# ---- block 1 ----
`src/rtl/stack_ptr_gen_if.sv`:
```
// stack_ptr_gen_if: command / data-bus bundle for the stack pointer block.
//   cmd_valid_i/cmd_op_i/cmd_ready_o : command handshake (accept = valid & ready)
//   abort_i                          : abort an in-flight LOAD/OUT
//   dat_i/dat_valid_i                : LSB-first load beats into the block
//   dat_o/dat_oe_o                   : LSB-first read beats out of the block
//   sp_addr_o/wrap_o                 : current SP and sticky wrap flag
// Signal names are from the block's point of view (_i into, _o out of it).
interface stack_ptr_gen_if #(
  parameter int ADDR_W = 16,
  parameter int DATA_W = 8
);
  logic              cmd_valid_i;
  logic [2:0]        cmd_op_i;
  logic              cmd_ready_o;
  logic              abort_i;
  logic [DATA_W-1:0] dat_i;
  logic              dat_valid_i;
  logic [DATA_W-1:0] dat_o;
  logic              dat_oe_o;
  logic [ADDR_W-1:0] sp_addr_o;
  logic              wrap_o;

  modport slave (
    input  cmd_valid_i, cmd_op_i, abort_i, dat_i, dat_valid_i,
    output cmd_ready_o, dat_o, dat_oe_o, sp_addr_o, wrap_o
  );

  modport master (
    output cmd_valid_i, cmd_op_i, abort_i, dat_i, dat_valid_i,
    input  cmd_ready_o, dat_o, dat_oe_o, sp_addr_o, wrap_o
  );
endinterface

```
`src/rtl/stack_ptr_gen.sv`:
```
// stack_ptr_gen: parametrised stack pointer for the 8080 core family.
//   clk50M_i : clock, all state on rising edge
//   rst_ni   : async active-low reset (release expected synchronous to clk50M_i)
//   bus      : stack_ptr_gen_if slave port
//     INC/DEC  : sp +/- STEP modulo 2**ADDR_W, sticky wrap_o on carry/borrow
//     LOAD     : BEATS LSB-first beats into a shadow, SP updated only at commit
//     OUT      : snapshot of SP streamed LSB-first, one beat per cycle
//     abort_i  : drops an in-flight LOAD/OUT, SP and wrap_o untouched
module stack_ptr_gen #(
  parameter int                 ADDR_W = 16,
  parameter int                 DATA_W = 8,
  parameter logic [ADDR_W-1:0]  STEP   = 1,
  parameter logic [ADDR_W-1:0]  SP_RST = '0
) (
  input  logic            clk50M_i,
  input  logic            rst_ni,
  stack_ptr_gen_if.slave  bus
);

  localparam int BEATS = ADDR_W / DATA_W;
  localparam int BW    = (BEATS > 1) ? $clog2(BEATS) : 1;
  localparam logic [BW-1:0] LAST = BW'(BEATS - 1);

  localparam logic [1:0] S_IDLE = 2'd0;
  localparam logic [1:0] S_LOAD = 2'd1;
  localparam logic [1:0] S_OUT  = 2'd2;

  localparam logic [2:0] OP_INC  = 3'd1;
  localparam logic [2:0] OP_DEC  = 3'd2;
  localparam logic [2:0] OP_LOAD = 3'd3;
  localparam logic [2:0] OP_OUT  = 3'd4;

  logic [1:0]        r_state;
  logic [BW-1:0]     r_beat;
  logic [ADDR_W-1:0] r_shadow;   // load assembly buffer, or OUT snapshot
  logic [ADDR_W-1:0] r_sp;
  logic              r_wrap;

  logic [ADDR_W:0]   w_inc;
  logic [ADDR_W:0]   w_dec;
  logic [ADDR_W-1:0] w_assembled;
  logic [DATA_W-1:0] w_beat_dat;
  logic              w_last;

  // Extra top bit carries the carry (INC) or borrow (DEC) out of the SP.
  assign w_inc  = {1'b0, r_sp} + {1'b0, STEP};
  assign w_dec  = {1'b0, r_sp} - {1'b0, STEP};
  assign w_last = (r_beat == LAST);

  // Shadow with the current beat replaced by dat_i; on the last beat this is
  // the full value committed to SP in the same edge.
  always_comb begin
    w_assembled = r_shadow;
    w_beat_dat  = '0;
    for (int b = 0; b < BEATS; b++) begin
      if (r_beat == BW'(b)) begin
        w_assembled[b*DATA_W +: DATA_W] = bus.dat_i;
        w_beat_dat                      = r_shadow[b*DATA_W +: DATA_W];
      end
    end
  end

  always_ff @(posedge clk50M_i or negedge rst_ni) begin
    if (!rst_ni) begin
      r_state  <= S_IDLE;
      r_beat   <= '0;
      r_shadow <= '0;
      r_sp     <= SP_RST;
      r_wrap   <= 1'b0;
    end else begin
      case (r_state)
        S_IDLE: begin
          if (bus.cmd_valid_i) begin
            case (bus.cmd_op_i)
              OP_INC: begin
                r_sp <= w_inc[ADDR_W-1:0];
                if (w_inc[ADDR_W]) r_wrap <= 1'b1;
              end
              OP_DEC: begin
                r_sp <= w_dec[ADDR_W-1:0];
                if (w_dec[ADDR_W]) r_wrap <= 1'b1;
              end
              OP_LOAD: begin
                r_beat  <= '0;
                r_state <= S_LOAD;
              end
              OP_OUT: begin
                r_shadow <= r_sp;
                r_beat   <= '0;
                r_state  <= S_OUT;
              end
              default: ;
            endcase
          end
        end
        S_LOAD: begin
          // Abort outranks a same-cycle last beat: nothing is committed.
          if (bus.abort_i) begin
            r_state  <= S_IDLE;
            r_beat   <= '0;
            r_shadow <= '0;
          end else if (bus.dat_valid_i) begin
            r_shadow <= w_assembled;
            if (w_last) begin
              r_sp    <= w_assembled;
              r_wrap  <= 1'b0;
              r_beat  <= '0;
              r_state <= S_IDLE;
            end else begin
              r_beat <= r_beat + BW'(1);
            end
          end
        end
        S_OUT: begin
          if (bus.abort_i || w_last) begin
            r_state  <= S_IDLE;
            r_beat   <= '0;
            r_shadow <= '0;
          end else begin
            r_beat <= r_beat + BW'(1);
          end
        end
        default: begin
          r_state <= S_IDLE;
          r_beat  <= '0;
        end
      endcase
    end
  end

  // Every cycle spent in OUT is a driven beat, so the enable is the state.
  assign bus.cmd_ready_o = (r_state == S_IDLE);
  assign bus.dat_oe_o    = (r_state == S_OUT);
  assign bus.dat_o       = (r_state == S_OUT) ? w_beat_dat : '0;
  assign bus.sp_addr_o   = r_sp;
  assign bus.wrap_o      = r_wrap;

endmodule

```
`src/flat_wrapper.sv`:
```
// flat-port wrapper written by rule: the top's interface ports become plain ports
module stack_ptr_gen_flat 
#(
  parameter int                 ADDR_W = 16,
  parameter int                 DATA_W = 8,
  parameter logic [ADDR_W-1:0]  STEP   = 1,
  parameter logic [ADDR_W-1:0]  SP_RST = '0
)
  (clk50M_i, rst_ni, bus_cmd_valid_i, bus_cmd_op_i, bus_abort_i, bus_dat_i, bus_dat_valid_i, bus_cmd_ready_o, bus_dat_o, bus_dat_oe_o, bus_sp_addr_o, bus_wrap_o);
  stack_ptr_gen_if #(.ADDR_W(ADDR_W), .DATA_W(DATA_W)) bus_i ();
  input  logic clk50M_i;
  input  logic rst_ni;
  input wire logic [$bits(bus_i.cmd_valid_i)-1:0] bus_cmd_valid_i;
  input wire logic [$bits(bus_i.cmd_op_i)-1:0] bus_cmd_op_i;
  input wire logic [$bits(bus_i.abort_i)-1:0] bus_abort_i;
  input wire logic [$bits(bus_i.dat_i)-1:0] bus_dat_i;
  input wire logic [$bits(bus_i.dat_valid_i)-1:0] bus_dat_valid_i;
  output wire logic [$bits(bus_i.cmd_ready_o)-1:0] bus_cmd_ready_o;
  output wire logic [$bits(bus_i.dat_o)-1:0] bus_dat_o;
  output wire logic [$bits(bus_i.dat_oe_o)-1:0] bus_dat_oe_o;
  output wire logic [$bits(bus_i.sp_addr_o)-1:0] bus_sp_addr_o;
  output wire logic [$bits(bus_i.wrap_o)-1:0] bus_wrap_o;
  assign bus_i.cmd_valid_i = bus_cmd_valid_i;
  assign bus_i.cmd_op_i = bus_cmd_op_i;
  assign bus_i.abort_i = bus_abort_i;
  assign bus_i.dat_i = bus_dat_i;
  assign bus_i.dat_valid_i = bus_dat_valid_i;
  assign bus_cmd_ready_o = bus_i.cmd_ready_o;
  assign bus_dat_o = bus_i.dat_o;
  assign bus_dat_oe_o = bus_i.dat_oe_o;
  assign bus_sp_addr_o = bus_i.sp_addr_o;
  assign bus_wrap_o = bus_i.wrap_o;
  stack_ptr_gen #(.ADDR_W(ADDR_W), .DATA_W(DATA_W), .STEP(STEP), .SP_RST(SP_RST)) u_core (.clk50M_i(clk50M_i), .rst_ni(rst_ni), .bus(bus_i));
endmodule
```
`config.mk`:
```
export PLATFORM = sky130hd
export DESIGN_NAME = stack_ptr_gen_flat
export DESIGN_NICKNAME = d
export VERILOG_FILES = /design/src/rtl/stack_ptr_gen_if.sv /design/src/rtl/stack_ptr_gen.sv /design/src/flat_wrapper.sv
export SDC_FILE = /design/constraint.sdc
export NUM_CORES = 1
export LEC_CHECK = 0
export CORE_ASPECT_RATIO = 1.2
export CORE_MARGIN = 8
export CORE_UTILIZATION = 35
export CTS_BUF_LIST = sky130_fd_sc_hd__clkbuf_8
export CTS_CLUSTER_DIAMETER = 50
export DETAILED_ROUTE_END_ITERATION = 16
export PLACE_DENSITY = 0.62
export SYNTH_ARGS = -nofsm -noshare
export SYNTH_HDL_FRONTEND = slang
export SYNTH_SLANG_ARGS = --single-unit
```
`constraint.sdc`:
```
create_clock -name clk50M_i -period 4.8 [get_ports clk50M_i]
set_input_delay 1.44 -clock clk50M_i [delete_from_list [all_inputs] [get_ports clk50M_i]]
set_output_delay 1.44 -clock clk50M_i [all_outputs]
set_load 0.005 [all_outputs]
```
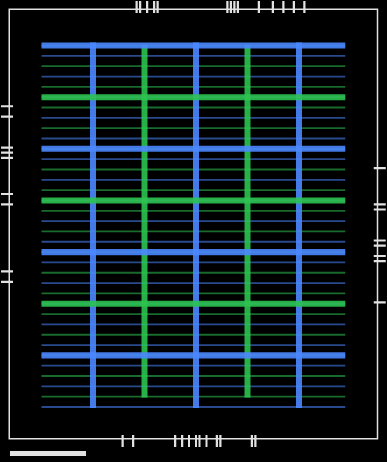
**Above:** block 1 (PDN straps and rails).
Bar = 20 um. Pins as bars on the die edge.
legend:
  VDD:
    colour: green
  VSS:
    colour: blue
met5 straps: 7
signal pins: 43
met4 straps: 5
rows: 35

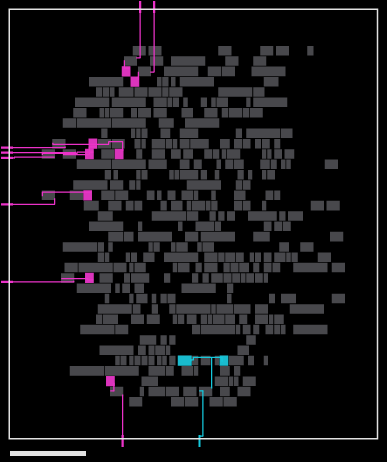
**Above:** block 1 (port wiring).
Bar = 20 um.
legend:
  bus_dat_o:
    colour: magenta
    bits: 8
    direction: output
    end_cells: 8
    buffers: 8
    wire: 191 um
  bus_cmd_valid_i:
    colour: cyan
    bits: 1
    direction: input
    end_cells: 2
    buffers: 1
    wire: 32.4 um

==> results.txt <==
core area: 7620 sq um
ys async rst share: 100.0%
layout cells sized above 1: 8.380%
Layout clock area frac: 2.827%
WP data required: 4940 ps
most used logic cell in the final layout: clkdlybuf4s50_1
status: completed
r2r setup slk: 1420 ps
drt pass-1 iters: 5
Place WS: 897.9 ps
non-filler cells, final: 450
Global Route Usage Sum: 14.80%
top cell category: combinational gates
max-cap violation count: 0
CP endpoint: u_core.r_shadow[7]
DRT antenna net count: 0
crit share post-route: 75.05%
worst r2r path cells: 6
#MultiIn Comb: 249
final WL: 8228 um
vertical die size: 112.7 um
crit path from: bus_cmd_op_i[2]
top cells, area: dfrtp_1, mux2i_1, o21ai_0, nor2_1, nand2_1
number of ordinary inverters in the final layout: 18
first-pass GRT wire length: 13330 um
## cells by family (layout without fill, tap and decap cells)
group	after synthesis	after routing	share of synthesized area, %
AND-OR/OR-AND	80	80	18.52
multiplexers	38	38	14.26
adder cells (fa/ha/maj)	6	6	2.751
XOR/XNOR	2	2	0.6420
flip-flops	36	36	33.01
AND/OR/NAND/NOR	123	123	24.16
buffers and inverters	44	73	6.648
## worst max-delay path, stage by stage
cell,delay (ps)
clkdlybuf4s50_1,550
nor3b_1,310
nand2b_1,190
nand3_1,670
a221oi_1,490
a21oi_1,70

# ---- block 2 ----
**Block 2: track usage over the die**

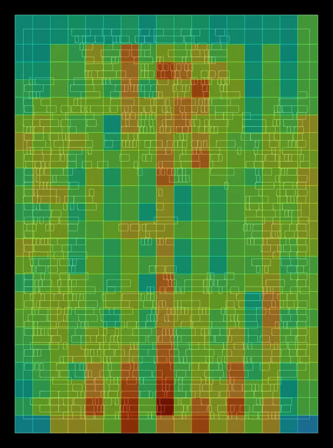
**Block 2: placed cells, one colour a class**

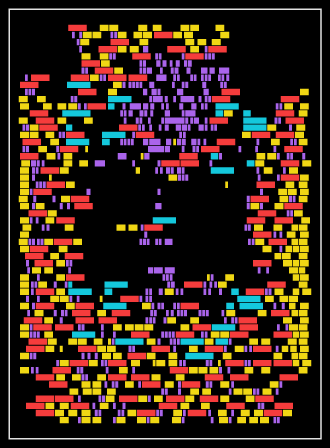
**Block 2: PDN straps and rails**

Bar = 20 um. Pins as bars on the die edge.
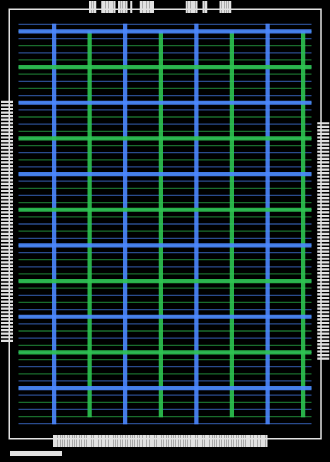
[src/rtl/id_ex_stage.sv]
// ID/EX pipeline register with load-use hazard detection,
// bubble insertion, flush and a saturating bubble counter.
module id_ex_stage #(
  parameter int DATA_W = 32,
  parameter int CNT_W  = 16
) (
  input  logic              clk,
  input  logic              rst,
  input  logic              id_valid,
  input  logic              id_RegWrite,
  input  logic [1:0]        id_ALUOp,
  input  logic              id_RegDst,
  input  logic              id_ALUSrc,
  input  logic              id_MemWrite,
  input  logic              id_MemRead,
  input  logic              id_MemtoReg,
  input  logic [DATA_W-1:0] id_ReadData1,
  input  logic [DATA_W-1:0] id_ReadData2,
  input  logic [15:0]       id_imm16,
  input  logic [5:0]        id_funct,
  input  logic [4:0]        id_Rs,
  input  logic [4:0]        id_Rt,
  input  logic [4:0]        id_Rd,
  input  logic              flush,
  output logic              ex_RegWrite,
  output logic [1:0]        ex_ALUOp,
  output logic              ex_RegDst,
  output logic              ex_ALUSrc,
  output logic              ex_MemWrite,
  output logic              ex_MemRead,
  output logic              ex_MemtoReg,
  output logic [DATA_W-1:0] ex_ReadData1,
  output logic [DATA_W-1:0] ex_ReadData2,
  output logic [DATA_W-1:0] ex_imm,
  output logic [5:0]        ex_funct,
  output logic [4:0]        ex_Rs,
  output logic [4:0]        ex_Rt,
  output logic [4:0]        ex_Rd,
  output logic              ex_valid,
  output logic              stall_if_id,
  output logic [CNT_W-1:0]  bubble_cnt
);

  logic uses_rt;
  logic load_use;
  logic take;
  logic cnt_inc;

  always_comb begin
    uses_rt  = !id_ALUSrc | id_MemWrite;
    load_use = ex_valid & ex_MemRead & id_valid
             & (ex_Rt != 5'd0)
             & ((ex_Rt == id_Rs)
             | (uses_rt & (ex_Rt == id_Rt)));
    stall_if_id = !rst & !flush & load_use;
    take    = id_valid & !flush & !load_use;
    cnt_inc = !flush & load_use & (bubble_cnt != '1);
  end

  // Controls are gated so a bubble or an empty slot carries no side effects.
  always_ff @(posedge clk) begin
    if (rst) begin
      ex_RegWrite  <= 1'b0;
      ex_ALUOp     <= 2'b00;
      ex_RegDst    <= 1'b0;
      ex_ALUSrc    <= 1'b0;
      ex_MemWrite  <= 1'b0;
      ex_MemRead   <= 1'b0;
      ex_MemtoReg  <= 1'b0;
      ex_ReadData1 <= '0;
      ex_ReadData2 <= '0;
      ex_imm       <= '0;
      ex_funct     <= 6'd0;
      ex_Rs        <= 5'd0;
      ex_Rt        <= 5'd0;
      ex_Rd        <= 5'd0;
      ex_valid     <= 1'b0;
      bubble_cnt   <= '0;
    end else begin
      ex_valid    <= take;
      ex_RegWrite <= take & id_RegWrite;
      ex_ALUOp    <= take ? id_ALUOp : 2'b00;
      // RegDst/MemtoReg are X from the decoder when RegWrite=0
      ex_RegDst   <= take & id_RegWrite & id_RegDst;
      ex_MemtoReg <= take & id_RegWrite & id_MemtoReg;
      ex_ALUSrc   <= take & id_ALUSrc;
      ex_MemWrite <= take & id_MemWrite;
      ex_MemRead  <= take & id_MemRead;
      ex_ReadData1 <= id_ReadData1;
      ex_ReadData2 <= id_ReadData2;
      ex_imm   <= {{(DATA_W-16){id_imm16[15]}}, id_imm16};
      ex_funct <= id_funct;
      ex_Rs    <= id_Rs;
      ex_Rt    <= id_Rt;
      ex_Rd    <= id_Rd;
      if (cnt_inc)
        bubble_cnt <= bubble_cnt + 1'b1;
    end
  end

endmodule
[config.mk]
export PLATFORM = sky130hd
export DESIGN_NAME = id_ex_stage
export DESIGN_NICKNAME = d
export VERILOG_FILES = /design/src/rtl/id_ex_stage.sv
export SDC_FILE = /design/constraint.sdc
export NUM_CORES = 1
export LEC_CHECK = 0
export ABC_AREA = 1
export CAP_MARGIN = 20
export CORE_ASPECT_RATIO = 1.4
export CORE_MARGIN = 3
export CORE_UTILIZATION = 25
export CTS_CLUSTER_DIAMETER = 120
export DETAILED_ROUTE_END_ITERATION = 16
export GPL_TIMING_DRIVEN = 0
export SETUP_SLACK_MARGIN = 0.3
export SYNTH_ARGS = -nofsm -noshare
export SYNTH_HDL_FRONTEND = slang
export SYNTH_SLANG_ARGS = --single-unit
[constraint.sdc]
create_clock -name clk -period 4.5 [get_ports clk]
set_clock_uncertainty 0.1 [all_clocks]
set_input_delay 0.9 -clock clk [delete_from_list [all_inputs] [get_ports clk]]
set_output_delay 0.9 -clock clk [all_outputs]
set_load 0.01 [all_outputs]
==> results.txt <==
Iter 0 DRT Violations: 92
total die size: 19300 sq um
layout cells sized above 1: 9.112%
CP Launch Type: primary input
Place WS: 323.6 ps
clock network power: 1.42 mW
top cells, area: dfxtp_1, nor2_1, inv_1, nand2_1, buf_4
Synth Seq Share: 57.16%
yosys adder share: 0.2835%
status: completed
non-filler cells, final: 1078
Critical path buffers and inverters: 4
power per cell area: 374.0 nW/um^2
Cell Type Count: 28
cts bufs inserted: 17
crit path from: rst
Synth warnings: 0
mux share of post-synthesis cell area: 0%
Late-Pin Clk Latency: 420 ps
Yosys top cell area share: 57.16%
largest net degree at the start of global routing: 18
Syn Area/Cell: 7.909 sq um
Max-Slew Margin vs Limit: 64.26%
crit end category: output port
Post-route DRC: 0
vias per inst: 3.740
Pwr top: clock
Post-Syn Nets: 672
xor/xnor share: 0.1985%
Worst Hold Class: reg -> reg
Top cells excl fill/tap: clkdlybuf4s50_1, nor2_1, inv_1
initial antenna violation count: 2
nets: 946
## Picture notes: 'track usage over the die' of block 2
met1 usage: 14.11%
met2 Use GR: 24.59%
wire per inst: 12.25 um
met3 Use GR: 5.958%
Final Util: 46.27%

## Picture notes: 'placed cells, one colour a class' of block 2
legend:
  flops:
    colour: red
    cells: 126
  other buffers and delay cells:
    colour: yellow
    cells: 283
  clock drivers and dummy loads:
    colour: cyan
    cells: 32
  all other logic:
    colour: purple
    cells: 404
Cell Rows: 56
core area: 17030 sq um
fraction of area in registers: 32.02%
post-route cell area: 7879 sq um

## Picture notes: 'PDN straps and rails' of block 2
legend:
  VSS:
    colour: blue
  VDD:
    colour: green
rows: 56
met1 rails: 57
signal pins: 256
met5 straps: 11
met4 straps: 8

## path summary, 6_finish.rpt
kind	endpoint	cells after the start
hold / removal	bubble_cnt[15]	2
setup / recovery	stall_if_id	5
hold reg to reg	bubble_cnt[15]	2
setup reg to reg	bubble_cnt[10]	8
## area by class of cell
type	instances	area share (%)
buffer	28	2.112
inverter	136	6.479
tap	232	3.684
timing repair buffer	255	32.40
sequential	126	32.02
antenna	1	0.03176
clock buffer	18	5.574
multi-input combinational	268	15.42
clock inverter	14	2.287

# ---- block 3 ----
**Block 3: port wiring**

Bar = 50 um.
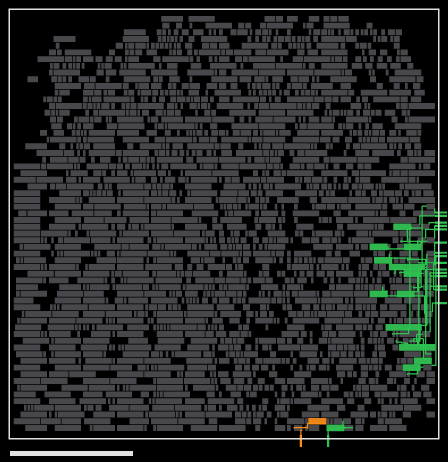
**Block 3: placed cells, one colour a class**

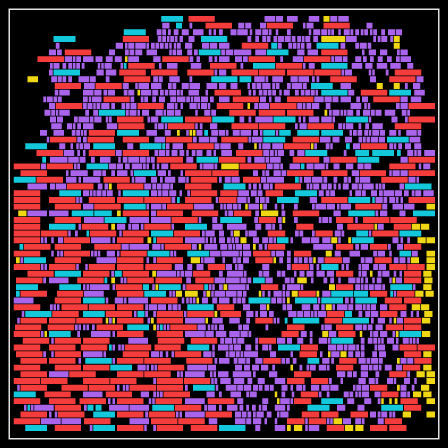
**Block 3: PDN straps and rails**

Bar = 50 um. Pins as bars on the die edge.
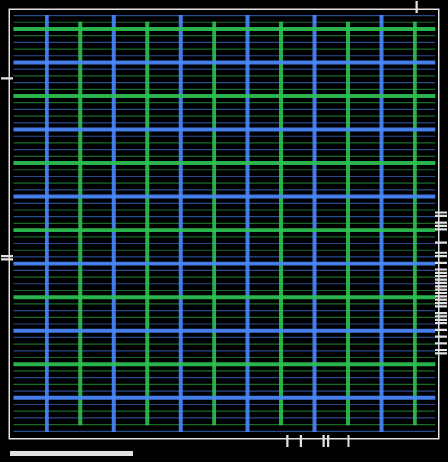
**config.mk**
```make
export PLATFORM = sky130hd
export DESIGN_NAME = pdm_cic_stereo_decim_flat
export DESIGN_NICKNAME = d
export VERILOG_FILES = /design/src/rtl/pdm_cic_stereo_decim_if.sv /design/src/rtl/pdm_cic_stereo_decim.sv /design/src/flat_wrapper.sv
export SDC_FILE = /design/constraint.sdc
export NUM_CORES = 1
export LEC_CHECK = 0
export ABC_CLOCK_PERIOD_IN_PS = 4100
export CAP_MARGIN = 20
export CORE_UTILIZATION = 61
export CTS_CLUSTER_DIAMETER = 30
export DETAILED_ROUTE_END_ITERATION = 8
export GPL_TIMING_DRIVEN = 0
export MAX_ROUTING_LAYER = met4
export PLACE_DENSITY = 0.78
export SLEW_MARGIN = 10
export SYNTH_ARGS = -nofsm -noshare
export SYNTH_HDL_FRONTEND = slang
export SYNTH_SLANG_ARGS = --single-unit
```
**constraint.sdc**
```tcl
create_clock -name clk -period 4.1 [get_ports clk]
set_input_delay 0.82 -clock clk [delete_from_list [all_inputs] [get_ports clk]]
set_output_delay 0.82 -clock clk [all_outputs]
set_load 0.02 [all_outputs]
```
**src/rtl/pdm_cic_stereo_decim_if.sv**
```systemverilog
// Stereo PDM decimator bus: PDM pin and strobes in, PCM words and status out.
// Master drives the PDM side; slave is the decimator.
interface pdm_cic_stereo_decim_if #(
    parameter int W_OUT = 16
);
    logic                    pdm_din;
    logic                    en_left;
    logic                    en_right;
    logic signed [W_OUT-1:0] pcm_left;
    logic signed [W_OUT-1:0] pcm_right;
    logic                    pcm_valid;
    logic                    overrun;

    modport master (
        output pdm_din, en_left, en_right,
        input  pcm_left, pcm_right, pcm_valid, overrun
    );

    modport slave (
        input  pdm_din, en_left, en_right,
        output pcm_left, pcm_right, pcm_valid, overrun
    );
endinterface

```
**src/rtl/pdm_cic_stereo_decim.sv**
```systemverilog
// Stereo PDM-to-PCM CIC decimator: per-channel integrators at PDM rate,
// one shared time-multiplexed comb engine, rounded PCM output.
module pdm_cic_stereo_decim #(
    parameter int N     = 3,
    parameter int R     = 32,
    parameter int W_OUT = 16
) (
    input  logic                   clk,
    input  logic                   reset,
    pdm_cic_stereo_decim_if.slave  bus
);
    localparam int W     = 2 + N * $clog2(R);
    localparam int SHIFT = W - W_OUT;
    localparam int CW    = $clog2(R);
    localparam int SW    = $clog2(2 * N);
    localparam logic [W-1:0] RND =
        (SHIFT > 0) ? (W'(1) << ((SHIFT > 0) ? SHIFT - 1 : 0)) : '0;

    typedef enum logic [1:0] {IDLE, CAPTURE, COMB, OUT} state_e;

    state_e                  state_q, state_d;
    logic [SW-1:0]           step_q, step_d;
    logic [CW-1:0]           dcnt_q;
    logic [W-1:0]            il_q [N];
    logic [W-1:0]            ir_q [N];
    logic [W-1:0]            dly_q [2*N];
    logic [W-1:0]            acc_l_q, acc_r_q;
    logic signed [W_OUT-1:0] pcm_l_q, pcm_r_q;
    logic                    valid_q, ovr_q;

    logic                    trig;
    logic                    right_step;
    logic [W-1:0]            x_in, cmb_a, cmb_d;
    logic [W-1:0]            rl_sum, rr_sum;
    logic signed [W_OUT-1:0] pcm_l_d, pcm_r_d;

    assign x_in = bus.pdm_din ? W'(1) : '1;
    assign trig = bus.en_right && (dcnt_q == CW'(R - 1));

    // Pipelined integrators: every stage adds the previous stage's old value.
    always_ff @(posedge clk) begin
        if (reset) begin
            for (int k = 0; k < N; k++) begin
                il_q[k] <= '0;
                ir_q[k] <= '0;
            end
        end else begin
            if (bus.en_left) begin
                il_q[0] <= il_q[0] + x_in;
                for (int k = 1; k < N; k++)
                    il_q[k] <= il_q[k] + il_q[k-1];
            end
            if (bus.en_right) begin
                ir_q[0] <= ir_q[0] + x_in;
                for (int k = 1; k < N; k++)
                    ir_q[k] <= ir_q[k] + ir_q[k-1];
            end
        end
    end

    always_ff @(posedge clk) begin
        if (reset)
            dcnt_q <= '0;
        else if (bus.en_right)
            dcnt_q <= (dcnt_q == CW'(R - 1)) ? '0 : dcnt_q + CW'(1);
    end

    always_ff @(posedge clk) begin
        if (reset) begin
            state_q <= IDLE;
            step_q  <= '0;
        end else begin
            state_q <= state_d;
            step_q  <= step_d;
        end
    end

    always_comb begin
        state_d = state_q;
        step_d  = step_q;
        unique case (state_q)
            IDLE:    if (trig) state_d = CAPTURE;
            CAPTURE: begin
                state_d = COMB;
                step_d  = '0;
            end
            COMB: begin
                if (step_q == SW'(2 * N - 1))
                    state_d = OUT;
                else
                    step_d = step_q + SW'(1);
            end
            OUT:     state_d = IDLE;
            default: state_d = IDLE;
        endcase
    end

    // Delay slots are laid out so the step number indexes them directly.
    assign right_step = (step_q >= SW'(N));
    assign cmb_a      = right_step ? acc_r_q : acc_l_q;
    assign cmb_d      = cmb_a - dly_q[step_q];

    assign rl_sum  = acc_l_q + RND;
    assign rr_sum  = acc_r_q + RND;
    assign pcm_l_d = W_OUT'($signed(rl_sum) >>> SHIFT);
    assign pcm_r_d = W_OUT'($signed(rr_sum) >>> SHIFT);

    always_ff @(posedge clk) begin
        if (reset) begin
            acc_l_q <= '0;
            acc_r_q <= '0;
            for (int k = 0; k < 2 * N; k++)
                dly_q[k] <= '0;
            pcm_l_q <= '0;
            pcm_r_q <= '0;
            valid_q <= 1'b0;
            ovr_q   <= 1'b0;
        end else begin
            valid_q <= (state_q == OUT);
            if (trig && state_q != IDLE)
                ovr_q <= 1'b1;
            unique case (1'b1)
                (state_q == CAPTURE): begin
                    acc_l_q <= il_q[N-1];
                    acc_r_q <= ir_q[N-1];
                end
                (state_q == COMB): begin
                    dly_q[step_q] <= cmb_a;
                    if (right_step)
                        acc_r_q <= cmb_d;
                    else
                        acc_l_q <= cmb_d;
                end
                (state_q == OUT): begin
                    pcm_l_q <= pcm_l_d;
                    pcm_r_q <= pcm_r_d;
                end
                default: ;
            endcase
        end
    end

    assign bus.pcm_left  = pcm_l_q;
    assign bus.pcm_right = pcm_r_q;
    assign bus.pcm_valid = valid_q;
    assign bus.overrun   = ovr_q;
endmodule
```
**src/flat_wrapper.sv**
```systemverilog
// flat-port wrapper written by rule: the top's interface ports become plain ports
module pdm_cic_stereo_decim_flat 
#(
    parameter int N     = 3,
    parameter int R     = 32,
    parameter int W_OUT = 16
)
  (clk, reset, bus_pdm_din, bus_en_left, bus_en_right, bus_pcm_left, bus_pcm_right, bus_pcm_valid, bus_overrun);
  pdm_cic_stereo_decim_if #(.W_OUT(W_OUT)) bus_i ();
  input  logic clk;
  input  logic reset;
  input wire logic [$bits(bus_i.pdm_din)-1:0] bus_pdm_din;
  input wire logic [$bits(bus_i.en_left)-1:0] bus_en_left;
  input wire logic [$bits(bus_i.en_right)-1:0] bus_en_right;
  output wire logic [$bits(bus_i.pcm_left)-1:0] bus_pcm_left;
  output wire logic [$bits(bus_i.pcm_right)-1:0] bus_pcm_right;
  output wire logic [$bits(bus_i.pcm_valid)-1:0] bus_pcm_valid;
  output wire logic [$bits(bus_i.overrun)-1:0] bus_overrun;
  assign bus_i.pdm_din = bus_pdm_din;
  assign bus_i.en_left = bus_en_left;
  assign bus_i.en_right = bus_en_right;
  assign bus_pcm_left = bus_i.pcm_left;
  assign bus_pcm_right = bus_i.pcm_right;
  assign bus_pcm_valid = bus_i.pcm_valid;
  assign bus_overrun = bus_i.overrun;
  pdm_cic_stereo_decim #(.N(N), .R(R), .W_OUT(W_OUT)) u_core (.clk(clk), .reset(reset), .bus(bus_i));
endmodule
```
==> results.txt <==
ys flop type: edfxtp_1
status: completed
Worst Hold Launch: u_core.bus.pcm_right[3]
CP max FO: 10
synthesis-to-layout area growth: 21.13%
mux share of post-synthesis cell area: 6.728%
clk_skew: 24.29 ps
number of cells in Yosys stat: 1676
nets: 1935
crit path from: u_core.step_q[1]
most used logic cell in the final layout: nor2_1
Pwr top: clock
Syn Area/Cell: 10.72 sq um
Post-synth EDFFs: 238
Place WS: -493.7 ps
total die size: 30140 sq um
Hold Violations, Final: 0
yosys adder share: 9.208%
About 'port wiring' of block 3:
legend:
  bus_overrun:
    colour: orange
    bits: 1
    direction: output
    end_cells: 1
    buffers: 1
    wire: 18.9 um
  bus_pcm_left:
    colour: green
    bits: 16
    direction: output
    end_cells: 16
    buffers: 16
    wire: 547 um
I/O pin cnt: 39
IO Port Bufs: 36

About 'placed cells, one colour a class' of block 3:
legend:
  other buffers and delay cells:
    colour: yellow
    cells: 112
  all other logic:
    colour: purple
    cells: 1298
  clock drivers and dummy loads:
    colour: cyan
    cells: 131
  flops:
    colour: red
    cells: 319

About 'PDN straps and rails' of block 3:
legend:
  VDD:
    colour: green
  VSS:
    colour: blue
rows: 62
met5 straps: 12
met4 straps: 12

## area by class of cell
type / count / area, sq um
Clock buffer: 87 / 1959
Timing Repair Buffer: 53 / 543.0
Tap cell: 384 / 480.5
Inverter: 72 / 274.0
Sequential cell: 319 / 8773
Clock inverter: 44 / 714.4
Buffer: 59 / 255.2
Multi-Input combinational cell: 1226 / 8756
Fill cell: 1872 / 7099
Antenna cell: 1 / 2.502

# ---- block 4 ----
**Block 4: placed cells, one colour a class**

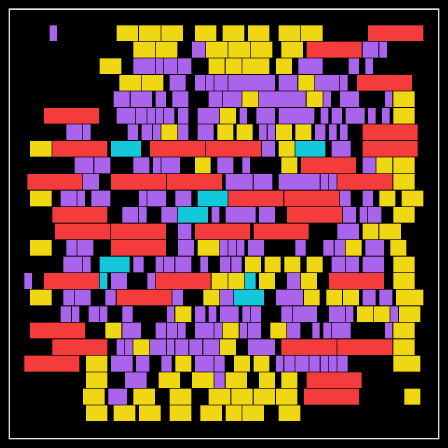
**Block 4: PDN straps and rails**

Bar = 20 um. Pins as bars on the die edge.
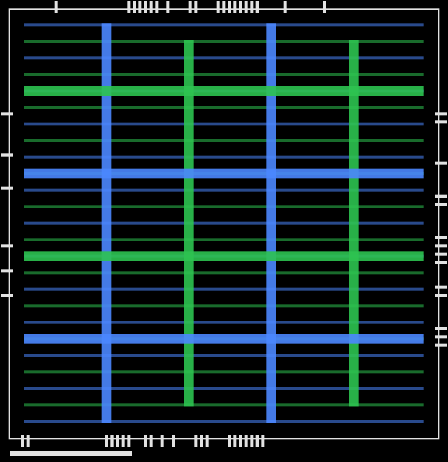
## config.mk

```make
export PLATFORM = sky130hd
export DESIGN_NAME = id_funct_bundle_flat
export DESIGN_NICKNAME = d
export VERILOG_FILES = /design/src/rtl/id_funct_bundle_if.sv /design/src/rtl/id_funct_bundle.sv /design/src/flat_wrapper.sv
export SDC_FILE = /design/constraint.sdc
export NUM_CORES = 1
export LEC_CHECK = 0
export CAP_MARGIN = 20
export CORE_MARGIN = 2
export CORE_UTILIZATION = 45
export CTS_CLUSTER_SIZE = 24
export DETAILED_ROUTE_END_ITERATION = 12
export PLACE_DENSITY = 0.76
export SLEW_MARGIN = 20
export SYNTH_ARGS = -nofsm -noshare
export SYNTH_HDL_FRONTEND = slang
export SYNTH_SLANG_ARGS = --single-unit
```

## constraint.sdc

```tcl
create_clock -name clk -period 2.1 [get_ports clk]
set_input_delay 0.63 -clock clk [delete_from_list [all_inputs] [get_ports clk]]
set_output_delay 0.63 -clock clk [all_outputs]
set_load 0.01 [all_outputs]
```

## src/rtl/id_funct_bundle_if.sv

```systemverilog
// Handshake bundle between the fetch/decode register, the funct decoder and dispatch.
// The slave modport is the decoder's view of the bus.
interface id_funct_bundle_if #(
    parameter int IW = 2,
    parameter int FW = 7
);
    logic            flush;
    logic            in_valid;
    logic            in_ready;
    logic [IW-1:0]   in_lane_mask;
    logic [6*IW-1:0] in_op;
    logic [6*IW-1:0] in_funct;
    logic [5*IW-1:0] in_rt;
    logic            out_valid;
    logic            out_ready;
    logic [IW-1:0]   out_lane_mask;
    logic [FW*IW-1:0] out_funct;
    logic [IW-1:0]   out_illegal;

    modport slave (
        input  flush, in_valid, in_lane_mask, in_op, in_funct, in_rt,
        input  out_ready,
        output in_ready, out_valid, out_lane_mask, out_funct, out_illegal
    );

    modport master (
        output flush, in_valid, in_lane_mask, in_op, in_funct, in_rt,
        output out_ready,
        input  in_ready, out_valid, out_lane_mask, out_funct, out_illegal
    );
endinterface

```

## src/rtl/id_funct_bundle.sv

```systemverilog
// Registered multi-lane MIPS funct decoder feeding a 2-entry skid buffer.
// Define FUNCT_SPECIAL2_EN to decode SPECIAL2; otherwise SPECIAL2 lanes flag illegal.
module id_funct_bundle #(
    parameter int ISSUE_WIDTH = 2
) (
    input  logic               clk,
    input  logic               rst,
    id_funct_bundle_if.slave   bus
);
    localparam int IW = ISSUE_WIDTH;
    localparam int FW = 7;

    // Bit 6 separates SPECIAL2 codes from the SPECIAL funct space.
    localparam logic [FW-1:0] FUNCT_NOP    = 7'h00;
    localparam logic [FW-1:0] FUNCT_ADD    = 7'h20;
    localparam logic [FW-1:0] FUNCT_ADDU   = 7'h21;
    localparam logic [FW-1:0] FUNCT_AND    = 7'h24;
    localparam logic [FW-1:0] FUNCT_OR     = 7'h25;
    localparam logic [FW-1:0] FUNCT_XOR    = 7'h26;
    localparam logic [FW-1:0] FUNCT_SLT    = 7'h2A;
    localparam logic [FW-1:0] FUNCT_SLTU   = 7'h2B;
`ifdef FUNCT_SPECIAL2_EN
    localparam logic [FW-1:0] FUNCT2_MADD  = 7'h40;
    localparam logic [FW-1:0] FUNCT2_MADDU = 7'h41;
    localparam logic [FW-1:0] FUNCT2_MUL   = 7'h42;
    localparam logic [FW-1:0] FUNCT2_MSUB  = 7'h44;
    localparam logic [FW-1:0] FUNCT2_MSUBU = 7'h45;
    localparam logic [FW-1:0] FUNCT2_CLZ   = 7'h60;
    localparam logic [FW-1:0] FUNCT2_CLO   = 7'h61;
`endif

    typedef enum logic [1:0] {EMPTY, ONE, FULL} state_t;

    typedef struct packed {
        logic [IW-1:0]    mask;
        logic [IW-1:0]    ill;
        logic [FW*IW-1:0] funct;
    } entry_t;

    state_t state, state_n;
    entry_t e0, e1, e0_n, e1_n, dec;
    logic   in_rdy, out_vld, wr, rd;

    function automatic logic [FW:0] dec_lane(
        input logic [5:0] op,
        input logic [5:0] fn,
        input logic [4:0] rt
    );
        logic [FW:0] r;
        r = {1'b0, FUNCT_NOP};
        unique case (op)
            6'h00: r = {2'b00, fn};
            6'h01: if (rt == 5'h10 || rt == 5'h11) r = {1'b0, FUNCT_OR};
            6'h03, 6'h0D, 6'h0F: r = {1'b0, FUNCT_OR};
            6'h0C: r = {1'b0, FUNCT_AND};
            6'h0E: r = {1'b0, FUNCT_XOR};
            6'h08, 6'h20, 6'h21, 6'h23, 6'h24,
            6'h25, 6'h28, 6'h29, 6'h2B: r = {1'b0, FUNCT_ADD};
            6'h09: r = {1'b0, FUNCT_ADDU};
            6'h0A: r = {1'b0, FUNCT_SLT};
            6'h0B: r = {1'b0, FUNCT_SLTU};
            6'h1C: begin
`ifdef FUNCT_SPECIAL2_EN
                unique case (fn)
                    6'h00:   r = {1'b0, FUNCT2_MADD};
                    6'h01:   r = {1'b0, FUNCT2_MADDU};
                    6'h02:   r = {1'b0, FUNCT2_MUL};
                    6'h04:   r = {1'b0, FUNCT2_MSUB};
                    6'h05:   r = {1'b0, FUNCT2_MSUBU};
                    6'h20:   r = {1'b0, FUNCT2_CLZ};
                    6'h21:   r = {1'b0, FUNCT2_CLO};
                    default: r = {1'b1, FUNCT_NOP};
                endcase
`else
                r = {1'b1, FUNCT_NOP};
`endif
            end
            default: r = {1'b0, FUNCT_NOP};
        endcase
        return r;
    endfunction

    always_comb begin
        dec      = '0;
        dec.mask = bus.in_lane_mask;
        for (int i = 0; i < IW; i++) begin
            if (bus.in_lane_mask[i]) begin
                {dec.ill[i], dec.funct[FW*i +: FW]} =
                    dec_lane(bus.in_op[6*i +: 6],
                             bus.in_funct[6*i +: 6],
                             bus.in_rt[5*i +: 5]);
            end
        end
    end

    assign in_rdy  = (state != FULL);
    assign out_vld = (state != EMPTY);
    assign wr      = bus.in_valid & in_rdy;
    assign rd      = out_vld & bus.out_ready;

    always_comb begin
        state_n = state;
        e0_n    = e0;
        e1_n    = e1;
        if (bus.flush) begin
            state_n = EMPTY;
            e0_n    = '0;
        end else begin
            unique case (state)
                EMPTY: if (wr) begin
                    state_n = ONE;
                    e0_n    = dec;
                end
                ONE: begin
                    if (wr && rd) begin
                        e0_n = dec;
                    end else if (wr) begin
                        state_n = FULL;
                        e1_n    = dec;
                    end else if (rd) begin
                        state_n = EMPTY;
                    end
                end
                FULL: if (rd) begin
                    state_n = ONE;
                    e0_n    = e1;
                end
                default: state_n = EMPTY;
            endcase
        end
    end

    always_ff @(posedge clk or negedge rst) begin
        if (!rst) begin
            state <= EMPTY;
            e0    <= '0;
            e1    <= '0;
        end else begin
            state <= state_n;
            e0    <= e0_n;
            e1    <= e1_n;
        end
    end

    assign bus.in_ready      = in_rdy;
    assign bus.out_valid     = out_vld;
    assign bus.out_lane_mask = e0.mask;
    assign bus.out_illegal   = e0.ill;
    assign bus.out_funct     = e0.funct;
endmodule

```

## src/flat_wrapper.sv

```systemverilog
// flat-port wrapper written by rule: the top's interface ports become plain ports
module id_funct_bundle_flat 
#(
    parameter int ISSUE_WIDTH = 2
)
  (clk, rst, bus_flush, bus_in_valid, bus_in_lane_mask, bus_in_op, bus_in_funct, bus_in_rt, bus_out_ready, bus_in_ready, bus_out_valid, bus_out_lane_mask, bus_out_funct, bus_out_illegal);
  id_funct_bundle_if #(.IW((2)), .FW((7))) bus_i ();
  input  logic clk;
  input  logic rst;
  input wire logic [$bits(bus_i.flush)-1:0] bus_flush;
  input wire logic [$bits(bus_i.in_valid)-1:0] bus_in_valid;
  input wire logic [$bits(bus_i.in_lane_mask)-1:0] bus_in_lane_mask;
  input wire logic [$bits(bus_i.in_op)-1:0] bus_in_op;
  input wire logic [$bits(bus_i.in_funct)-1:0] bus_in_funct;
  input wire logic [$bits(bus_i.in_rt)-1:0] bus_in_rt;
  input wire logic [$bits(bus_i.out_ready)-1:0] bus_out_ready;
  output wire logic [$bits(bus_i.in_ready)-1:0] bus_in_ready;
  output wire logic [$bits(bus_i.out_valid)-1:0] bus_out_valid;
  output wire logic [$bits(bus_i.out_lane_mask)-1:0] bus_out_lane_mask;
  output wire logic [$bits(bus_i.out_funct)-1:0] bus_out_funct;
  output wire logic [$bits(bus_i.out_illegal)-1:0] bus_out_illegal;
  assign bus_i.flush = bus_flush;
  assign bus_i.in_valid = bus_in_valid;
  assign bus_i.in_lane_mask = bus_in_lane_mask;
  assign bus_i.in_op = bus_in_op;
  assign bus_i.in_funct = bus_in_funct;
  assign bus_i.in_rt = bus_in_rt;
  assign bus_i.out_ready = bus_out_ready;
  assign bus_in_ready = bus_i.in_ready;
  assign bus_out_valid = bus_i.out_valid;
  assign bus_out_lane_mask = bus_i.out_lane_mask;
  assign bus_out_funct = bus_i.out_funct;
  assign bus_out_illegal = bus_i.out_illegal;
  id_funct_bundle #(.ISSUE_WIDTH(ISSUE_WIDTH)) u_core (.clk(clk), .rst(rst), .bus(bus_i));
endmodule
```

==> results.txt <==
status: completed
synthesis-to-layout area growth: 53.72%
final WL: 5375 um
ys async rst share: 100.0%
Iter 0 DRT Violations: 95
register share of total power: 45.3%
Slew @ Worst Pin: 567.6 ps
total die size: 4963 sq um
Clock power frac: 31.9%
Switch Pwr: 0.4061 mW
Max-Slew Margin vs Limit: 62.12%
Crit. path cell count: 6
Late-Pin Clk Latency: 280 ps
number of ordinary inverters in the final layout: 7
logic share of the area: 36.01%
GPL Wtd Cong: 0.8426
clock network power: 0.492 mW
WHS: 476.8 ps
Comb power frac: 22.8%
critical path data arrival time: 2210 ps
About 'placed cells, one colour a class' of block 4:
legend:
  all other logic:
    colour: purple
    cells: 178
  other buffers and delay cells:
    colour: yellow
    cells: 103
  clock drivers and dummy loads:
    colour: cyan
    cells: 8
  flops:
    colour: red
    cells: 34
post-route cell area: 3054 sq um
core area: 4294 sq um
Cell Rows: 24

About 'PDN straps and rails' of block 4:
legend:
  VSS:
    colour: blue
  VDD:
    colour: green
met5 straps: 4
met4 straps: 4
met1 rails: 25
rows: 24
Max rail drop VDD: 386.0 uV
die width: 70.45 um
vertical die size: 70.45 um

registers in the layout (all words and copies together) (netlist names):
register and cells:
u_core.state 2, u_core.e1 16, u_core.bus.out_illegal 2, u_core.bus.out_lane_mask 2, u_core.bus.out_funct 12
cells in the final DEF (no fill, tap or decap), types with 9 or more instances in the layout:
cell type,netlist,routed
o21ai_1,12,11
dfrtp_1,34,34
nand3_1,10,10
nor2_1,13,12
nand2_1,36,35
clkdlybuf4s50_1,0,53
buf_4,2,47
a21oi_1,9,9
a22oi_1,12,12

# ---- block 5 ----
**Block 5: track usage over the die**

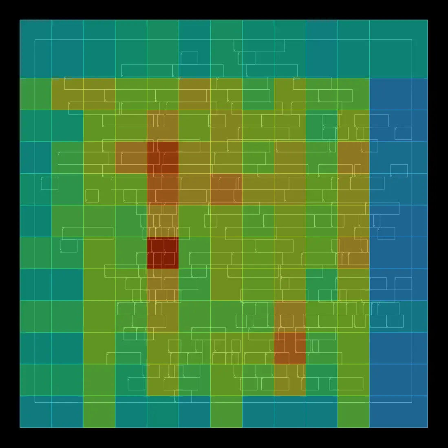
**Block 5: placed cells, one colour a class**

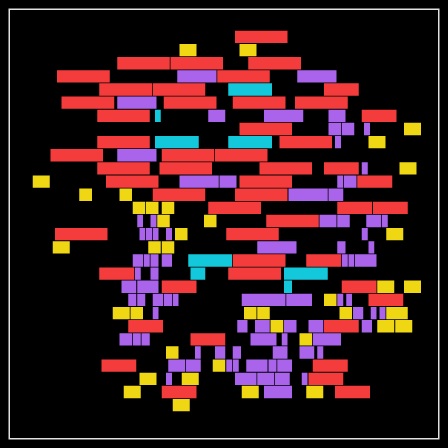
**Block 5: port wiring**

Bar = 20 um.
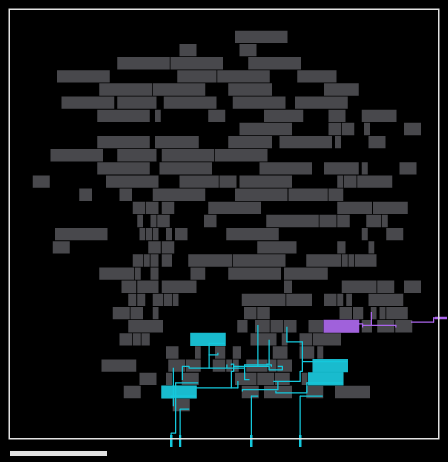
[config.mk]
export PLATFORM = sky130hd
export DESIGN_NAME = sync_fifo
export DESIGN_NICKNAME = d
export VERILOG_FILES = /design/src/rtl/seq_pkg.sv /design/src/rtl/fifo_mem.sv /design/src/rtl/sync_fifo.sv
export SDC_FILE = /design/constraint.sdc
export NUM_CORES = 1
export LEC_CHECK = 0
export CAP_MARGIN = 20
export CORE_MARGIN = 3
export CORE_UTILIZATION = 30
export CTS_BUF_LIST = sky130_fd_sc_hd__clkbuf_16
export CTS_CLUSTER_DIAMETER = 40
export DETAILED_ROUTE_END_ITERATION = 12
export HOLD_SLACK_MARGIN = 0.08
export PLACE_DENSITY_LB_ADDON = 0.12
export SLEW_MARGIN = 20
export SYNTH_ARGS = -nofsm -noshare
export SYNTH_HDL_FRONTEND = slang
export SYNTH_SLANG_ARGS = --single-unit
[constraint.sdc]
create_clock -name i_clk -period 2.67 [get_ports i_clk]
set_input_delay 0.6675 -clock i_clk [delete_from_list [all_inputs] [get_ports i_clk]]
set_output_delay 0.6675 -clock i_clk [all_outputs]
set_load 0.01 [all_outputs]
[src/rtl/seq_pkg.sv]
// Shared constants and helpers for the sequential data-path blocks.
package seq_pkg;

    localparam int DEFAULT_WIDTH = 4;
    localparam int DEFAULT_DEPTH = 8;

    // Ceiling log2, usable in parameter expressions.
    function automatic int clog2(input int value);
        int result;
        int v;
        result = 0;
        v      = value - 1;
        while (v > 0) begin
            result = result + 1;
            v      = v >>> 1;
        end
        return result;
    endfunction

endpackage

[src/rtl/fifo_mem.sv]
// DEPTH x WIDTH register-array storage with a synchronous write port
// and a registered read port that holds its value between reads.
module fifo_mem #(
    parameter int WIDTH  = 4,
    parameter int DEPTH  = 8,
    parameter int ADDR_W = 3
) (
    input  logic              i_clk,
    input  logic              i_rst,
    input  logic              i_wr_en,
    input  logic [ADDR_W-1:0] i_wr_addr,
    input  logic [WIDTH-1:0]  i_wr_data,
    input  logic              i_rd_en,
    input  logic [ADDR_W-1:0] i_rd_addr,
    output logic [WIDTH-1:0]  o_rd_data
);

    logic [WIDTH-1:0] r_mem [DEPTH];
    logic [WIDTH-1:0] r_rd_data;

    // NOTE: the storage array has no reset; stale words are unreachable
    // once the pointers are cleared, and a reset here would block RAM mapping.
    always_ff @(posedge i_clk) begin
        if (i_wr_en) begin
            r_mem[i_wr_addr] <= i_wr_data;
        end
    end

    // NOTE: non-blocking assignments make a same-edge read of the slot
    // being written return the old word, which the full-FIFO case relies on.
    always_ff @(posedge i_clk) begin
        if (i_rst) begin
            r_rd_data <= '0;
        end else if (i_rd_en) begin
            r_rd_data <= r_mem[i_rd_addr];
        end
    end

    assign o_rd_data = r_rd_data;

endmodule

[src/rtl/sync_fifo.sv]
// Single-clock FIFO with registered read data, registered full/empty/count
// flags and one-cycle overflow/underflow pulses for rejected requests.
module sync_fifo
    import seq_pkg::*;
#(
    parameter  int WIDTH  = DEFAULT_WIDTH,
    parameter  int DEPTH  = DEFAULT_DEPTH,
    localparam int ADDR_W = clog2(DEPTH)
) (
    input  logic              i_clk,
    input  logic              i_rst,
    input  logic              i_wr_en,
    input  logic [WIDTH-1:0]  i_wr_data,
    input  logic              i_rd_en,
    output logic [WIDTH-1:0]  o_rd_data,
    output logic              o_rd_valid,
    output logic              o_full,
    output logic              o_empty,
    output logic [ADDR_W:0]   o_count,
    output logic              o_overflow,
    output logic              o_underflow
);

    localparam logic [ADDR_W:0] FULL_COUNT = DEPTH[ADDR_W:0];

    logic [ADDR_W-1:0] r_wr_ptr;
    logic [ADDR_W-1:0] r_rd_ptr;
    logic [ADDR_W:0]   r_count;
    logic              r_full;
    logic              r_empty;
    logic              r_rd_valid;
    logic              r_overflow;
    logic              r_underflow;

    logic              w_rd_ok;
    logic              w_wr_ok;
    logic [ADDR_W:0]   w_count_next;

    // A full FIFO still accepts a write when a read frees a slot on the same edge.
    assign w_rd_ok = i_rd_en & ~r_empty;
    assign w_wr_ok = i_wr_en & (~r_full | w_rd_ok);

    // NOTE: default assigned first so every path drives w_count_next (no latch).
    always_comb begin
        w_count_next = r_count;
        case ({w_wr_ok, w_rd_ok})
            2'b10:   w_count_next = r_count + 1'b1;
            2'b01:   w_count_next = r_count - 1'b1;
            default: w_count_next = r_count;
        endcase
    end

    always_ff @(posedge i_clk) begin
        if (i_rst) begin
            r_wr_ptr    <= '0;
            r_rd_ptr    <= '0;
            r_count     <= '0;
            r_full      <= 1'b0;
            r_empty     <= 1'b1;
            r_rd_valid  <= 1'b0;
            r_overflow  <= 1'b0;
            r_underflow <= 1'b0;
        end else begin
            // Power-of-two depth: pointers wrap by natural overflow.
            if (w_wr_ok) r_wr_ptr <= r_wr_ptr + 1'b1;
            if (w_rd_ok) r_rd_ptr <= r_rd_ptr + 1'b1;
            r_count     <= w_count_next;
            r_full      <= (w_count_next == FULL_COUNT);
            r_empty     <= (w_count_next == '0);
            r_rd_valid  <= w_rd_ok;
            r_overflow  <= i_wr_en & ~w_wr_ok;
            r_underflow <= i_rd_en & r_empty;
        end
    end

    fifo_mem #(
        .WIDTH  (WIDTH),
        .DEPTH  (DEPTH),
        .ADDR_W (ADDR_W)
    ) u_mem (
        .i_clk     (i_clk),
        .i_rst     (i_rst),
        .i_wr_en   (w_wr_ok),
        .i_wr_addr (r_wr_ptr),
        .i_wr_data (i_wr_data),
        .i_rd_en   (w_rd_ok),
        .i_rd_addr (r_rd_ptr),
        .o_rd_data (o_rd_data)
    );

    assign o_rd_valid  = r_rd_valid;
    assign o_full      = r_full;
    assign o_empty     = r_empty;
    assign o_count     = r_count;
    assign o_overflow  = r_overflow;
    assign o_underflow = r_underflow;

endmodule

==> results.txt <==
register share of total power: 47.9%
critical path data arrival time: 2550 ps
Power Sequential: 0.974 mW
placed cell count: 253
first-pass GRT wire length: 6092 um
Top Layer Used: met4
switching part of the total: 25.58%
GRT overflow: 0
non-filler cells, final: 261
Worst Hold Class: reg -> reg
CP Launch Type: primary input
vertical die size: 88.53 um
status: completed
# clock sinks: 51
Basic Gates by Area: 10.90%
## Picture notes: 'track usage over the die' of block 5
met1 usage: 14.48%
met2 Use GR: 16.11%
Global Route Usage Sum: 10.71%

## Picture notes: 'placed cells, one colour a class' of block 5
legend:
  clock drivers and dummy loads:
    colour: cyan
    cells: 8
  flops:
    colour: red
    cells: 51
  all other logic:
    colour: purple
    cells: 86
  other buffers and delay cells:
    colour: yellow
    cells: 39
Cell Rows: 29
post-route cell area: 2643 sq um

## Picture notes: 'port wiring' of block 5
legend:
  o_count:
    colour: cyan
    bits: 4
    direction: output
    end_cells: 4
    buffers: 4
    wire: 195 um
  o_empty:
    colour: purple
    bits: 1
    direction: output
    end_cells: 1
    buffers: 1
    wire: 17.2 um

## cell type report
class                   instances  share of cell area [%]
clock buffers                   5                   4.735
inverters                       1                  0.1420
multi-input cells              85                   26.99
clock inverters                 3                  0.6629
repair buffers                 39                   13.07
well taps                      77                   3.646
flip-flops and latches         51                   50.76
## critical path, stage by stage
cell and delay [ps]:
clkdlybuf4s50_1 500, nand2_2 90, ha_4 160, xor2_1 150
ha_2 190, a21oi_2 110, xor2_1 150, nor2_1 70
xnor2_1 220, nor4bb_2 240

# ---- block 6 ----
==> src/rtl/ft245_rx_cmd.sv <==
// FT245 sync-FIFO receive path: reads host bytes and frames them into addr/data commands.
// Define FT_RX_CKSUM_EN for a 5-byte frame with XOR checksum; otherwise frames are 4 bytes.
module ft245_rx_cmd #(
    parameter logic [7:0]  HDR_BYTE = 8'hA5,
    parameter int unsigned TIMEOUT  = 255
) (
    input  logic        ft_shift_clk,
    input  logic        rst,
    input  logic        ft_rxf_i,
    input  logic [7:0]  ft_adbus_i,
    input  logic        tx_active_i,
    output logic        ft_oe_o,
    output logic        ft_rd_o,
    output logic        ft_bus_busy_o,
    output logic        cmd_valid,
    input  logic        cmd_ready,
    output logic [7:0]  cmd_addr,
    output logic [15:0] cmd_data,
    output logic [7:0]  err_cnt
);

    localparam logic [7:0] TmoLast = 8'(TIMEOUT - 1);

    typedef enum logic [1:0] {StIdle, StOe, StRead} state_e;

    state_e      state_q, state_d;
    logic        oe_d, rd_d, busy_d;
    logic [2:0]  idx_q, idx_d;
    logic [7:0]  addr_q, addr_d;
    logic [7:0]  hi_q, hi_d;
`ifdef FT_RX_CKSUM_EN
    logic [7:0]  lo_q, lo_d;
`endif
    logic [7:0]  tmo_q, tmo_d;
    logic        cmd_valid_d;
    logic [7:0]  cmd_addr_d;
    logic [15:0] cmd_data_d;
    logic [7:0]  err_d;
    logic        accept, frame_done, frame_err, tmo_fire;

    assign accept = (state_q == StRead) && !ft_rd_o && !ft_rxf_i;

    // Byte parser, inter-byte timeout and command register.
    always_comb begin
        idx_d      = idx_q;
        addr_d     = addr_q;
        hi_d       = hi_q;
`ifdef FT_RX_CKSUM_EN
        lo_d       = lo_q;
`endif
        frame_done = 1'b0;
        frame_err  = 1'b0;
        tmo_fire   = 1'b0;
        tmo_d      = tmo_q;
        cmd_addr_d = cmd_addr;
        cmd_data_d = cmd_data;
        if (accept) begin
            case (idx_q)
                3'd0: if (ft_adbus_i == HDR_BYTE) idx_d = 3'd1;
                3'd1: begin
                    addr_d = ft_adbus_i;
                    idx_d  = 3'd2;
                end
                3'd2: begin
                    hi_d  = ft_adbus_i;
                    idx_d = 3'd3;
                end
`ifdef FT_RX_CKSUM_EN
                3'd3: begin
                    lo_d  = ft_adbus_i;
                    idx_d = 3'd4;
                end
                default: begin
                    idx_d = 3'd0;
                    if (ft_adbus_i == (addr_q ^ hi_q ^ lo_q)) begin
                        frame_done = 1'b1;
                        cmd_addr_d = addr_q;
                        cmd_data_d = {hi_q, lo_q};
                    end else begin
                        frame_err = 1'b1;
                    end
                end
`else
                default: begin
                    idx_d      = 3'd0;
                    frame_done = 1'b1;
                    cmd_addr_d = addr_q;
                    cmd_data_d = {hi_q, ft_adbus_i};
                end
`endif
            endcase
        end

        // An accepted byte always wins over an expiring timeout.
        if (accept || idx_q == 3'd0) begin
            tmo_d = 8'd0;
        end else if (tmo_q >= TmoLast) begin
            tmo_fire = 1'b1;
            tmo_d    = 8'd0;
            idx_d    = 3'd0;
        end else begin
            tmo_d = tmo_q + 8'd1;
        end

        err_d = err_cnt;
        if ((frame_err || tmo_fire) && err_cnt != 8'hFF) err_d = err_cnt + 8'd1;

        cmd_valid_d = cmd_valid;
        if (frame_done) begin
            cmd_valid_d = 1'b1;
        end else if (cmd_valid && cmd_ready) begin
            cmd_valid_d = 1'b0;
        end
    end

    // Bus FSM; strobes are registered and change together with the state.
    always_comb begin
        state_d = state_q;
        oe_d    = ft_oe_o;
        rd_d    = ft_rd_o;
        busy_d  = ft_bus_busy_o;
        unique case (state_q)
            StIdle: begin
                if (!ft_rxf_i && !tx_active_i && !cmd_valid) begin
                    state_d = StOe;
                    oe_d    = 1'b0;
                    busy_d  = 1'b1;
                end
            end
            StOe: begin
                state_d = StRead;
                rd_d    = 1'b0;
            end
            StRead: begin
                if (ft_rxf_i || frame_done) begin
                    state_d = StIdle;
                    oe_d    = 1'b1;
                    rd_d    = 1'b1;
                    busy_d  = 1'b0;
                end
            end
            default: begin
                state_d = StIdle;
                oe_d    = 1'b1;
                rd_d    = 1'b1;
                busy_d  = 1'b0;
            end
        endcase
    end

    always_ff @(posedge ft_shift_clk or posedge rst) begin
        if (rst) begin
            state_q       <= StIdle;
            ft_oe_o       <= 1'b1;
            ft_rd_o       <= 1'b1;
            ft_bus_busy_o <= 1'b0;
            idx_q         <= 3'd0;
            addr_q        <= 8'd0;
            hi_q          <= 8'd0;
`ifdef FT_RX_CKSUM_EN
            lo_q          <= 8'd0;
`endif
            tmo_q         <= 8'd0;
            cmd_valid     <= 1'b0;
            cmd_addr      <= 8'd0;
            cmd_data      <= 16'd0;
            err_cnt       <= 8'd0;
        end else begin
            state_q       <= state_d;
            ft_oe_o       <= oe_d;
            ft_rd_o       <= rd_d;
            ft_bus_busy_o <= busy_d;
            idx_q         <= idx_d;
            addr_q        <= addr_d;
            hi_q          <= hi_d;
`ifdef FT_RX_CKSUM_EN
            lo_q          <= lo_d;
`endif
            tmo_q         <= tmo_d;
            cmd_valid     <= cmd_valid_d;
            cmd_addr      <= cmd_addr_d;
            cmd_data      <= cmd_data_d;
            err_cnt       <= err_d;
        end
    end

endmodule

==> config.mk <==
export PLATFORM = sky130hd
export DESIGN_NAME = ft245_rx_cmd
export DESIGN_NICKNAME = d
export VERILOG_FILES = /design/src/rtl/ft245_rx_cmd.sv
export SDC_FILE = /design/constraint.sdc
export NUM_CORES = 1
export LEC_CHECK = 0
export CELL_PAD_IN_SITES_DETAIL_PLACEMENT = 1
export CELL_PAD_IN_SITES_GLOBAL_PLACEMENT = 1
export CORE_ASPECT_RATIO = 0.75
export CORE_MARGIN = 8
export CORE_UTILIZATION = 30
export CTS_CLUSTER_SIZE = 28
export DETAILED_ROUTE_END_ITERATION = 8
export PLACE_DENSITY_LB_ADDON = 0.1
export REMOVE_ABC_BUFFERS = 1
export SYNTH_ARGS = -nofsm -noshare
export SYNTH_HDL_FRONTEND = slang
export SYNTH_SLANG_ARGS = --single-unit
==> constraint.sdc <==
create_clock -name ft_shift_clk -period 4.95 [get_ports ft_shift_clk]
set_input_delay 0.495 -clock ft_shift_clk [delete_from_list [all_inputs] [get_ports ft_shift_clk]]
set_output_delay 0.495 -clock ft_shift_clk [all_outputs]
set_load 0.01 [all_outputs]
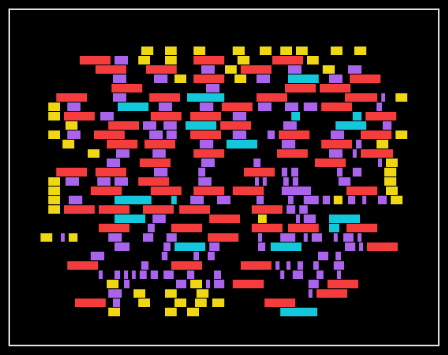
**Above:** block 6 (placed cells, one colour a class).
legend:
  clock drivers and dummy loads:
    colour: cyan
    cells: 16
  other buffers and delay cells:
    colour: yellow
    cells: 51
  flops:
    colour: red
    cells: 65
  all other logic:
    colour: purple
    cells: 123
Final Util: 42.38%
Cell Rows: 29
post-route cell area: 3613 sq um
fraction of area in registers: 45.08%
core area: 8527 sq um

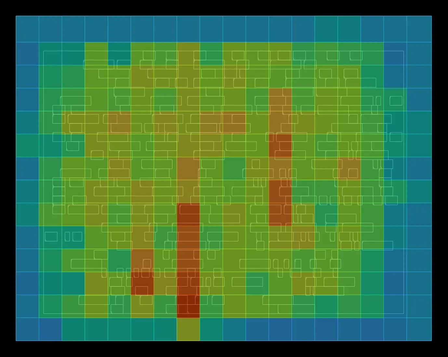
**Above:** block 6 (track usage over the die).
Global Route Usage Sum: 10.21%
wire per inst: 15.94 um
met2 Use GR: 14.33%

==> results.txt <==
met3 wire length: 313 um
Yosys top cell area share: 59.21%
M1 wire length: 2752 um
clock buffers: 9
TritonCTS clock tree: built
critical path data arrival time: 2650 ps
r2r setup slk: 2650 ps
number of cells in Yosys stat: 193
post-layout minimum cycle time: 2441 ps
Iter 0 DRT Violations: 93
IO Port Bufs: 48
Synth Seq Share: 61.18%
via count: 1707
Slew @ Worst Pin: 823.9 ps
GRT overflow: 0
Power Sequential: 0.555 mW
Hold EP: ft_oe_o
CP Launch Type: primary input
Combinational Area: 979.7 sq um
Post-synth EDFFs: 0
post-synth top area cell: dfrtp_1
DR WL met2: 2589 um
Worst Hold Launch: ft_oe_o
unrepaired setup endpoints after global routing: false
Top Layer Used: met4
fp_density: 31.23%
met1 usage: 12.81%
Leakage: 1.673 nW
Layout clock area frac: 9.522%
Fin Setup TNS: 0 ps
layer with the highest usage: met2
Worst-path clk slew: 50 ps
Max rail drop VDD: 208.6 uV
I/O pin cnt: 49
hold_buf cts: 0
tool warning count: 26
die width: 124.8 um
Post-synth top cells: dfrtp_1, mux2_2, nor2_1, xor2_1
Synth warnings: 0
crit end category: flop
Buffers excl. clock: 51
status: completed
cell count after synthesis: 193
## how the worst max path moves through the flow
stage,startpoint,endpoint,slack (ps),cells past startpoint
detailed placement,ft_rxf_i,addr_q[4],2130,4
global placement,ft_rxf_i,addr_q[5],2150,4
floorplan,ft_rxf_i,cmd_data[0],2580,3
global route,ft_rxf_i,hi_q[3],2320,5
finish,ft_rxf_i,addr_q[1],2510,4
CTS,ft_rxf_i,addr_q[1],2490,4
## tightest hold or removal path, stage by stage (launching register included)
cell and delay, ps:
dfstp_2 360, inv_1 40, a21oi_1 60

# ---- block 7 ----
### config.mk
export PLATFORM = sky130hd
export DESIGN_NAME = occupancy_grid_arbiter
export DESIGN_NICKNAME = d
export VERILOG_FILES = /design/src/rtl/occupancy_grid_pkg.sv /design/src/rtl/occupancy_grid_arbiter_rr.sv /design/src/rtl/occupancy_grid_arbiter.sv
export SDC_FILE = /design/constraint.sdc
export NUM_CORES = 1
export LEC_CHECK = 0
export ABC_AREA = 0
export CORE_MARGIN = 5
export CORE_UTILIZATION = 34
export CTS_CLUSTER_DIAMETER = 30
export CTS_CLUSTER_SIZE = 25
export DETAILED_ROUTE_END_ITERATION = 16
export PLACE_DENSITY = 0.76
export RECOVER_POWER = 25
export SLEW_MARGIN = 10
export SYNTH_ARGS = -nofsm -noshare
export SYNTH_HDL_FRONTEND = slang
export SYNTH_HIERARCHICAL = 1
export SYNTH_SLANG_ARGS = --single-unit
export TNS_END_PERCENT = 5
### constraint.sdc
create_clock -name clk -period 3.7 [get_ports clk]
set_input_delay 0.37 -clock clk [delete_from_list [all_inputs] [get_ports clk]]
set_output_delay 0.37 -clock clk [all_outputs]
set_load 0.01 [all_outputs]
### src/rtl/occupancy_grid_pkg.sv
`default_nettype none
// ============================================================================
//  Package     : occupancy_grid_pkg
//  Description : Shared types for the occupancy-grid port arbiter: the
//                arbiter state encoding and the latched cell-request record.
//  Revision    : 1.0 - initial release
// ============================================================================
package occupancy_grid_pkg;

    // Cell coordinate widths of the grid this codebase targets. The arbiter's
    // geometry parameters default to these and must not exceed them.
    localparam int CELL_X_W = 8;
    localparam int CELL_Y_W = 8;

    // Arbiter sequencing: accept -> one-cycle issue -> stale-ready hold -> wait
    typedef enum logic [1:0] {
        IDLE  = 2'd0,
        ISSUE = 2'd1,
        HOLD  = 2'd2,
        WAIT  = 2'd3
    } arb_state_t;

    // Request fields captured at accept time and replayed to the grid
    typedef struct packed {
        logic                we;
        logic                w_occupied;
        logic [CELL_X_W-1:0] x;
        logic [CELL_Y_W-1:0] y;
    } cell_req_t;

endpackage : occupancy_grid_pkg
`default_nettype wire

### src/rtl/occupancy_grid_arbiter_rr.sv
`default_nettype none
// ============================================================================
//  Module      : rr_arbiter
//  Description : Combinational round-robin picker. Grants the first asserted
//                request at or after the pointer, wrapping modulo N.
//  Revision    : 1.0 - initial release
// ============================================================================
module rr_arbiter #(
    parameter int N    = 4,
    parameter int ID_W = $clog2(N)
) (
    input  logic [N-1:0]    i_req,
    input  logic [ID_W-1:0] i_ptr,
    output logic [N-1:0]    o_grant,
    output logic [ID_W-1:0] o_grant_id,
    output logic            o_valid
);

    int              v_sum;
    logic [ID_W-1:0] v_idx;

    // Scan from the pointer upward; the first hit wins and later hits are masked
    always_comb begin
        o_grant    = '0;
        o_grant_id = '0;
        o_valid    = 1'b0;
        v_sum      = 0;
        v_idx      = '0;
        for (int off = 0; off < N; off++) begin
            v_sum = int'(i_ptr) + off;
            if (v_sum >= N) begin
                v_sum = v_sum - N;
            end
            v_idx = ID_W'(v_sum);
            if (!o_valid && i_req[v_idx]) begin
                o_valid        = 1'b1;
                o_grant[v_idx] = 1'b1;
                o_grant_id     = v_idx;
            end
        end
    end

endmodule : rr_arbiter
`default_nettype wire

### src/rtl/occupancy_grid_arbiter.sv
`default_nettype none
// ============================================================================
//  Module      : occupancy_grid_arbiter
//  Description : Round-robin sharing of one single-outstanding occupancy-grid
//                port between NUM_REQ requesters, with completion routing and
//                a sticky watchdog for a grid that never answers.
//  Revision    : 1.0 - initial release
// ============================================================================
module occupancy_grid_arbiter
    import occupancy_grid_pkg::*;
#(
    parameter int NUM_REQ          = 4,
    parameter int GRID_WIDTH_LOG2  = CELL_X_W,
    parameter int GRID_HEIGHT_LOG2 = CELL_Y_W,
    parameter int TIMEOUT_CYCLES   = 64
) (
    input  logic                                  clk,
    input  logic                                  rst_n,
    input  logic [NUM_REQ-1:0]                    i_req_vld,
    output logic [NUM_REQ-1:0]                    o_req_rdy,
    input  logic [NUM_REQ-1:0]                    i_req_we,
    input  logic [NUM_REQ-1:0]                    i_req_w_occupied,
    input  logic [NUM_REQ*GRID_WIDTH_LOG2-1:0]    i_req_cell_x,
    input  logic [NUM_REQ*GRID_HEIGHT_LOG2-1:0]   i_req_cell_y,
    output logic [NUM_REQ-1:0]                    o_rsp_vld,
    output logic                                  o_rsp_occupied,
    output logic [GRID_WIDTH_LOG2-1:0]            o_grid_cell_x,
    output logic [GRID_HEIGHT_LOG2-1:0]           o_grid_cell_y,
    output logic                                  o_grid_we,
    output logic                                  o_grid_w_occupied,
    output logic                                  o_grid_vld_in,
    input  logic                                  i_grid_rdy,
    input  logic                                  i_grid_vld_out,
    input  logic                                  i_grid_r_occupied,
    output logic                                  o_busy,
    output logic                                  o_err_timeout
);

    localparam int ID_W = $clog2(NUM_REQ);
    // Watchdog counter is at least 8 bits and always wide enough to hold the limit
    localparam int WD_W = ($clog2(TIMEOUT_CYCLES + 1) > 8) ? $clog2(TIMEOUT_CYCLES + 1) : 8;
    localparam logic [WD_W-1:0] c_wd_last = WD_W'(TIMEOUT_CYCLES - 1);
    localparam logic [ID_W-1:0] c_id_last = ID_W'(NUM_REQ - 1);

    arb_state_t       r_state;
    arb_state_t       w_next_state;
    cell_req_t        r_req;
    cell_req_t        w_sel_req;
    logic [ID_W-1:0]  r_owner;
    logic [ID_W-1:0]  r_rr_ptr;
    logic [WD_W-1:0]  r_wdog;
    logic [NUM_REQ-1:0] r_rsp_vld;
    logic             r_rsp_occ;
    logic             r_err;

    logic [NUM_REQ-1:0] w_grant_oh;
    logic [ID_W-1:0]    w_grant_id;
    logic               w_arb_valid;
    logic               w_accept;
    logic               w_done;
    logic               w_timeout;

    rr_arbiter #(
        .N    (NUM_REQ),
        .ID_W (ID_W)
    ) u_rr (
        .i_req      (i_req_vld),
        .i_ptr      (r_rr_ptr),
        .o_grant    (w_grant_oh),
        .o_grant_id (w_grant_id),
        .o_valid    (w_arb_valid)
    );

    // A grant is only offered from IDLE while the grid reports ready
    assign w_accept  = rst_n && (r_state == IDLE) && i_grid_rdy && w_arb_valid;
    assign o_req_rdy = w_accept ? w_grant_oh : '0;

    // Reads finish on returned data, writes finish when the grid goes ready again
    assign w_done    = (r_state == WAIT) &&
                       (r_req.we ? i_grid_rdy : i_grid_vld_out);
    // Completion takes priority over a watchdog expiry landing in the same cycle
    assign w_timeout = (r_state == WAIT) && !w_done && (r_wdog == c_wd_last);

    // Mux the granted requester's fields into the request record
    always_comb begin
        w_sel_req = '0;
        for (int i = 0; i < NUM_REQ; i++) begin
            if (w_grant_oh[i]) begin
                w_sel_req.we         = i_req_we[i];
                w_sel_req.w_occupied = i_req_w_occupied[i];
                w_sel_req.x          = CELL_X_W'(i_req_cell_x[i*GRID_WIDTH_LOG2 +: GRID_WIDTH_LOG2]);
                w_sel_req.y          = CELL_Y_W'(i_req_cell_y[i*GRID_HEIGHT_LOG2 +: GRID_HEIGHT_LOG2]);
            end
        end
    end

    // State register
    always_ff @(posedge clk) begin
        if (!rst_n) begin
            r_state <= IDLE;
        end else begin
            r_state <= w_next_state;
        end
    end

    // Next-state and state-decoded outputs; HOLD never looks at grid ready
    // because the grid's registered ready may still read high after issue
    always_comb begin
        w_next_state  = r_state;
        o_grid_vld_in = 1'b0;
        o_busy        = (r_state != IDLE);
        case (r_state)
            IDLE: begin
                if (w_accept) begin
                    w_next_state = ISSUE;
                end
            end
            ISSUE: begin
                o_grid_vld_in = 1'b1;
                w_next_state  = HOLD;
            end
            HOLD: begin
                w_next_state = WAIT;
            end
            WAIT: begin
                if (w_done || w_timeout) begin
                    w_next_state = IDLE;
                end
            end
            default: begin
                w_next_state = IDLE;
            end
        endcase
    end

    // Request capture, pointer advance, watchdog and registered completion
    always_ff @(posedge clk) begin
        if (!rst_n) begin
            r_req     <= '0;
            r_owner   <= '0;
            r_rr_ptr  <= '0;
            r_wdog    <= '0;
            r_rsp_vld <= '0;
            r_rsp_occ <= 1'b0;
            r_err     <= 1'b0;
        end else begin
            r_rsp_vld <= '0;
            r_rsp_occ <= 1'b0;

            if (w_accept) begin
                r_req    <= w_sel_req;
                r_owner  <= w_grant_id;
                r_rr_ptr <= (w_grant_id == c_id_last) ? '0 : w_grant_id + ID_W'(1);
            end

            if (r_state == HOLD) begin
                r_wdog <= '0;
            end else if (r_state == WAIT) begin
                r_wdog <= r_wdog + WD_W'(1);
            end

            if (w_done || w_timeout) begin
                r_rsp_vld[r_owner] <= 1'b1;
                // An expired watchdog reports the cell as blocked
                r_rsp_occ <= w_timeout ? 1'b1 : (r_req.we ? 1'b0 : i_grid_r_occupied);
            end

            if (w_timeout) begin
                r_err <= 1'b1;
            end
        end
    end

    assign o_rsp_vld         = r_rsp_vld;
    assign o_rsp_occupied    = r_rsp_occ;
    assign o_err_timeout     = r_err;
    assign o_grid_cell_x     = GRID_WIDTH_LOG2'(r_req.x);
    assign o_grid_cell_y     = GRID_HEIGHT_LOG2'(r_req.y);
    assign o_grid_we         = r_req.we;
    assign o_grid_w_occupied = r_req.w_occupied;

endmodule : occupancy_grid_arbiter
`default_nettype wire

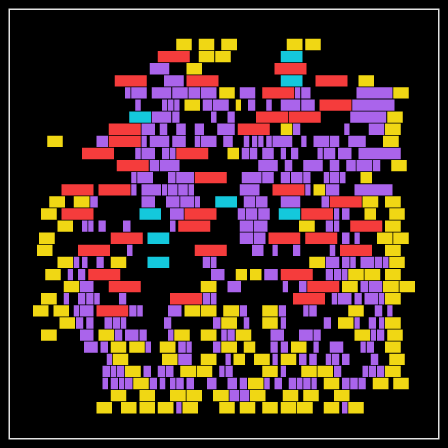
**Above:** block 7 (placed cells, one colour a class).
legend:
  clock drivers and dummy loads:
    colour: cyan
    cells: 8
  all other logic:
    colour: purple
    cells: 261
  other buffers and delay cells:
    colour: yellow
    cells: 120
  flops:
    colour: red
    cells: 38

==> results.txt <==
cell count after synthesis: 325
Max rail drop VDD: 229.1 uV
M1 wire length: 3304 um
Post-synth top cells: dfxtp_1, a21oi_1, o21ai_0, nor2_1, nand2_1
final WL: 7874 um
Slew @ Worst Pin: 1245 ps
drt pass-1 iters: 4
Post-Syn Nets: 418
number of ordinary inverters in the final layout: 24
synthesis-to-layout area growth: 50.87%
DRT antenna net count: 0
post-layout minimum cycle time: 3399 ps
Power Sequential: 0.534 mW
Max Root-Sink Buffers: 2
Leakage: 1.534 nW
core area: 7253 sq um
status: completed
vias per inst: 5.203
Post-synth EDFFs: 0
number of cells in Yosys stat: 325
Hold Violations, Final: 0
CP cell instances: clkdlybuf4s50_1 > mux4_2 > buf_4 > nor4b_4 > a22oi_1 > o21ai_1 > and2_1 > clkdlybuf4s50_1
Yosys top cell area share: 30.14%
Late-Pin Clk Latency: 290 ps
Seq cells: 38
Mapped Area: 2524 sq um
Syn Area/Cell: 7.765 sq um
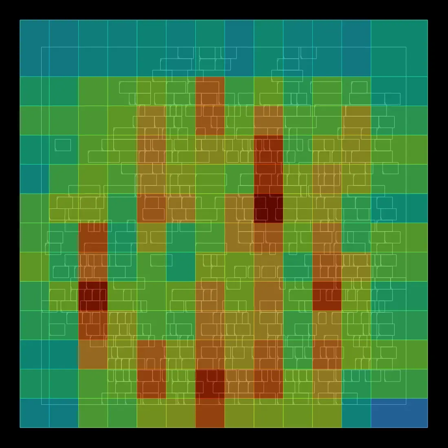
**Above:** block 7 (track usage over the die).
met3 Use GR: 3.206%
Final Util: 52.49%
Global Route Usage Sum: 16.96%
layer with the highest usage: met2

stage by stage:
step | hold WS [ps] | power (mW) | std cells | setup slack [ps] | util, %
after detailed placement | 446.1 | 1.986 | 518 | 140.1 | 50.96
after global placement | 449.5 | 1.947 | 518 | 267.9 | 50.96
after CTS | 462.8 | 2.329 | 526 | 132.4 | 52.48
after global routing | 493.9 | 2.500 | 526 | 119.9 | 52.49
after floorplan | 426.9 | 1.522 | 325 | 817.4 | -
final | 463.0 | 2.316 | 526 | 301.3 | 52.49
timing repair:
action / CTS / global route
gates resized: 0 / 1
hold endpoints to repair: 0 / 0
endpoints found under the setup margin: 0 / 3

# ---- block 8 ----
**Block 8: cell density map**

Bar = 20 um. The die is cut into 9 by 12 equal tiles; black is low, pale yellow is high, 0 to 100% covered.
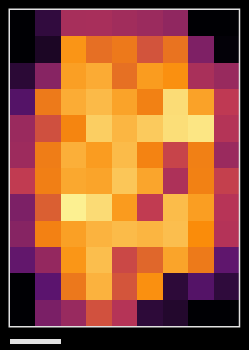
**Block 8: track usage over the die**

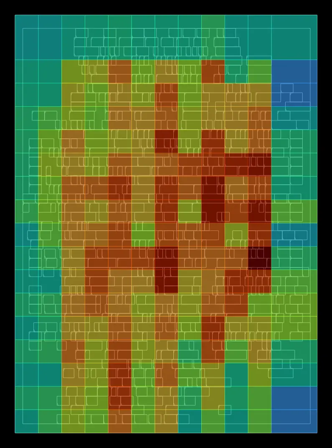
## config.mk

```make
export PLATFORM = sky130hd
export DESIGN_NAME = cpa_seq_ctrl
export DESIGN_NICKNAME = d
export VERILOG_FILES = /design/src/rtl/cpa_seq_ctrl.sv
export SDC_FILE = /design/constraint.sdc
export NUM_CORES = 1
export LEC_CHECK = 0
export CAP_MARGIN = 10
export CORE_ASPECT_RATIO = 1.4
export CORE_MARGIN = 2
export CORE_UTILIZATION = 46
export DETAILED_ROUTE_END_ITERATION = 10
export PLACE_DENSITY = 0.74
export SYNTH_ARGS = -nofsm -noshare
export SYNTH_HDL_FRONTEND = slang
export SYNTH_SLANG_ARGS = --single-unit
export TNS_END_PERCENT = 20
```

## constraint.sdc

```tcl
create_clock -name clk -period 3.6 [get_ports clk]
set_clock_uncertainty 0.15 [all_clocks]
set_input_delay 0.72 -clock clk [delete_from_list [all_inputs] [get_ports clk]]
set_output_delay 0.72 -clock clk [all_outputs]
set_load 0.05 [all_outputs]
```

## src/rtl/cpa_seq_ctrl.sv

```systemverilog
// Byte-serial multi-precision add/sub over one shared 8-bit carry-propagate adder.
// start->done takes NBYTES+1 edges; start is accepted only in IDLE and never queued.

module cpa (
  input  logic [7:0] i_a,
  input  logic [7:0] i_b,
  input  logic       i_ci,
  output logic [7:0] o_s,
  output logic       o_c2,
  output logic       o_c3
);
  logic [7:0] w_low;
  logic [1:0] w_high;

  // Split at bit 7 so the carry into the MSB is visible for overflow detection.
  assign w_low  = {1'b0, i_a[6:0]} + {1'b0, i_b[6:0]} + {7'b0, i_ci};
  assign w_high = {1'b0, i_a[7]} + {1'b0, i_b[7]} + {1'b0, w_low[7]};
  assign o_s    = {w_high[0], w_low[6:0]};
  assign o_c2   = w_low[7];
  assign o_c3   = w_high[1];
endmodule

module cpa_seq_ctrl #(
  parameter int NBYTES = 4
) (
  input  logic                clk,
  input  logic                rst,
  input  logic                start,
  input  logic                sub,
  input  logic [8*NBYTES-1:0] a,
  input  logic [8*NBYTES-1:0] b,
  output logic                busy,
  output logic                done,
  output logic [8*NBYTES-1:0] result,
  output logic                cout,
  output logic                ovf,
  output logic                zero
);
  localparam int W  = 8 * NBYTES;
  localparam int KW = (NBYTES > 1) ? $clog2(NBYTES) : 1;
  localparam logic [KW-1:0] K_LAST = KW'(NBYTES - 1);

  typedef enum logic [1:0] {S_IDLE, S_RUN, S_DONE} state_t;

  state_t        r_state;
  logic [W-1:0]  r_a;
  logic [W-1:0]  r_b;
  logic [W-1:0]  r_result;
  logic [KW-1:0] r_k;
  logic          r_carry;
  logic          r_busy;
  logic          r_done;
  logic          r_cout;
  logic          r_ovf;
  logic          r_zero;

  logic [7:0]    w_a_byte;
  logic [7:0]    w_b_byte;
  logic [7:0]    w_s;
  logic          w_c2;
  logic          w_c3;
  logic [W-1:0]  w_res_next;

  assign w_a_byte = 8'(r_a >> {r_k, 3'b000});
  assign w_b_byte = 8'(r_b >> {r_k, 3'b000});

  cpa u_cpa (
    .i_a  (w_a_byte),
    .i_b  (w_b_byte),
    .i_ci (r_carry),
    .o_s  (w_s),
    .o_c2 (w_c2),
    .o_c3 (w_c3)
  );

  // The slot for byte k is still zero from the accept-time clear, so OR merges it in.
  assign w_res_next = r_result | (W'(w_s) << {r_k, 3'b000});

  always_ff @(posedge clk) begin
    if (rst) begin
      r_state  <= S_IDLE;
      r_a      <= '0;
      r_b      <= '0;
      r_result <= '0;
      r_k      <= '0;
      r_carry  <= 1'b0;
      r_busy   <= 1'b0;
      r_done   <= 1'b0;
      r_cout   <= 1'b0;
      r_ovf    <= 1'b0;
      r_zero   <= 1'b0;
    end else begin
      case (r_state)
        S_IDLE: begin
          r_done <= 1'b0;
          if (start) begin
            r_a      <= a;
            r_b      <= sub ? ~b : b;
            r_carry  <= sub;
            r_k      <= '0;
            r_result <= '0;
            r_busy   <= 1'b1;
            r_state  <= S_RUN;
          end
        end
        S_RUN: begin
          r_result <= w_res_next;
          r_carry  <= w_c3;
          if (r_k == K_LAST) begin
            r_cout  <= w_c3;
            r_ovf   <= w_c2 ^ w_c3;
            r_zero  <= (w_res_next == '0);
            r_done  <= 1'b1;
            r_state <= S_DONE;
          end else begin
            r_k <= r_k + 1'b1;
          end
        end
        S_DONE: begin
          r_done  <= 1'b0;
          r_busy  <= 1'b0;
          r_state <= S_IDLE;
        end
        default: begin
          r_done  <= 1'b0;
          r_busy  <= 1'b0;
          r_state <= S_IDLE;
        end
      endcase
    end
  end

  assign busy   = r_busy;
  assign done   = r_done;
  assign result = r_result;
  assign cout   = r_cout;
  assign ovf    = r_ovf;
  assign zero   = r_zero;
endmodule

```

==> results.txt <==
Hold EP: r_a[6]
crit path from: r_k[0]
status: completed
crit end category: flop
CP endpoint: zero
#MultiIn Comb: 365
Syn Area/Cell: 9.148 sq um
final WL: 12580 um
Iter 0 DRT Violations: 263
Max Slew Vio Count: 0
unrepaired setup endpoints after global routing: true
fraction of area in registers: 33.65%
DRT antenna net count: 0
Synth warnings: 0
Place WS: -63.68 ps
Notes on 'cell density map' of block 8 above:
densest ninth of the die: centre
mean over tiles: 56%
tiles over 75% full: 35%
fullest tile: 97%
nearly empty tiles: 8.3%
Final Util: 63.47%
fp_density: 47.24%
core area: 9953 sq um

Notes on 'track usage over the die' of block 8 above:
wire per inst: 16.80 um
met2 Use GR: 42.82%
layer with the highest usage: met2
met3 Use GR: 3.777%

[cell families (layout without fill, tap and decap cells)]
| group | after synthesis | after routing | share of synthesized area [%] |
|---|---|---|---|
| fa+ha+maj | 10 | 10 | 3.140 |
| simple gates | 185 | 185 | 16.98 |
| flops | 106 | 106 | 45.13 |
| mux | 17 | 17 | 7.877 |
| buf+inv | 43 | 143 | 3.645 |
| compound gates | 117 | 117 | 16.52 |
| xor+xnor | 36 | 36 | 6.706 |
[timing repair]
action	CTS	global route
gates resized	7	9
endpoints found under the setup margin	1	1
pin swaps	3	10
cloned	2	0
buffers inserted	0	5

# ---- block 9 ----
File: config.mk
export PLATFORM = sky130hd
export DESIGN_NAME = instruction_fetch_stage
export DESIGN_NICKNAME = d
export VERILOG_FILES = /design/src/rtl/instruction_fetch_stage.sv
export SDC_FILE = /design/constraint.sdc
export NUM_CORES = 1
export LEC_CHECK = 0
export CAP_MARGIN = 20
export CORE_MARGIN = 4
export CORE_UTILIZATION = 45
export DETAILED_ROUTE_END_ITERATION = 16
export MAX_ROUTING_LAYER = met4
export PLACE_DENSITY_LB_ADDON = 0.08
export SLEW_MARGIN = 10
export SYNTH_ARGS = -nofsm -noshare
export SYNTH_HDL_FRONTEND = slang
export SYNTH_SLANG_ARGS = --single-unit
File: constraint.sdc
create_clock -name Clk -period 4.5 [get_ports Clk]
set_input_delay 1.35 -clock Clk [delete_from_list [all_inputs] [get_ports Clk]]
set_output_delay 1.35 -clock Clk [all_outputs]
set_load 0.01 [all_outputs]
File: src/rtl/instruction_fetch_stage.sv
// Fetch stage of the pipelined MIPS datapath: owns the PC, addresses instruction
// memory and registers the fetched word into the IF/ID pipeline register.
module instruction_fetch_stage #(
    parameter logic [31:0] RESET_PC = 32'h0000_0000,
    parameter int          IMEM_AW  = 7
) (
    input  logic               Clk,
    input  logic               Rst,
    input  logic               Stall,
    input  logic               Flush,
    input  logic               BranchTaken,
    input  logic [31:0]        BranchTarget,
    input  logic               Jump,
    input  logic [31:0]        JumpTarget,
    output logic [IMEM_AW-1:0] ImemAddr,
    input  logic [31:0]        ImemData,
    output logic [31:0]        PC,
    output logic [31:0]        IFID_Instr,
    output logic [31:0]        IFID_PCPlus4,
    output logic               IFID_Valid,
    output logic [31:0]        FetchCount,
    output logic               AlignErr
);

    logic [31:0] pc_q, pc_d;
    logic [31:0] instr_q, instr_d;
    logic [31:0] pc_plus4_q, pc_plus4_d;
    logic        valid_q, valid_d;
    logic [31:0] fetch_cnt_q, fetch_cnt_d;
    logic        align_err_q, align_err_d;
    logic [31:0] pc_inc;
    logic [31:0] redirect_target;
    logic        redirect;

    function automatic logic [31:0] sat_inc(input logic [31:0] v);
        return (v == 32'hFFFF_FFFF) ? v : v + 32'd1;
    endfunction

    always_comb begin
        pc_inc          = pc_q + 32'd4;
        redirect        = BranchTaken | Jump;
        redirect_target = BranchTaken ? BranchTarget : JumpTarget;

        pc_d        = pc_q;
        instr_d     = instr_q;
        pc_plus4_d  = pc_plus4_q;
        valid_d     = valid_q;
        fetch_cnt_d = fetch_cnt_q;
        align_err_d = align_err_q;

        if (redirect) begin
            // The word fetched this cycle is wrong-path, so it becomes a bubble.
            pc_d        = {redirect_target[31:2], 2'b00};
            instr_d     = 32'h0;
            pc_plus4_d  = 32'h0;
            valid_d     = 1'b0;
            align_err_d = align_err_q | (redirect_target[1:0] != 2'b00);
        end else if (Stall) begin
            if (Flush) begin
                instr_d    = 32'h0;
                pc_plus4_d = 32'h0;
                valid_d    = 1'b0;
            end
        end else begin
            pc_d = pc_inc;
            if (Flush) begin
                instr_d    = 32'h0;
                pc_plus4_d = 32'h0;
                valid_d    = 1'b0;
            end else begin
                instr_d     = ImemData;
                pc_plus4_d  = pc_inc;
                valid_d     = 1'b1;
                fetch_cnt_d = sat_inc(fetch_cnt_q);
            end
        end
    end

    always_ff @(posedge Clk) begin
        if (Rst) begin
            pc_q        <= RESET_PC;
            instr_q     <= 32'h0;
            pc_plus4_q  <= 32'h0;
            valid_q     <= 1'b0;
            fetch_cnt_q <= 32'h0;
            align_err_q <= 1'b0;
        end else begin
            pc_q        <= pc_d;
            instr_q     <= instr_d;
            pc_plus4_q  <= pc_plus4_d;
            valid_q     <= valid_d;
            fetch_cnt_q <= fetch_cnt_d;
            align_err_q <= align_err_d;
        end
    end

    assign ImemAddr     = pc_q[IMEM_AW+1:2];
    assign PC           = pc_q;
    assign IFID_Instr   = instr_q;
    assign IFID_PCPlus4 = pc_plus4_q;
    assign IFID_Valid   = valid_q;
    assign FetchCount   = fetch_cnt_q;
    assign AlignErr     = align_err_q;

endmodule

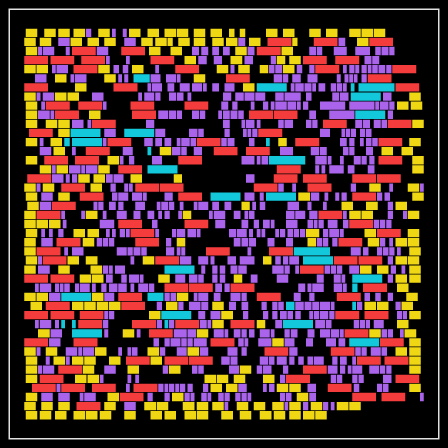
**Above:** block 9 (placed cells, one colour a class).
legend:
  flops:
    colour: red
    cells: 126
  clock drivers and dummy loads:
    colour: cyan
    cells: 32
  other buffers and delay cells:
    colour: yellow
    cells: 246
  all other logic:
    colour: purple
    cells: 610
core area: 13990 sq um
post-route cell area: 9390 sq um
Cell Rows: 43

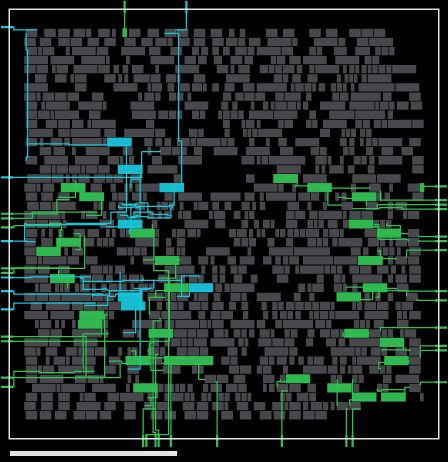
**Above:** block 9 (port wiring).
Bar = 50 um.
legend:
  IFID_PCPlus4:
    colour: green
    bits: 32
    direction: output
    end_cells: 32
    buffers: 30
    wire: 1070 um
  ImemAddr:
    colour: cyan
    bits: 7
    direction: output
    end_cells: 7
    buffers: 7
    wire: 630 um
I/O pin cnt: 239
IO Port Bufs: 234

area by class of cell:
class | instances | area, sq um | share of cell area, %
clock inverter | 6 | 107.6 | 1.146
tap | 180 | 225.2 | 2.398
sequential | 126 | 2522 | 26.86
inverter | 19 | 71.32 | 0.7595
clock buffer | 26 | 479.2 | 5.103
timing repair buffer | 246 | 2416 | 25.73
multi-input combinational | 591 | 3568 | 38.00
registers in the layout (all words and copies together) (netlist names):
signal,cells
AlignErr,1
FetchCount,32
IFID_Instr,32
IFID_PCPlus4,30
IFID_Valid,1
PC,30
==> results.txt <==
wire per inst: 17.14 um
DRT antenna net count: 0
met2 Use GR: 37.80%
post-CTS setup buffers: 0
Crit. path cell count: 5
clock root cell: clkbuf_16
M1 wire length: 9518 um
status: completed
crit end category: flop
vias in the first global route: 6173
via count: 6533
Late-Pin Clk Latency: 410 ps
CP peak stage delay: 570 ps
Clock power frac: 46.9%
Top Layer Used: met4

# ---- block 10 ----
**Block 10: cell density map**

Bar = 20 um. The die is cut into 8 by 8 equal tiles; black is low, pale yellow is high, 0 to 100% covered.
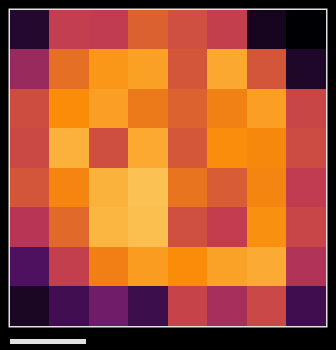
**Block 10: track usage over the die**

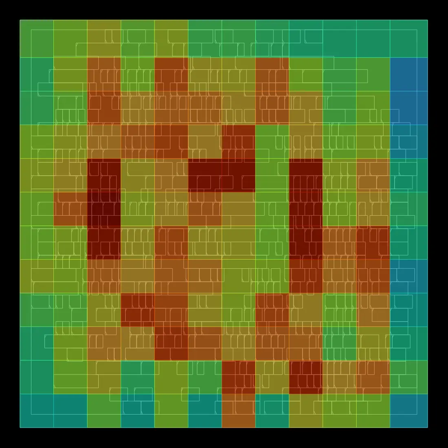
**Block 10: port wiring**

Bar = 20 um.
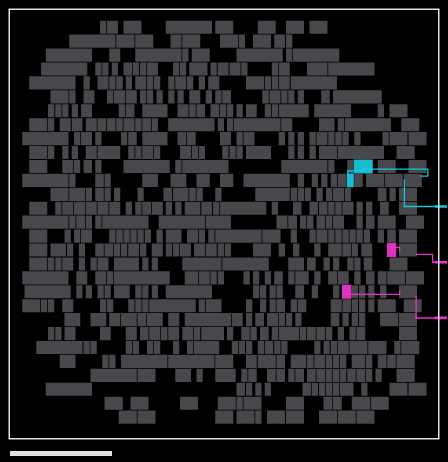
$ cat src/rtl/multicycle_control_pkg.sv
// Shared definitions for the multi-cycle MIPS control unit.
// Holds opcode/funct values, FSM state encodings, ALUOp codes and
// the encodings of every datapath mux select driven by the controller.
package multicycle_control_pkg;

  // Primary opcodes (IR[31:26])
  localparam logic [5:0] OP_RTYPE = 6'h00;
  localparam logic [5:0] OP_J     = 6'h02;
  localparam logic [5:0] OP_JAL   = 6'h03;
  localparam logic [5:0] OP_BEQ   = 6'h04;
  localparam logic [5:0] OP_BNE   = 6'h05;
  localparam logic [5:0] OP_ADDI  = 6'h08;
  localparam logic [5:0] OP_ADDIU = 6'h09;
  localparam logic [5:0] OP_SLTI  = 6'h0a;
  localparam logic [5:0] OP_SLTIU = 6'h0b;
  localparam logic [5:0] OP_ANDI  = 6'h0c;
  localparam logic [5:0] OP_LUI   = 6'h0f;
  localparam logic [5:0] OP_LW    = 6'h23;
  localparam logic [5:0] OP_SW    = 6'h2b;

  // R-type function codes (IR[5:0])
  localparam logic [5:0] FN_SLL  = 6'h00;
  localparam logic [5:0] FN_SRL  = 6'h02;
  localparam logic [5:0] FN_SRA  = 6'h03;
  localparam logic [5:0] FN_JR   = 6'h08;
  localparam logic [5:0] FN_JALR = 6'h09;
  localparam logic [5:0] FN_ADD  = 6'h20;
  localparam logic [5:0] FN_ADDU = 6'h21;
  localparam logic [5:0] FN_SUB  = 6'h22;
  localparam logic [5:0] FN_SUBU = 6'h23;
  localparam logic [5:0] FN_AND  = 6'h24;
  localparam logic [5:0] FN_OR   = 6'h25;
  localparam logic [5:0] FN_XOR  = 6'h26;
  localparam logic [5:0] FN_NOR  = 6'h27;
  localparam logic [5:0] FN_SLT  = 6'h2a;
  localparam logic [5:0] FN_SLTU = 6'h2b;

  // Controller states
  typedef enum logic [3:0] {
    S_IF      = 4'd0,
    S_ID      = 4'd1,
    S_EX_R    = 4'd2,
    S_EX_SH   = 4'd3,
    S_EX_I    = 4'd4,
    S_EX_ADDR = 4'd5,
    S_MEM_RD  = 4'd6,
    S_MEM_WR  = 4'd7,
    S_WB_R    = 4'd8,
    S_WB_I    = 4'd9,
    S_WB_MEM  = 4'd10,
    S_BR      = 4'd11,
    S_JMP     = 4'd12,
    S_JR      = 4'd13,
    S_EXC     = 4'd14
  } stateT;

  // ALU operation codes
  localparam logic [3:0] ALU_ADD   = 4'd0;
  localparam logic [3:0] ALU_SUB   = 4'd1;
  localparam logic [3:0] ALU_AND   = 4'd2;
  localparam logic [3:0] ALU_OR    = 4'd3;
  localparam logic [3:0] ALU_XOR   = 4'd4;
  localparam logic [3:0] ALU_NOR   = 4'd5;
  localparam logic [3:0] ALU_SLT   = 4'd6;
  localparam logic [3:0] ALU_SLTU  = 4'd7;
  localparam logic [3:0] ALU_SLL   = 4'd8;
  localparam logic [3:0] ALU_SRL   = 4'd9;
  localparam logic [3:0] ALU_SRA   = 4'd10;
  localparam logic [3:0] ALU_PASSA = 4'd12;

  // PC source select
  localparam logic [1:0] PCSRC_ALU    = 2'b00;
  localparam logic [1:0] PCSRC_ALUOUT = 2'b01;
  localparam logic [1:0] PCSRC_JUMP   = 2'b10;
  localparam logic [1:0] PCSRC_EXC    = 2'b11;

  // Register file write address select
  localparam logic [1:0] REGDST_RT = 2'b00;
  localparam logic [1:0] REGDST_RD = 2'b01;
  localparam logic [1:0] REGDST_RA = 2'b10;

  // Register file write data select
  localparam logic [1:0] MEMTOREG_ALUOUT = 2'b00;
  localparam logic [1:0] MEMTOREG_MDR    = 2'b01;
  localparam logic [1:0] MEMTOREG_PC     = 2'b10;

  // ALU operand selects
  localparam logic [1:0] SRCA_PC    = 2'b00;
  localparam logic [1:0] SRCA_A     = 2'b01;
  localparam logic [1:0] SRCA_SHAMT = 2'b10;
  localparam logic [1:0] SRCB_B     = 2'b00;
  localparam logic [1:0] SRCB_FOUR  = 2'b01;
  localparam logic [1:0] SRCB_IMM   = 2'b10;
  localparam logic [1:0] SRCB_IMMSH = 2'b11;

  // Shift-by-immediate R-types take the shamt operand path.
  function automatic logic isShiftFunct(input logic [5:0] funct);
    return (funct == FN_SLL) || (funct == FN_SRL) || (funct == FN_SRA);
  endfunction

endpackage

$ cat src/rtl/multicycle_control_alu_op_decode.sv
// ALU operation decoder shared with the single-cycle design.
// Ports:
//   OpCode, Funct : instruction fields IR[31:26] / IR[5:0]
//   ALUOp         : ALU operation code (ALU_* encodings)
//   ExtOp         : 1 = sign-extend the immediate
//   LuOp          : 1 = immediate is shifted into the upper half (lui)
module alu_op_decode
  import multicycle_control_pkg::*;
(
  input  logic [5:0] OpCode,
  input  logic [5:0] Funct,
  output logic [3:0] ALUOp,
  output logic       ExtOp,
  output logic       LuOp
);

  always_comb begin
    ALUOp = ALU_ADD;
    ExtOp = 1'b1;
    LuOp  = 1'b0;
    case (OpCode)
      OP_RTYPE: begin
        case (Funct)
          FN_ADD, FN_ADDU: ALUOp = ALU_ADD;
          FN_SUB, FN_SUBU: ALUOp = ALU_SUB;
          FN_AND:          ALUOp = ALU_AND;
          FN_OR:           ALUOp = ALU_OR;
          FN_XOR:          ALUOp = ALU_XOR;
          FN_NOR:          ALUOp = ALU_NOR;
          FN_SLT:          ALUOp = ALU_SLT;
          FN_SLTU:         ALUOp = ALU_SLTU;
          FN_SLL:          ALUOp = ALU_SLL;
          FN_SRL:          ALUOp = ALU_SRL;
          FN_SRA:          ALUOp = ALU_SRA;
          FN_JR, FN_JALR:  ALUOp = ALU_PASSA;
          default:         ALUOp = ALU_ADD;
        endcase
      end
      OP_ADDI, OP_ADDIU: ALUOp = ALU_ADD;
      OP_SLTI:           ALUOp = ALU_SLT;
      OP_SLTIU:          ALUOp = ALU_SLTU;
      OP_ANDI: begin
        ALUOp = ALU_AND;
        ExtOp = 1'b0;       // logical immediates are zero-extended
      end
      OP_LUI: begin
        // imm << 16 added to rs ($0) yields the upper immediate
        ALUOp = ALU_ADD;
        ExtOp = 1'b0;
        LuOp  = 1'b1;
      end
      OP_LW, OP_SW:      ALUOp = ALU_ADD;
      OP_BEQ, OP_BNE:    ALUOp = ALU_SUB;
      default:           ALUOp = ALU_ADD;
    endcase
  end

endmodule

$ cat src/rtl/multicycle_control.sv
// Multi-cycle MIPS control unit: a Moore FSM walking each instruction
// through fetch, decode, execute, memory and write-back, driving the
// shared-memory datapath enables and mux selects every cycle.
// Ports:
//   clk, reset        : clock (rising edge), asynchronous active-high reset
//   OpCode, Funct     : instruction register fields
//   Zero              : ALU zero flag (branch gating happens in the datapath)
//   mem_ready         : memory access completes this cycle
//   irq               : level interrupt request
//   PCWrite .. EPCWrite : datapath control (see package for encodings)
//   state             : current FSM state, for debug
//   retired           : count of completed instructions
module multicycle_control
  import multicycle_control_pkg::*;
#(
  parameter int unsigned MEM_HANDSHAKE = 1,
  parameter int unsigned SUPPORT_EXC   = 1,
  parameter int unsigned CNT_WIDTH     = 32
) (
  input  logic                 clk,
  input  logic                 reset,
  input  logic [5:0]           OpCode,
  input  logic [5:0]           Funct,
  input  logic                 Zero,
  input  logic                 mem_ready,
  input  logic                 irq,
  output logic                 PCWrite,
  output logic                 PCWriteCond,
  output logic                 BranchNe,
  output logic                 IorD,
  output logic                 MemRead,
  output logic                 MemWrite,
  output logic                 IRWrite,
  output logic [1:0]           MemtoReg,
  output logic [1:0]           RegDst,
  output logic                 RegWrite,
  output logic [1:0]           ALUSrcA,
  output logic [1:0]           ALUSrcB,
  output logic [3:0]           ALUOp,
  output logic                 ExtOp,
  output logic                 LuOp,
  output logic [1:0]           PCSource,
  output logic                 EPCWrite,
  output logic [3:0]           state,
  output logic [CNT_WIDTH-1:0] retired
);

  stateT                stateReg;
  stateT                stateNext;
  logic                 ifEntryReg;    // first cycle spent in IF
  logic [CNT_WIDTH-1:0] retiredReg;
  logic                 memDone;
  logic                 irqTake;
  logic                 retire;
  logic [3:0]           decAluOp;
  logic                 decExtOp;
  logic                 decLuOp;

  // The branch decision (Zero vs. BranchNe) is resolved in the datapath.
  logic unusedZero;
  assign unusedZero = Zero;

  alu_op_decode uAluOpDecode (
    .OpCode (OpCode),
    .Funct  (Funct),
    .ALUOp  (decAluOp),
    .ExtOp  (decExtOp),
    .LuOp   (decLuOp)
  );

  assign memDone = (MEM_HANDSHAKE == 0) || mem_ready;
  // Interrupts are only taken at the first IF cycle so an in-flight
  // fetch never loses its read strobe.
  assign irqTake = (SUPPORT_EXC != 0) && irq && ifEntryReg;
  // An exception return is not a completed instruction.
  assign retire  = (stateNext == S_IF) && (stateReg != S_IF) && (stateReg != S_EXC);

  always_ff @(posedge clk or posedge reset) begin
    if (reset) begin
      stateReg   <= S_IF;
      ifEntryReg <= 1'b1;
      retiredReg <= '0;
    end else begin
      stateReg   <= stateNext;
      ifEntryReg <= (stateNext == S_IF) && (stateReg != S_IF);
      if (retire) begin
        retiredReg <= retiredReg + CNT_WIDTH'(1);
      end
    end
  end

  always_comb begin
    stateNext   = stateReg;
    PCWrite     = 1'b0;
    PCWriteCond = 1'b0;
    BranchNe    = 1'b0;
    IorD        = 1'b0;
    MemRead     = 1'b0;
    MemWrite    = 1'b0;
    IRWrite     = 1'b0;
    MemtoReg    = MEMTOREG_ALUOUT;
    RegDst      = REGDST_RT;
    RegWrite    = 1'b0;
    ALUSrcA     = SRCA_PC;
    ALUSrcB     = SRCB_B;
    ALUOp       = ALU_ADD;
    ExtOp       = 1'b0;
    LuOp        = 1'b0;
    PCSource    = PCSRC_ALU;
    EPCWrite    = 1'b0;

    // Reset overrides the decode so nothing is written while it is held.
    if (!reset) begin
      case (stateReg)
        S_IF: begin
          ALUSrcA = SRCA_PC;
          ALUSrcB = SRCB_FOUR;
          ALUOp   = ALU_ADD;
          if (irqTake) begin
            stateNext = S_EXC;
          end else begin
            MemRead = 1'b1;
            if (memDone) begin
              IRWrite   = 1'b1;
              PCWrite   = 1'b1;
              stateNext = S_ID;
            end
          end
        end

        S_ID: begin
          // Speculatively compute the branch target into ALUOut.
          ALUSrcA = SRCA_PC;
          ALUSrcB = SRCB_IMMSH;
          ExtOp   = 1'b1;
          case (OpCode)
            OP_RTYPE: begin
              if (isShiftFunct(Funct)) begin
                stateNext = S_EX_SH;
              end else if ((Funct == FN_JR) || (Funct == FN_JALR)) begin
                stateNext = S_JR;
              end else begin
                stateNext = S_EX_R;
              end
            end
            OP_ADDI, OP_ADDIU, OP_ANDI, OP_SLTI, OP_SLTIU, OP_LUI:
              stateNext = S_EX_I;
            OP_LW, OP_SW:   stateNext = S_EX_ADDR;
            OP_BEQ, OP_BNE: stateNext = S_BR;
            OP_J, OP_JAL:   stateNext = S_JMP;
            default:        stateNext = (SUPPORT_EXC != 0) ? S_EXC : S_IF;
          endcase
        end

        S_EX_R: begin
          ALUSrcA   = SRCA_A;
          ALUSrcB   = SRCB_B;
          ALUOp     = decAluOp;
          stateNext = S_WB_R;
        end

        S_EX_SH: begin
          ALUSrcA   = SRCA_SHAMT;
          ALUSrcB   = SRCB_B;
          ALUOp     = decAluOp;
          stateNext = S_WB_R;
        end

        S_EX_I: begin
          ALUSrcA   = SRCA_A;
          ALUSrcB   = SRCB_IMM;
          ALUOp     = decAluOp;
          ExtOp     = decExtOp;
          LuOp      = decLuOp;
          stateNext = S_WB_I;
        end

        S_EX_ADDR: begin
          ALUSrcA   = SRCA_A;
          ALUSrcB   = SRCB_IMM;
          ALUOp     = ALU_ADD;
          ExtOp     = 1'b1;
          stateNext = (OpCode == OP_LW) ? S_MEM_RD : S_MEM_WR;
        end

        S_MEM_RD: begin
          IorD    = 1'b1;
          MemRead = 1'b1;
          if (memDone) begin
            stateNext = S_WB_MEM;
          end
        end

        S_MEM_WR: begin
          IorD     = 1'b1;
          MemWrite = 1'b1;
          if (memDone) begin
            stateNext = S_IF;
          end
        end

        S_WB_R: begin
          RegDst    = REGDST_RD;
          MemtoReg  = MEMTOREG_ALUOUT;
          RegWrite  = 1'b1;
          stateNext = S_IF;
        end

        S_WB_I: begin
          RegDst    = REGDST_RT;
          MemtoReg  = MEMTOREG_ALUOUT;
          RegWrite  = 1'b1;
          ALUOp     = decAluOp;
          ExtOp     = decExtOp;
          LuOp      = decLuOp;
          stateNext = S_IF;
        end

        S_WB_MEM: begin
          MemtoReg  = MEMTOREG_MDR;
          RegDst    = REGDST_RT;
          RegWrite  = 1'b1;
          stateNext = S_IF;
        end

        S_BR: begin
          ALUSrcA     = SRCA_A;
          ALUSrcB     = SRCB_B;
          ALUOp       = ALU_SUB;
          PCWriteCond = 1'b1;
          PCSource    = PCSRC_ALUOUT;
          BranchNe    = OpCode[0];   // beq = 0x04, bne = 0x05
          stateNext   = S_IF;
        end

        S_JMP: begin
          PCWrite  = 1'b1;
          PCSource = PCSRC_JUMP;
          if (OpCode == OP_JAL) begin
            RegWrite = 1'b1;
            RegDst   = REGDST_RA;
            MemtoReg = MEMTOREG_PC;
          end
          stateNext = S_IF;
        end

        S_JR: begin
          ALUSrcA  = SRCA_A;
          ALUOp    = ALU_PASSA;
          PCWrite  = 1'b1;
          PCSource = PCSRC_ALU;
          if (Funct == FN_JALR) begin
            RegWrite = 1'b1;
            RegDst   = REGDST_RD;
            MemtoReg = MEMTOREG_PC;
          end
          stateNext = S_IF;
        end

        S_EXC: begin
          EPCWrite  = 1'b1;
          PCWrite   = 1'b1;
          PCSource  = PCSRC_EXC;
          stateNext = S_IF;
        end

        default: stateNext = S_IF;
      endcase
    end
  end

  assign state   = stateReg;
  assign retired = retiredReg;

endmodule

$ cat config.mk
export PLATFORM = sky130hd
export DESIGN_NAME = multicycle_control
export DESIGN_NICKNAME = d
export VERILOG_FILES = /design/src/rtl/multicycle_control_pkg.sv /design/src/rtl/multicycle_control_alu_op_decode.sv /design/src/rtl/multicycle_control.sv
export SDC_FILE = /design/constraint.sdc
export NUM_CORES = 1
export LEC_CHECK = 0
export ABC_AREA = 1
export CAP_MARGIN = 20
export CORE_MARGIN = 2
export CORE_UTILIZATION = 51
export DETAILED_ROUTE_END_ITERATION = 10
export GPL_ROUTABILITY_DRIVEN = 0
export PLACE_DENSITY = 0.81
export SLEW_MARGIN = 20
export SYNTH_ARGS = -nofsm -noshare
export SYNTH_HDL_FRONTEND = slang
export SYNTH_SLANG_ARGS = --single-unit
export TNS_END_PERCENT = 20
$ cat constraint.sdc
create_clock -name clk -period 4.9 [get_ports clk]
set_input_delay 1.225 -clock clk [delete_from_list [all_inputs] [get_ports clk]]
set_output_delay 1.225 -clock clk [all_outputs]
set_load 0.01 [all_outputs]
==> results.txt <==
Slew @ Worst Pin: 722.8 ps
vias in the first global route: 3561
Place WS: 481.3 ps
cts bufs inserted: 5
Iter 0 DRT Violations: 284
die width: 83.61 um
max-cap violation count: 0
Max-Slew Margin vs Limit: 51.70%
worst r2r path cells: 9
post-synth top area cell: dfrtp_1
crit share post-route: 89.93%
Post-synth EDFFs: 0
FF/Latch Area: 927.1 sq um
Yosys top cell area share: 27.87%
Max Fclk: 226.9 MHz
Worst path top cell family by delay: buffers and inverters
status: completed
ys async rst share: 100.0%
CP cell instances: clkdlybuf4s50_1 > nor2_1 > nand3_2 > nor2_1 > o211ai_1 > nand2_1 > inv_1 > o21ai_0 > clkdlybuf4s50_1
layout cells sized above 1: 7.130%
Post-DP Area: 3995 sq um
final WL: 9230 um
Top Layer Used: met4
met3 Use GR: 4.847%
yosys stat chip area: 3232 sq um
post-layout minimum cycle time: 4406 ps
Leakage: 1.882 nW
tool warning count: 27
Worst-path clk slew: 80 ps
vias per inst: 5.713
post-route cell area: 4115 sq um
fp_density: 51.78%
r2r endpoint: retired[28]
# clock sinks: 37
Post-Syn Nets: 524
Switch Pwr: 0.6704 mW
Synth warnings: 0
Global Route Usage Sum: 26.81%
Max Root-Sink Buffers: 2
H-Tree Depth: 2
reg2reg start: state[0]
AO/OA Area Share: 5.304%
clk_skew: 9.372 ps
Notes on 'cell density map' of block 10 above:
tiles over 75% full: 28%
mean over tiles: 57%
nearly empty tiles: 1.6%
fullest tile: 87%

Notes on 'track usage over the die' of block 10 above:
wire per inst: 14.16 um
layer with the highest usage: met2

Notes on 'port wiring' of block 10 above:
legend:
  mem_ready:
    colour: cyan
    bits: 1
    direction: input
    end_cells: 2
    buffers: 1
    wire: 32.4 um
  ALUSrcB:
    colour: magenta
    bits: 2
    direction: output
    end_cells: 2
    buffers: 2
    wire: 28.3 um
IO Port Bufs: 76
I/O pin cnt: 78

[worst max path at each step]
stage	startpoint	endpoint	slack, ps	depth (start not counted)
3_3_place_gp	OpCode[1]	ALUOp[2]	550	9
2_1_floorplan	reset	ALUOp[3]	190	4
4_1_cts	OpCode[1]	ALUOp[2]	480	9
3_5_place_dp	OpCode[1]	ALUOp[2]	480	9
6_report	OpCode[1]	ALUOp[2]	490	9
5_1_grt	OpCode[5]	ALUOp[2]	310	9
[tightest hold or removal path: stages (launching register included)]
cell     delay, ps
dfrtp_1        370
nand2_1         60
nand2_1         50

# ---- block 11 ----
## src/rtl/tamagotchi_pkg.sv

```systemverilog
// ---------------------------------------------------------------------------
// tamagotchi_pkg
// Shared definitions for the pet controller:
//   estado_t   - pet state codes driven on the estado bus
//   cmd_t      - button command codes produced by the classifier
//   classif_t  - internal states of the button classifier
// Helper functions map between commands and activity states.
// ---------------------------------------------------------------------------
package tamagotchi_pkg;

    typedef enum logic [2:0] {
        IDLE       = 3'b000,
        DORMINDO   = 3'b001,
        COMENDO    = 3'b010,
        DANDO_AULA = 3'b011,
        MORTO      = 3'b100
    } estado_t;

    typedef enum logic [1:0] {
        CMD_NENHUM = 2'b00,
        CMD_COMER  = 2'b01,
        CMD_DORMIR = 2'b10,
        CMD_AULA   = 2'b11
    } cmd_t;

    typedef enum logic [1:0] {
        CL_ARMADO = 2'b00,
        CL_JANELA = 2'b01,
        CL_ESPERA = 2'b10
    } classif_t;

    // Bit 0 is "b1 seen", bit 1 is "b2 seen": the code layout makes this a plain concatenation.
    function automatic cmd_t codifica_cmd(input logic b1_seen, input logic b2_seen);
        return cmd_t'({b2_seen, b1_seen});
    endfunction

    // Activity entered from IDLE for a given command.
    function automatic estado_t atividade_de(input cmd_t cmd);
        estado_t res;
        case (cmd)
            CMD_COMER:  res = COMENDO;
            CMD_DORMIR: res = DORMINDO;
            CMD_AULA:   res = DANDO_AULA;
            default:    res = IDLE;
        endcase
        return res;
    endfunction

    // Command that entered (and therefore leaves) an activity state.
    function automatic cmd_t cmd_de_entrada(input estado_t e);
        cmd_t res;
        case (e)
            COMENDO:    res = CMD_COMER;
            DORMINDO:   res = CMD_DORMIR;
            DANDO_AULA: res = CMD_AULA;
            default:    res = CMD_NENHUM;
        endcase
        return res;
    endfunction

endpackage

```

## src/rtl/classificador_botoes.sv

```systemverilog
// ---------------------------------------------------------------------------
// classificador_botoes
// Turns two level buttons into one command per press gesture. A rising edge
// on either button opens a JANELA-cycle window during which button levels are
// OR-accumulated; the result is then pulsed for one cycle. A new gesture is
// only accepted after both buttons have been released for a cycle.
// Ports:
//   i_clk, i_rst  clock, asynchronous active-high reset
//   i_b1, i_b2    button levels, synchronous to i_clk
//   o_cmd_valid   one-cycle pulse when a command is ready
//   o_cmd         command code (CMD_COMER / CMD_DORMIR / CMD_AULA)
// ---------------------------------------------------------------------------
module classificador_botoes
    import tamagotchi_pkg::*;
#(
    parameter int JANELA = 4
) (
    input  logic       i_clk,
    input  logic       i_rst,
    input  logic       i_b1,
    input  logic       i_b2,
    output logic       o_cmd_valid,
    output logic [1:0] o_cmd
);

    localparam int CW = (JANELA > 1) ? $clog2(JANELA) : 1;

    classif_t      r_estado, w_estado_next;
    logic [CW-1:0] r_cnt, w_cnt_next;
    logic          r_seen1, r_seen2, w_seen1_next, w_seen2_next;
    logic          r_b1_q, r_b2_q;
    logic          r_cmd_valid, w_cmd_valid_next;
    cmd_t          r_cmd, w_cmd_next;
    logic          w_borda;

    assign w_borda = (i_b1 & ~r_b1_q) | (i_b2 & ~r_b2_q);

    always_comb begin
        // NOTE: every signal this block drives gets a default first, so no path can leave it unassigned and infer a latch.
        w_estado_next    = r_estado;
        w_cnt_next       = r_cnt;
        w_seen1_next     = r_seen1;
        w_seen2_next     = r_seen2;
        w_cmd_valid_next = 1'b0;
        w_cmd_next       = CMD_NENHUM;

        case (r_estado)
            CL_ARMADO: begin
                if (w_borda) begin
                    // The edge cycle itself is the first cycle of the window.
                    w_seen1_next = i_b1;
                    w_seen2_next = i_b2;
                    w_cnt_next   = CW'(1);
                    if (JANELA == 1) begin
                        w_cmd_valid_next = 1'b1;
                        w_cmd_next       = codifica_cmd(i_b1, i_b2);
                        w_estado_next    = CL_ESPERA;
                    end else begin
                        w_estado_next = CL_JANELA;
                    end
                end
            end
            CL_JANELA: begin
                w_seen1_next = r_seen1 | i_b1;
                w_seen2_next = r_seen2 | i_b2;
                if (r_cnt == CW'(JANELA - 1)) begin
                    w_cmd_valid_next = 1'b1;
                    w_cmd_next       = codifica_cmd(w_seen1_next, w_seen2_next);
                    w_estado_next    = CL_ESPERA;
                end else begin
                    w_cnt_next = r_cnt + CW'(1);
                end
            end
            CL_ESPERA: begin
                if (!i_b1 && !i_b2) w_estado_next = CL_ARMADO;
            end
            default: w_estado_next = CL_ARMADO;
        endcase
    end

    // NOTE: state registers use non-blocking assignments so every flop samples pre-edge values.
    always_ff @(posedge i_clk or posedge i_rst) begin
        if (i_rst) begin
            // NOTE: the button history is reset too; otherwise a stale level could fake an edge after reset.
            r_estado    <= CL_ARMADO;
            r_cnt       <= '0;
            r_seen1     <= 1'b0;
            r_seen2     <= 1'b0;
            r_b1_q      <= 1'b0;
            r_b2_q      <= 1'b0;
            r_cmd_valid <= 1'b0;
            r_cmd       <= CMD_NENHUM;
        end else begin
            r_estado    <= w_estado_next;
            r_cnt       <= w_cnt_next;
            r_seen1     <= w_seen1_next;
            r_seen2     <= w_seen2_next;
            r_b1_q      <= i_b1;
            r_b2_q      <= i_b2;
            r_cmd_valid <= w_cmd_valid_next;
            r_cmd       <= w_cmd_next;
        end
    end

    assign o_cmd_valid = r_cmd_valid;
    assign o_cmd       = r_cmd;

endmodule

```

## src/rtl/controlador_tamagotchi_param.sv

```systemverilog
// ---------------------------------------------------------------------------
// controlador_tamagotchi_param
// Main pet controller: state machine, three saturating attributes, rise
// (activity) and decay (time) counters, death on depletion and restart.
// Ports:
//   i_clk, i_rst     clock, asynchronous active-high reset
//   i_b1, i_b2       button levels
//   o_estado         IDLE/DORMINDO/COMENDO/DANDO_AULA/MORTO
//   o_fome           satiety
//   o_felicidade     happiness
//   o_sono           rest
//   o_morte          one-cycle pulse on entry to MORTO
// ---------------------------------------------------------------------------
module controlador_tamagotchi_param
    import tamagotchi_pkg::*;
#(
    parameter int W          = 8,
    parameter int MAX        = 100,
    parameter int PASSO      = 1,
    parameter int TICK_SOBE  = 66,
    parameter int TICK_DECAI = 200,
    parameter int JANELA     = 4,
    parameter int INIT_FOME  = 40,
    parameter int INIT_FELIC = 50,
    parameter int INIT_SONO  = 20
) (
    input  logic         i_clk,
    input  logic         i_rst,
    input  logic         i_b1,
    input  logic         i_b2,
    output logic [2:0]   o_estado,
    output logic [W-1:0] o_fome,
    output logic [W-1:0] o_felicidade,
    output logic [W-1:0] o_sono,
    output logic         o_morte
);

    localparam int SW = (TICK_SOBE > 1) ? $clog2(TICK_SOBE) : 1;
    localparam int DW = (TICK_DECAI > 1) ? $clog2(TICK_DECAI) : 1;

    estado_t       r_estado, w_estado_next;
    logic [W-1:0]  r_fome, r_felic, r_sono;
    logic [W-1:0]  w_fome_next, w_felic_next, w_sono_next;
    logic [SW-1:0] r_cnt_sobe, w_cnt_sobe_next;
    logic [DW-1:0] r_cnt_decai, w_cnt_decai_next;
    logic          r_morte;

    logic          w_cmd_valid;
    logic [1:0]    w_cmd_bits;
    cmd_t          w_cmd;
    logic          w_em_atividade, w_tick_sobe, w_tick_decai, w_reinicio, w_morre;

    classificador_botoes #(.JANELA(JANELA)) u_classificador (
        .i_clk      (i_clk),
        .i_rst      (i_rst),
        .i_b1       (i_b1),
        .i_b2       (i_b2),
        .o_cmd_valid(w_cmd_valid),
        .o_cmd      (w_cmd_bits)
    );

    // Owned attribute only rises (never decays); the others only decay.
    // The rise sum is taken in W+1 bits so MAX close to 2**W cannot wrap.
    function automatic logic [W-1:0] atualiza(input logic [W-1:0] a, input logic dono,
                                              input logic sobe, input logic decai);
        logic [W:0]   soma;
        logic [W-1:0] res;
        soma = {1'b0, a} + (W+1)'(PASSO);
        res  = a;
        if (dono) begin
            if (sobe) res = (soma > (W+1)'(MAX)) ? W'(MAX) : soma[W-1:0];
        end else if (decai && a != '0) begin
            res = a - W'(1);
        end
        return res;
    endfunction

    always_comb begin
        w_cmd          = cmd_t'(w_cmd_bits);
        w_em_atividade = (r_estado == COMENDO) || (r_estado == DORMINDO) || (r_estado == DANDO_AULA);
        w_tick_sobe    = w_em_atividade && (r_cnt_sobe == SW'(TICK_SOBE - 1));
        w_tick_decai   = (r_estado != MORTO) && (r_cnt_decai == DW'(TICK_DECAI - 1));
        w_reinicio     = (r_estado == MORTO) && w_cmd_valid && (w_cmd == CMD_AULA);

        // Attributes: ticks use the pre-transition state, so a command that
        // leaves an activity this cycle still lets its owned attribute rise.
        w_fome_next  = r_fome;
        w_felic_next = r_felic;
        w_sono_next  = r_sono;
        if (r_estado == MORTO) begin
            if (w_reinicio) begin
                w_fome_next  = W'(INIT_FOME);
                w_felic_next = W'(INIT_FELIC);
                w_sono_next  = W'(INIT_SONO);
            end
        end else begin
            w_fome_next  = atualiza(r_fome,  r_estado == COMENDO,    w_tick_sobe, w_tick_decai);
            w_felic_next = atualiza(r_felic, r_estado == DANDO_AULA, w_tick_sobe, w_tick_decai);
            w_sono_next  = atualiza(r_sono,  r_estado == DORMINDO,   w_tick_sobe, w_tick_decai);
        end

        // Death looks at the updated values so it lands on the same edge as the depletion.
        w_morre = (r_estado != MORTO) &&
                  (w_fome_next == '0 || w_felic_next == '0 || w_sono_next == '0);

        w_estado_next = r_estado;
        if (w_cmd_valid) begin
            case (r_estado)
                IDLE:                          w_estado_next = atividade_de(w_cmd);
                COMENDO, DORMINDO, DANDO_AULA: if (w_cmd == cmd_de_entrada(r_estado)) w_estado_next = IDLE;
                MORTO:                         if (w_cmd == CMD_AULA) w_estado_next = IDLE;
                default:                       w_estado_next = IDLE;
            endcase
        end
        if (w_morre) w_estado_next = MORTO;

        // Rise counter only runs while staying in the same activity; any entry starts from zero.
        if (w_em_atividade && w_estado_next == r_estado)
            w_cnt_sobe_next = w_tick_sobe ? '0 : r_cnt_sobe + SW'(1);
        else
            w_cnt_sobe_next = '0;

        if (r_estado == MORTO)
            w_cnt_decai_next = w_reinicio ? '0 : r_cnt_decai;
        else
            w_cnt_decai_next = w_tick_decai ? '0 : r_cnt_decai + DW'(1);
    end

    always_ff @(posedge i_clk or posedge i_rst) begin
        if (i_rst) begin
            r_estado    <= IDLE;
            r_fome      <= W'(INIT_FOME);
            r_felic     <= W'(INIT_FELIC);
            r_sono      <= W'(INIT_SONO);
            r_cnt_sobe  <= '0;
            r_cnt_decai <= '0;
            r_morte     <= 1'b0;
        end else begin
            r_estado    <= w_estado_next;
            r_fome      <= w_fome_next;
            r_felic     <= w_felic_next;
            r_sono      <= w_sono_next;
            r_cnt_sobe  <= w_cnt_sobe_next;
            r_cnt_decai <= w_cnt_decai_next;
            r_morte     <= w_morre;
        end
    end

    assign o_estado     = r_estado;
    assign o_fome       = r_fome;
    assign o_felicidade = r_felic;
    assign o_sono       = r_sono;
    assign o_morte      = r_morte;

endmodule

```

## config.mk

```make
export PLATFORM = sky130hd
export DESIGN_NAME = controlador_tamagotchi_param
export DESIGN_NICKNAME = d
export VERILOG_FILES = /design/src/rtl/tamagotchi_pkg.sv /design/src/rtl/classificador_botoes.sv /design/src/rtl/controlador_tamagotchi_param.sv
export SDC_FILE = /design/constraint.sdc
export NUM_CORES = 1
export LEC_CHECK = 0
export CORE_MARGIN = 5
export CORE_UTILIZATION = 60
export CTS_BUF_LIST = sky130_fd_sc_hd__clkbuf_8
export CTS_CLUSTER_DIAMETER = 50
export DETAILED_ROUTE_END_ITERATION = 7
export PLACE_DENSITY = 0.83
export SLEW_MARGIN = 30
export SYNTH_ARGS = -nofsm -noshare
export SYNTH_HDL_FRONTEND = slang
export SYNTH_HIERARCHICAL = 1
export SYNTH_SLANG_ARGS = --single-unit
```

## constraint.sdc

```tcl
create_clock -name i_clk -period 8.3 [get_ports i_clk]
set_input_delay 2.075 -clock i_clk [delete_from_list [all_inputs] [get_ports i_clk]]
set_output_delay 2.075 -clock i_clk [all_outputs]
set_load 0.1 [all_outputs]
```

==> results.txt <==
vias in the first global route: 4656
Post-synth EDFFs: 0
CP Launch Type: flop
core area: 7687 sq um
non-filler cells, final: 705
Final non-clock buffer share: 6.334%
crit end category: output port
xor/xnor share: 1.852%
fraction of area in registers: 26.48%
tool warning count: 36
max-cap violation count: 0
Synth Seq Share: 28.76%
first-pass GRT wire length: 22140 um
status: completed
Crit. path cell count: 1
mux share of post-synthesis cell area: 0.8468%
Max Slew Vio Count: 0
Fin Setup TNS: 0 ps
number of ordinary inverters in the final layout: 37
Max rail drop VDD: 193.0 uV
Leakage: 2.019 nW
FF/Latch Area: 1360 sq um
Buffers excl. clock: 33
register share of total power: 33.0%
worst hold stages: 2
top cell category: combinational gates
Int Power: 0.6032 mW
GRT overflow: 0
Seq cells: 54
# clock sinks: 54
Worst Hold Launch: u_classificador/r_seen2
Mapped Area: 4728 sq um
post-synth top area cell: dfrtp_1
critical path data arrival time: 2300 ps
Power, Total: 1.230 mW
Cell Rows: 32
Yosys top cell area share: 24.87%
Hold Violations, Final: 0
WP data required: 6230 ps
Switch Pwr: 0.6272 mW
-- metrics by stage --
step	instance area, sq um	hold slack [ps]
floorplan	4728	459.5
global placement	5015	474.1
detailed placement	5020	492.7
CTS	5136	518.3
global route	5136	557.7
finish	5136	510.9
-- metal layers --
layer / track usage, % / wire [um]
met3: 4.742 / 1030
met1: 35.14 / 5617
met2: 45.45 / 6360
met4: 10.08 / 408
met5: 0 / 0
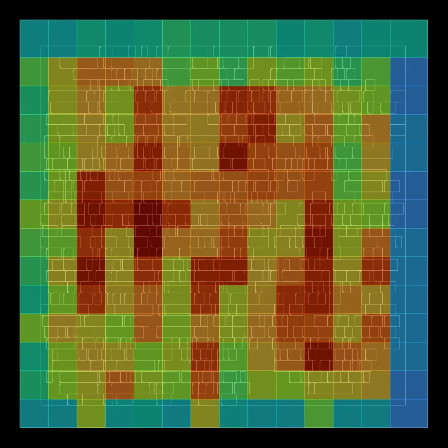
**Above:** block 11 (track usage over the die).
Final Util: 66.81%
met2 Use GR: 45.45%
layer with the highest usage: met2

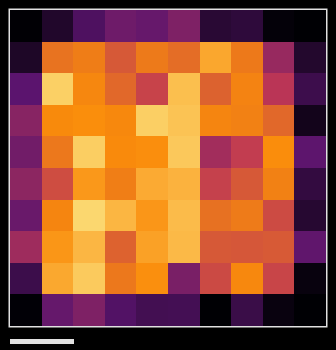
**Above:** block 11 (cell density map).
Bar = 20 um. The die is cut into 10 by 10 equal tiles; black is low, pale yellow is high, 0 to 100% covered.
tiles over 75% full: 24%
densest ninth of the die: centre
mean over tiles: 51%
nearly empty tiles: 6.0%
fullest tile: 91%

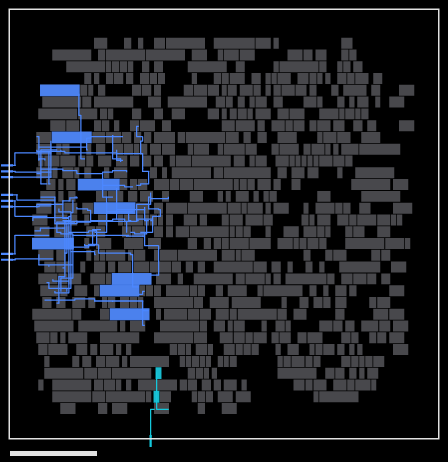
**Above:** block 11 (port wiring).
Bar = 20 um.
legend:
  o_felicidade:
    colour: blue
    bits: 8
    direction: output
    end_cells: 8
    buffers: 8
    wire: 662 um
  i_rst:
    colour: cyan
    bits: 1
    direction: input
    end_cells: 2
    buffers: 1
    wire: 18.6 um
I/O pin cnt: 32
IO Port Bufs: 31



==> notes/layouts.md <==
Pictures saved along the way, in no particular order.

Cell density map.
picture 1
Bar = 20 um. The die is cut into 10 by 10 equal tiles; black is low, pale yellow is high, 0 to 100% covered.
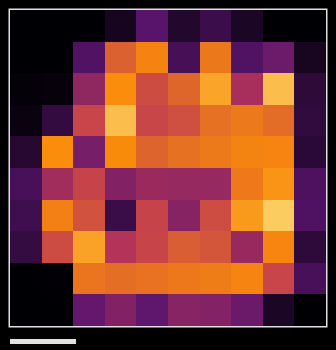
picture 2
Bar = 20 um. The die is cut into 7 by 7 equal tiles; black is low, pale yellow is high, 0 to 100% covered.
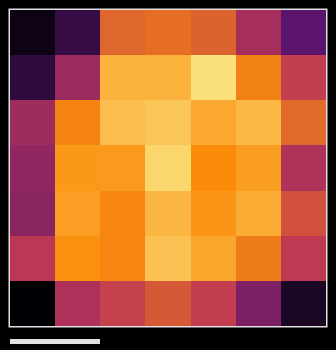
picture 3
Bar = 50 um. The die is cut into 17 by 17 equal tiles; black is low, pale yellow is high, 0 to 100% covered.
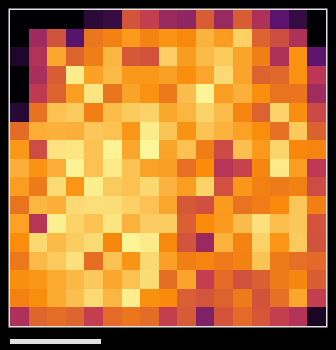
picture 4
Bar = 20 um. The die is cut into 12 by 16 equal tiles; black is low, pale yellow is high, 0 to 100% covered.
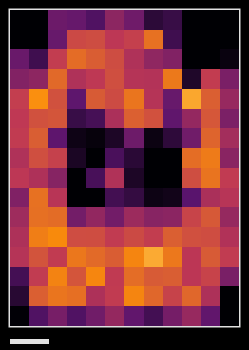
picture 5
Bar = 20 um. The die is cut into 9 by 9 equal tiles; black is low, pale yellow is high, 0 to 100% covered.
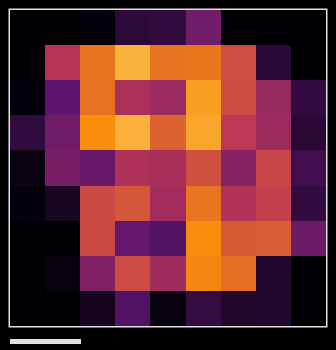
picture 6
Bar = 20 um. The die is cut into 12 by 10 equal tiles; black is low, pale yellow is high, 0 to 100% covered.
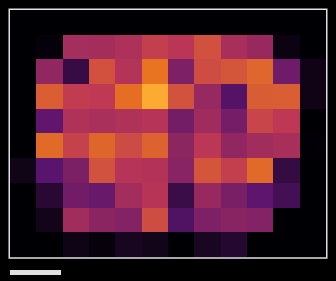
- picture 5 = block 5
- picture 1 = block 7
- picture 2 = block 4
- picture 3 = block 3
- picture 6 = block 6
- picture 4 = block 2


## Gallery

PDN straps and rails.
Plate I
Bar = 20 um. Pins as bars on the die edge.
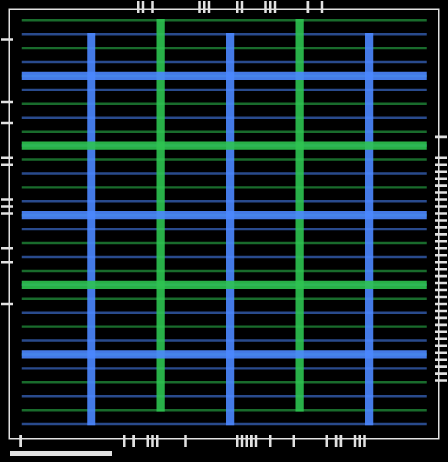
Plate II
Bar = 50 um. Pins as bars on the die edge.
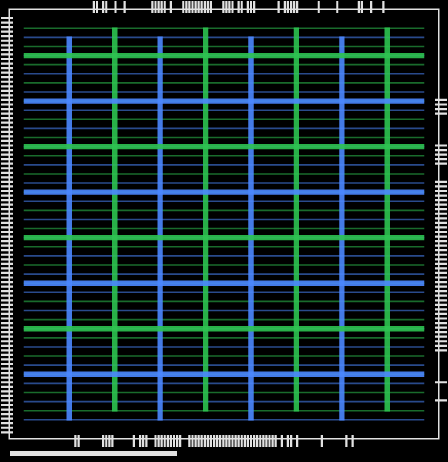
Plate III
Bar = 20 um. Pins as bars on the die edge.
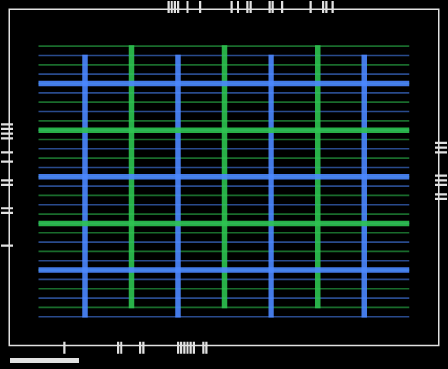
Plate IV
Bar = 20 um. Pins as bars on the die edge.
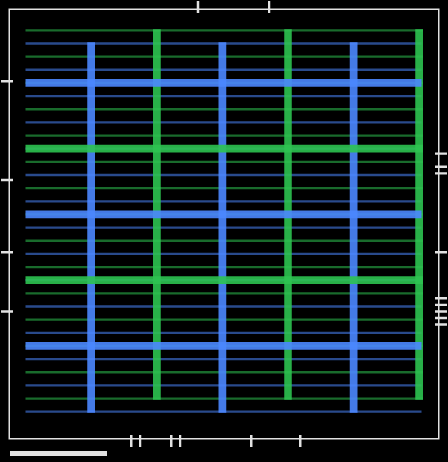
Plate V
Bar = 20 um. Pins as bars on the die edge.
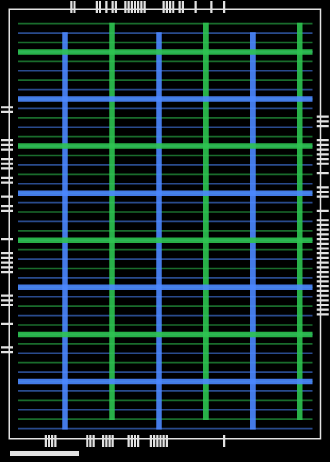
Plate VI
Bar = 20 um. Pins as bars on the die edge.
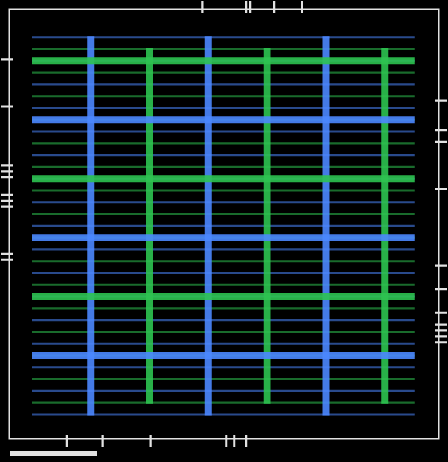
Plate VI comes from block 11.
Plate IV comes from block 5.
Plate II comes from block 9.
Plate III comes from block 6.
Plate I comes from block 10.
Plate V comes from block 8.
- largest die: Plate II
- fewest pins: Plate IV

Power is estimated from default activity; no workload was simulated.
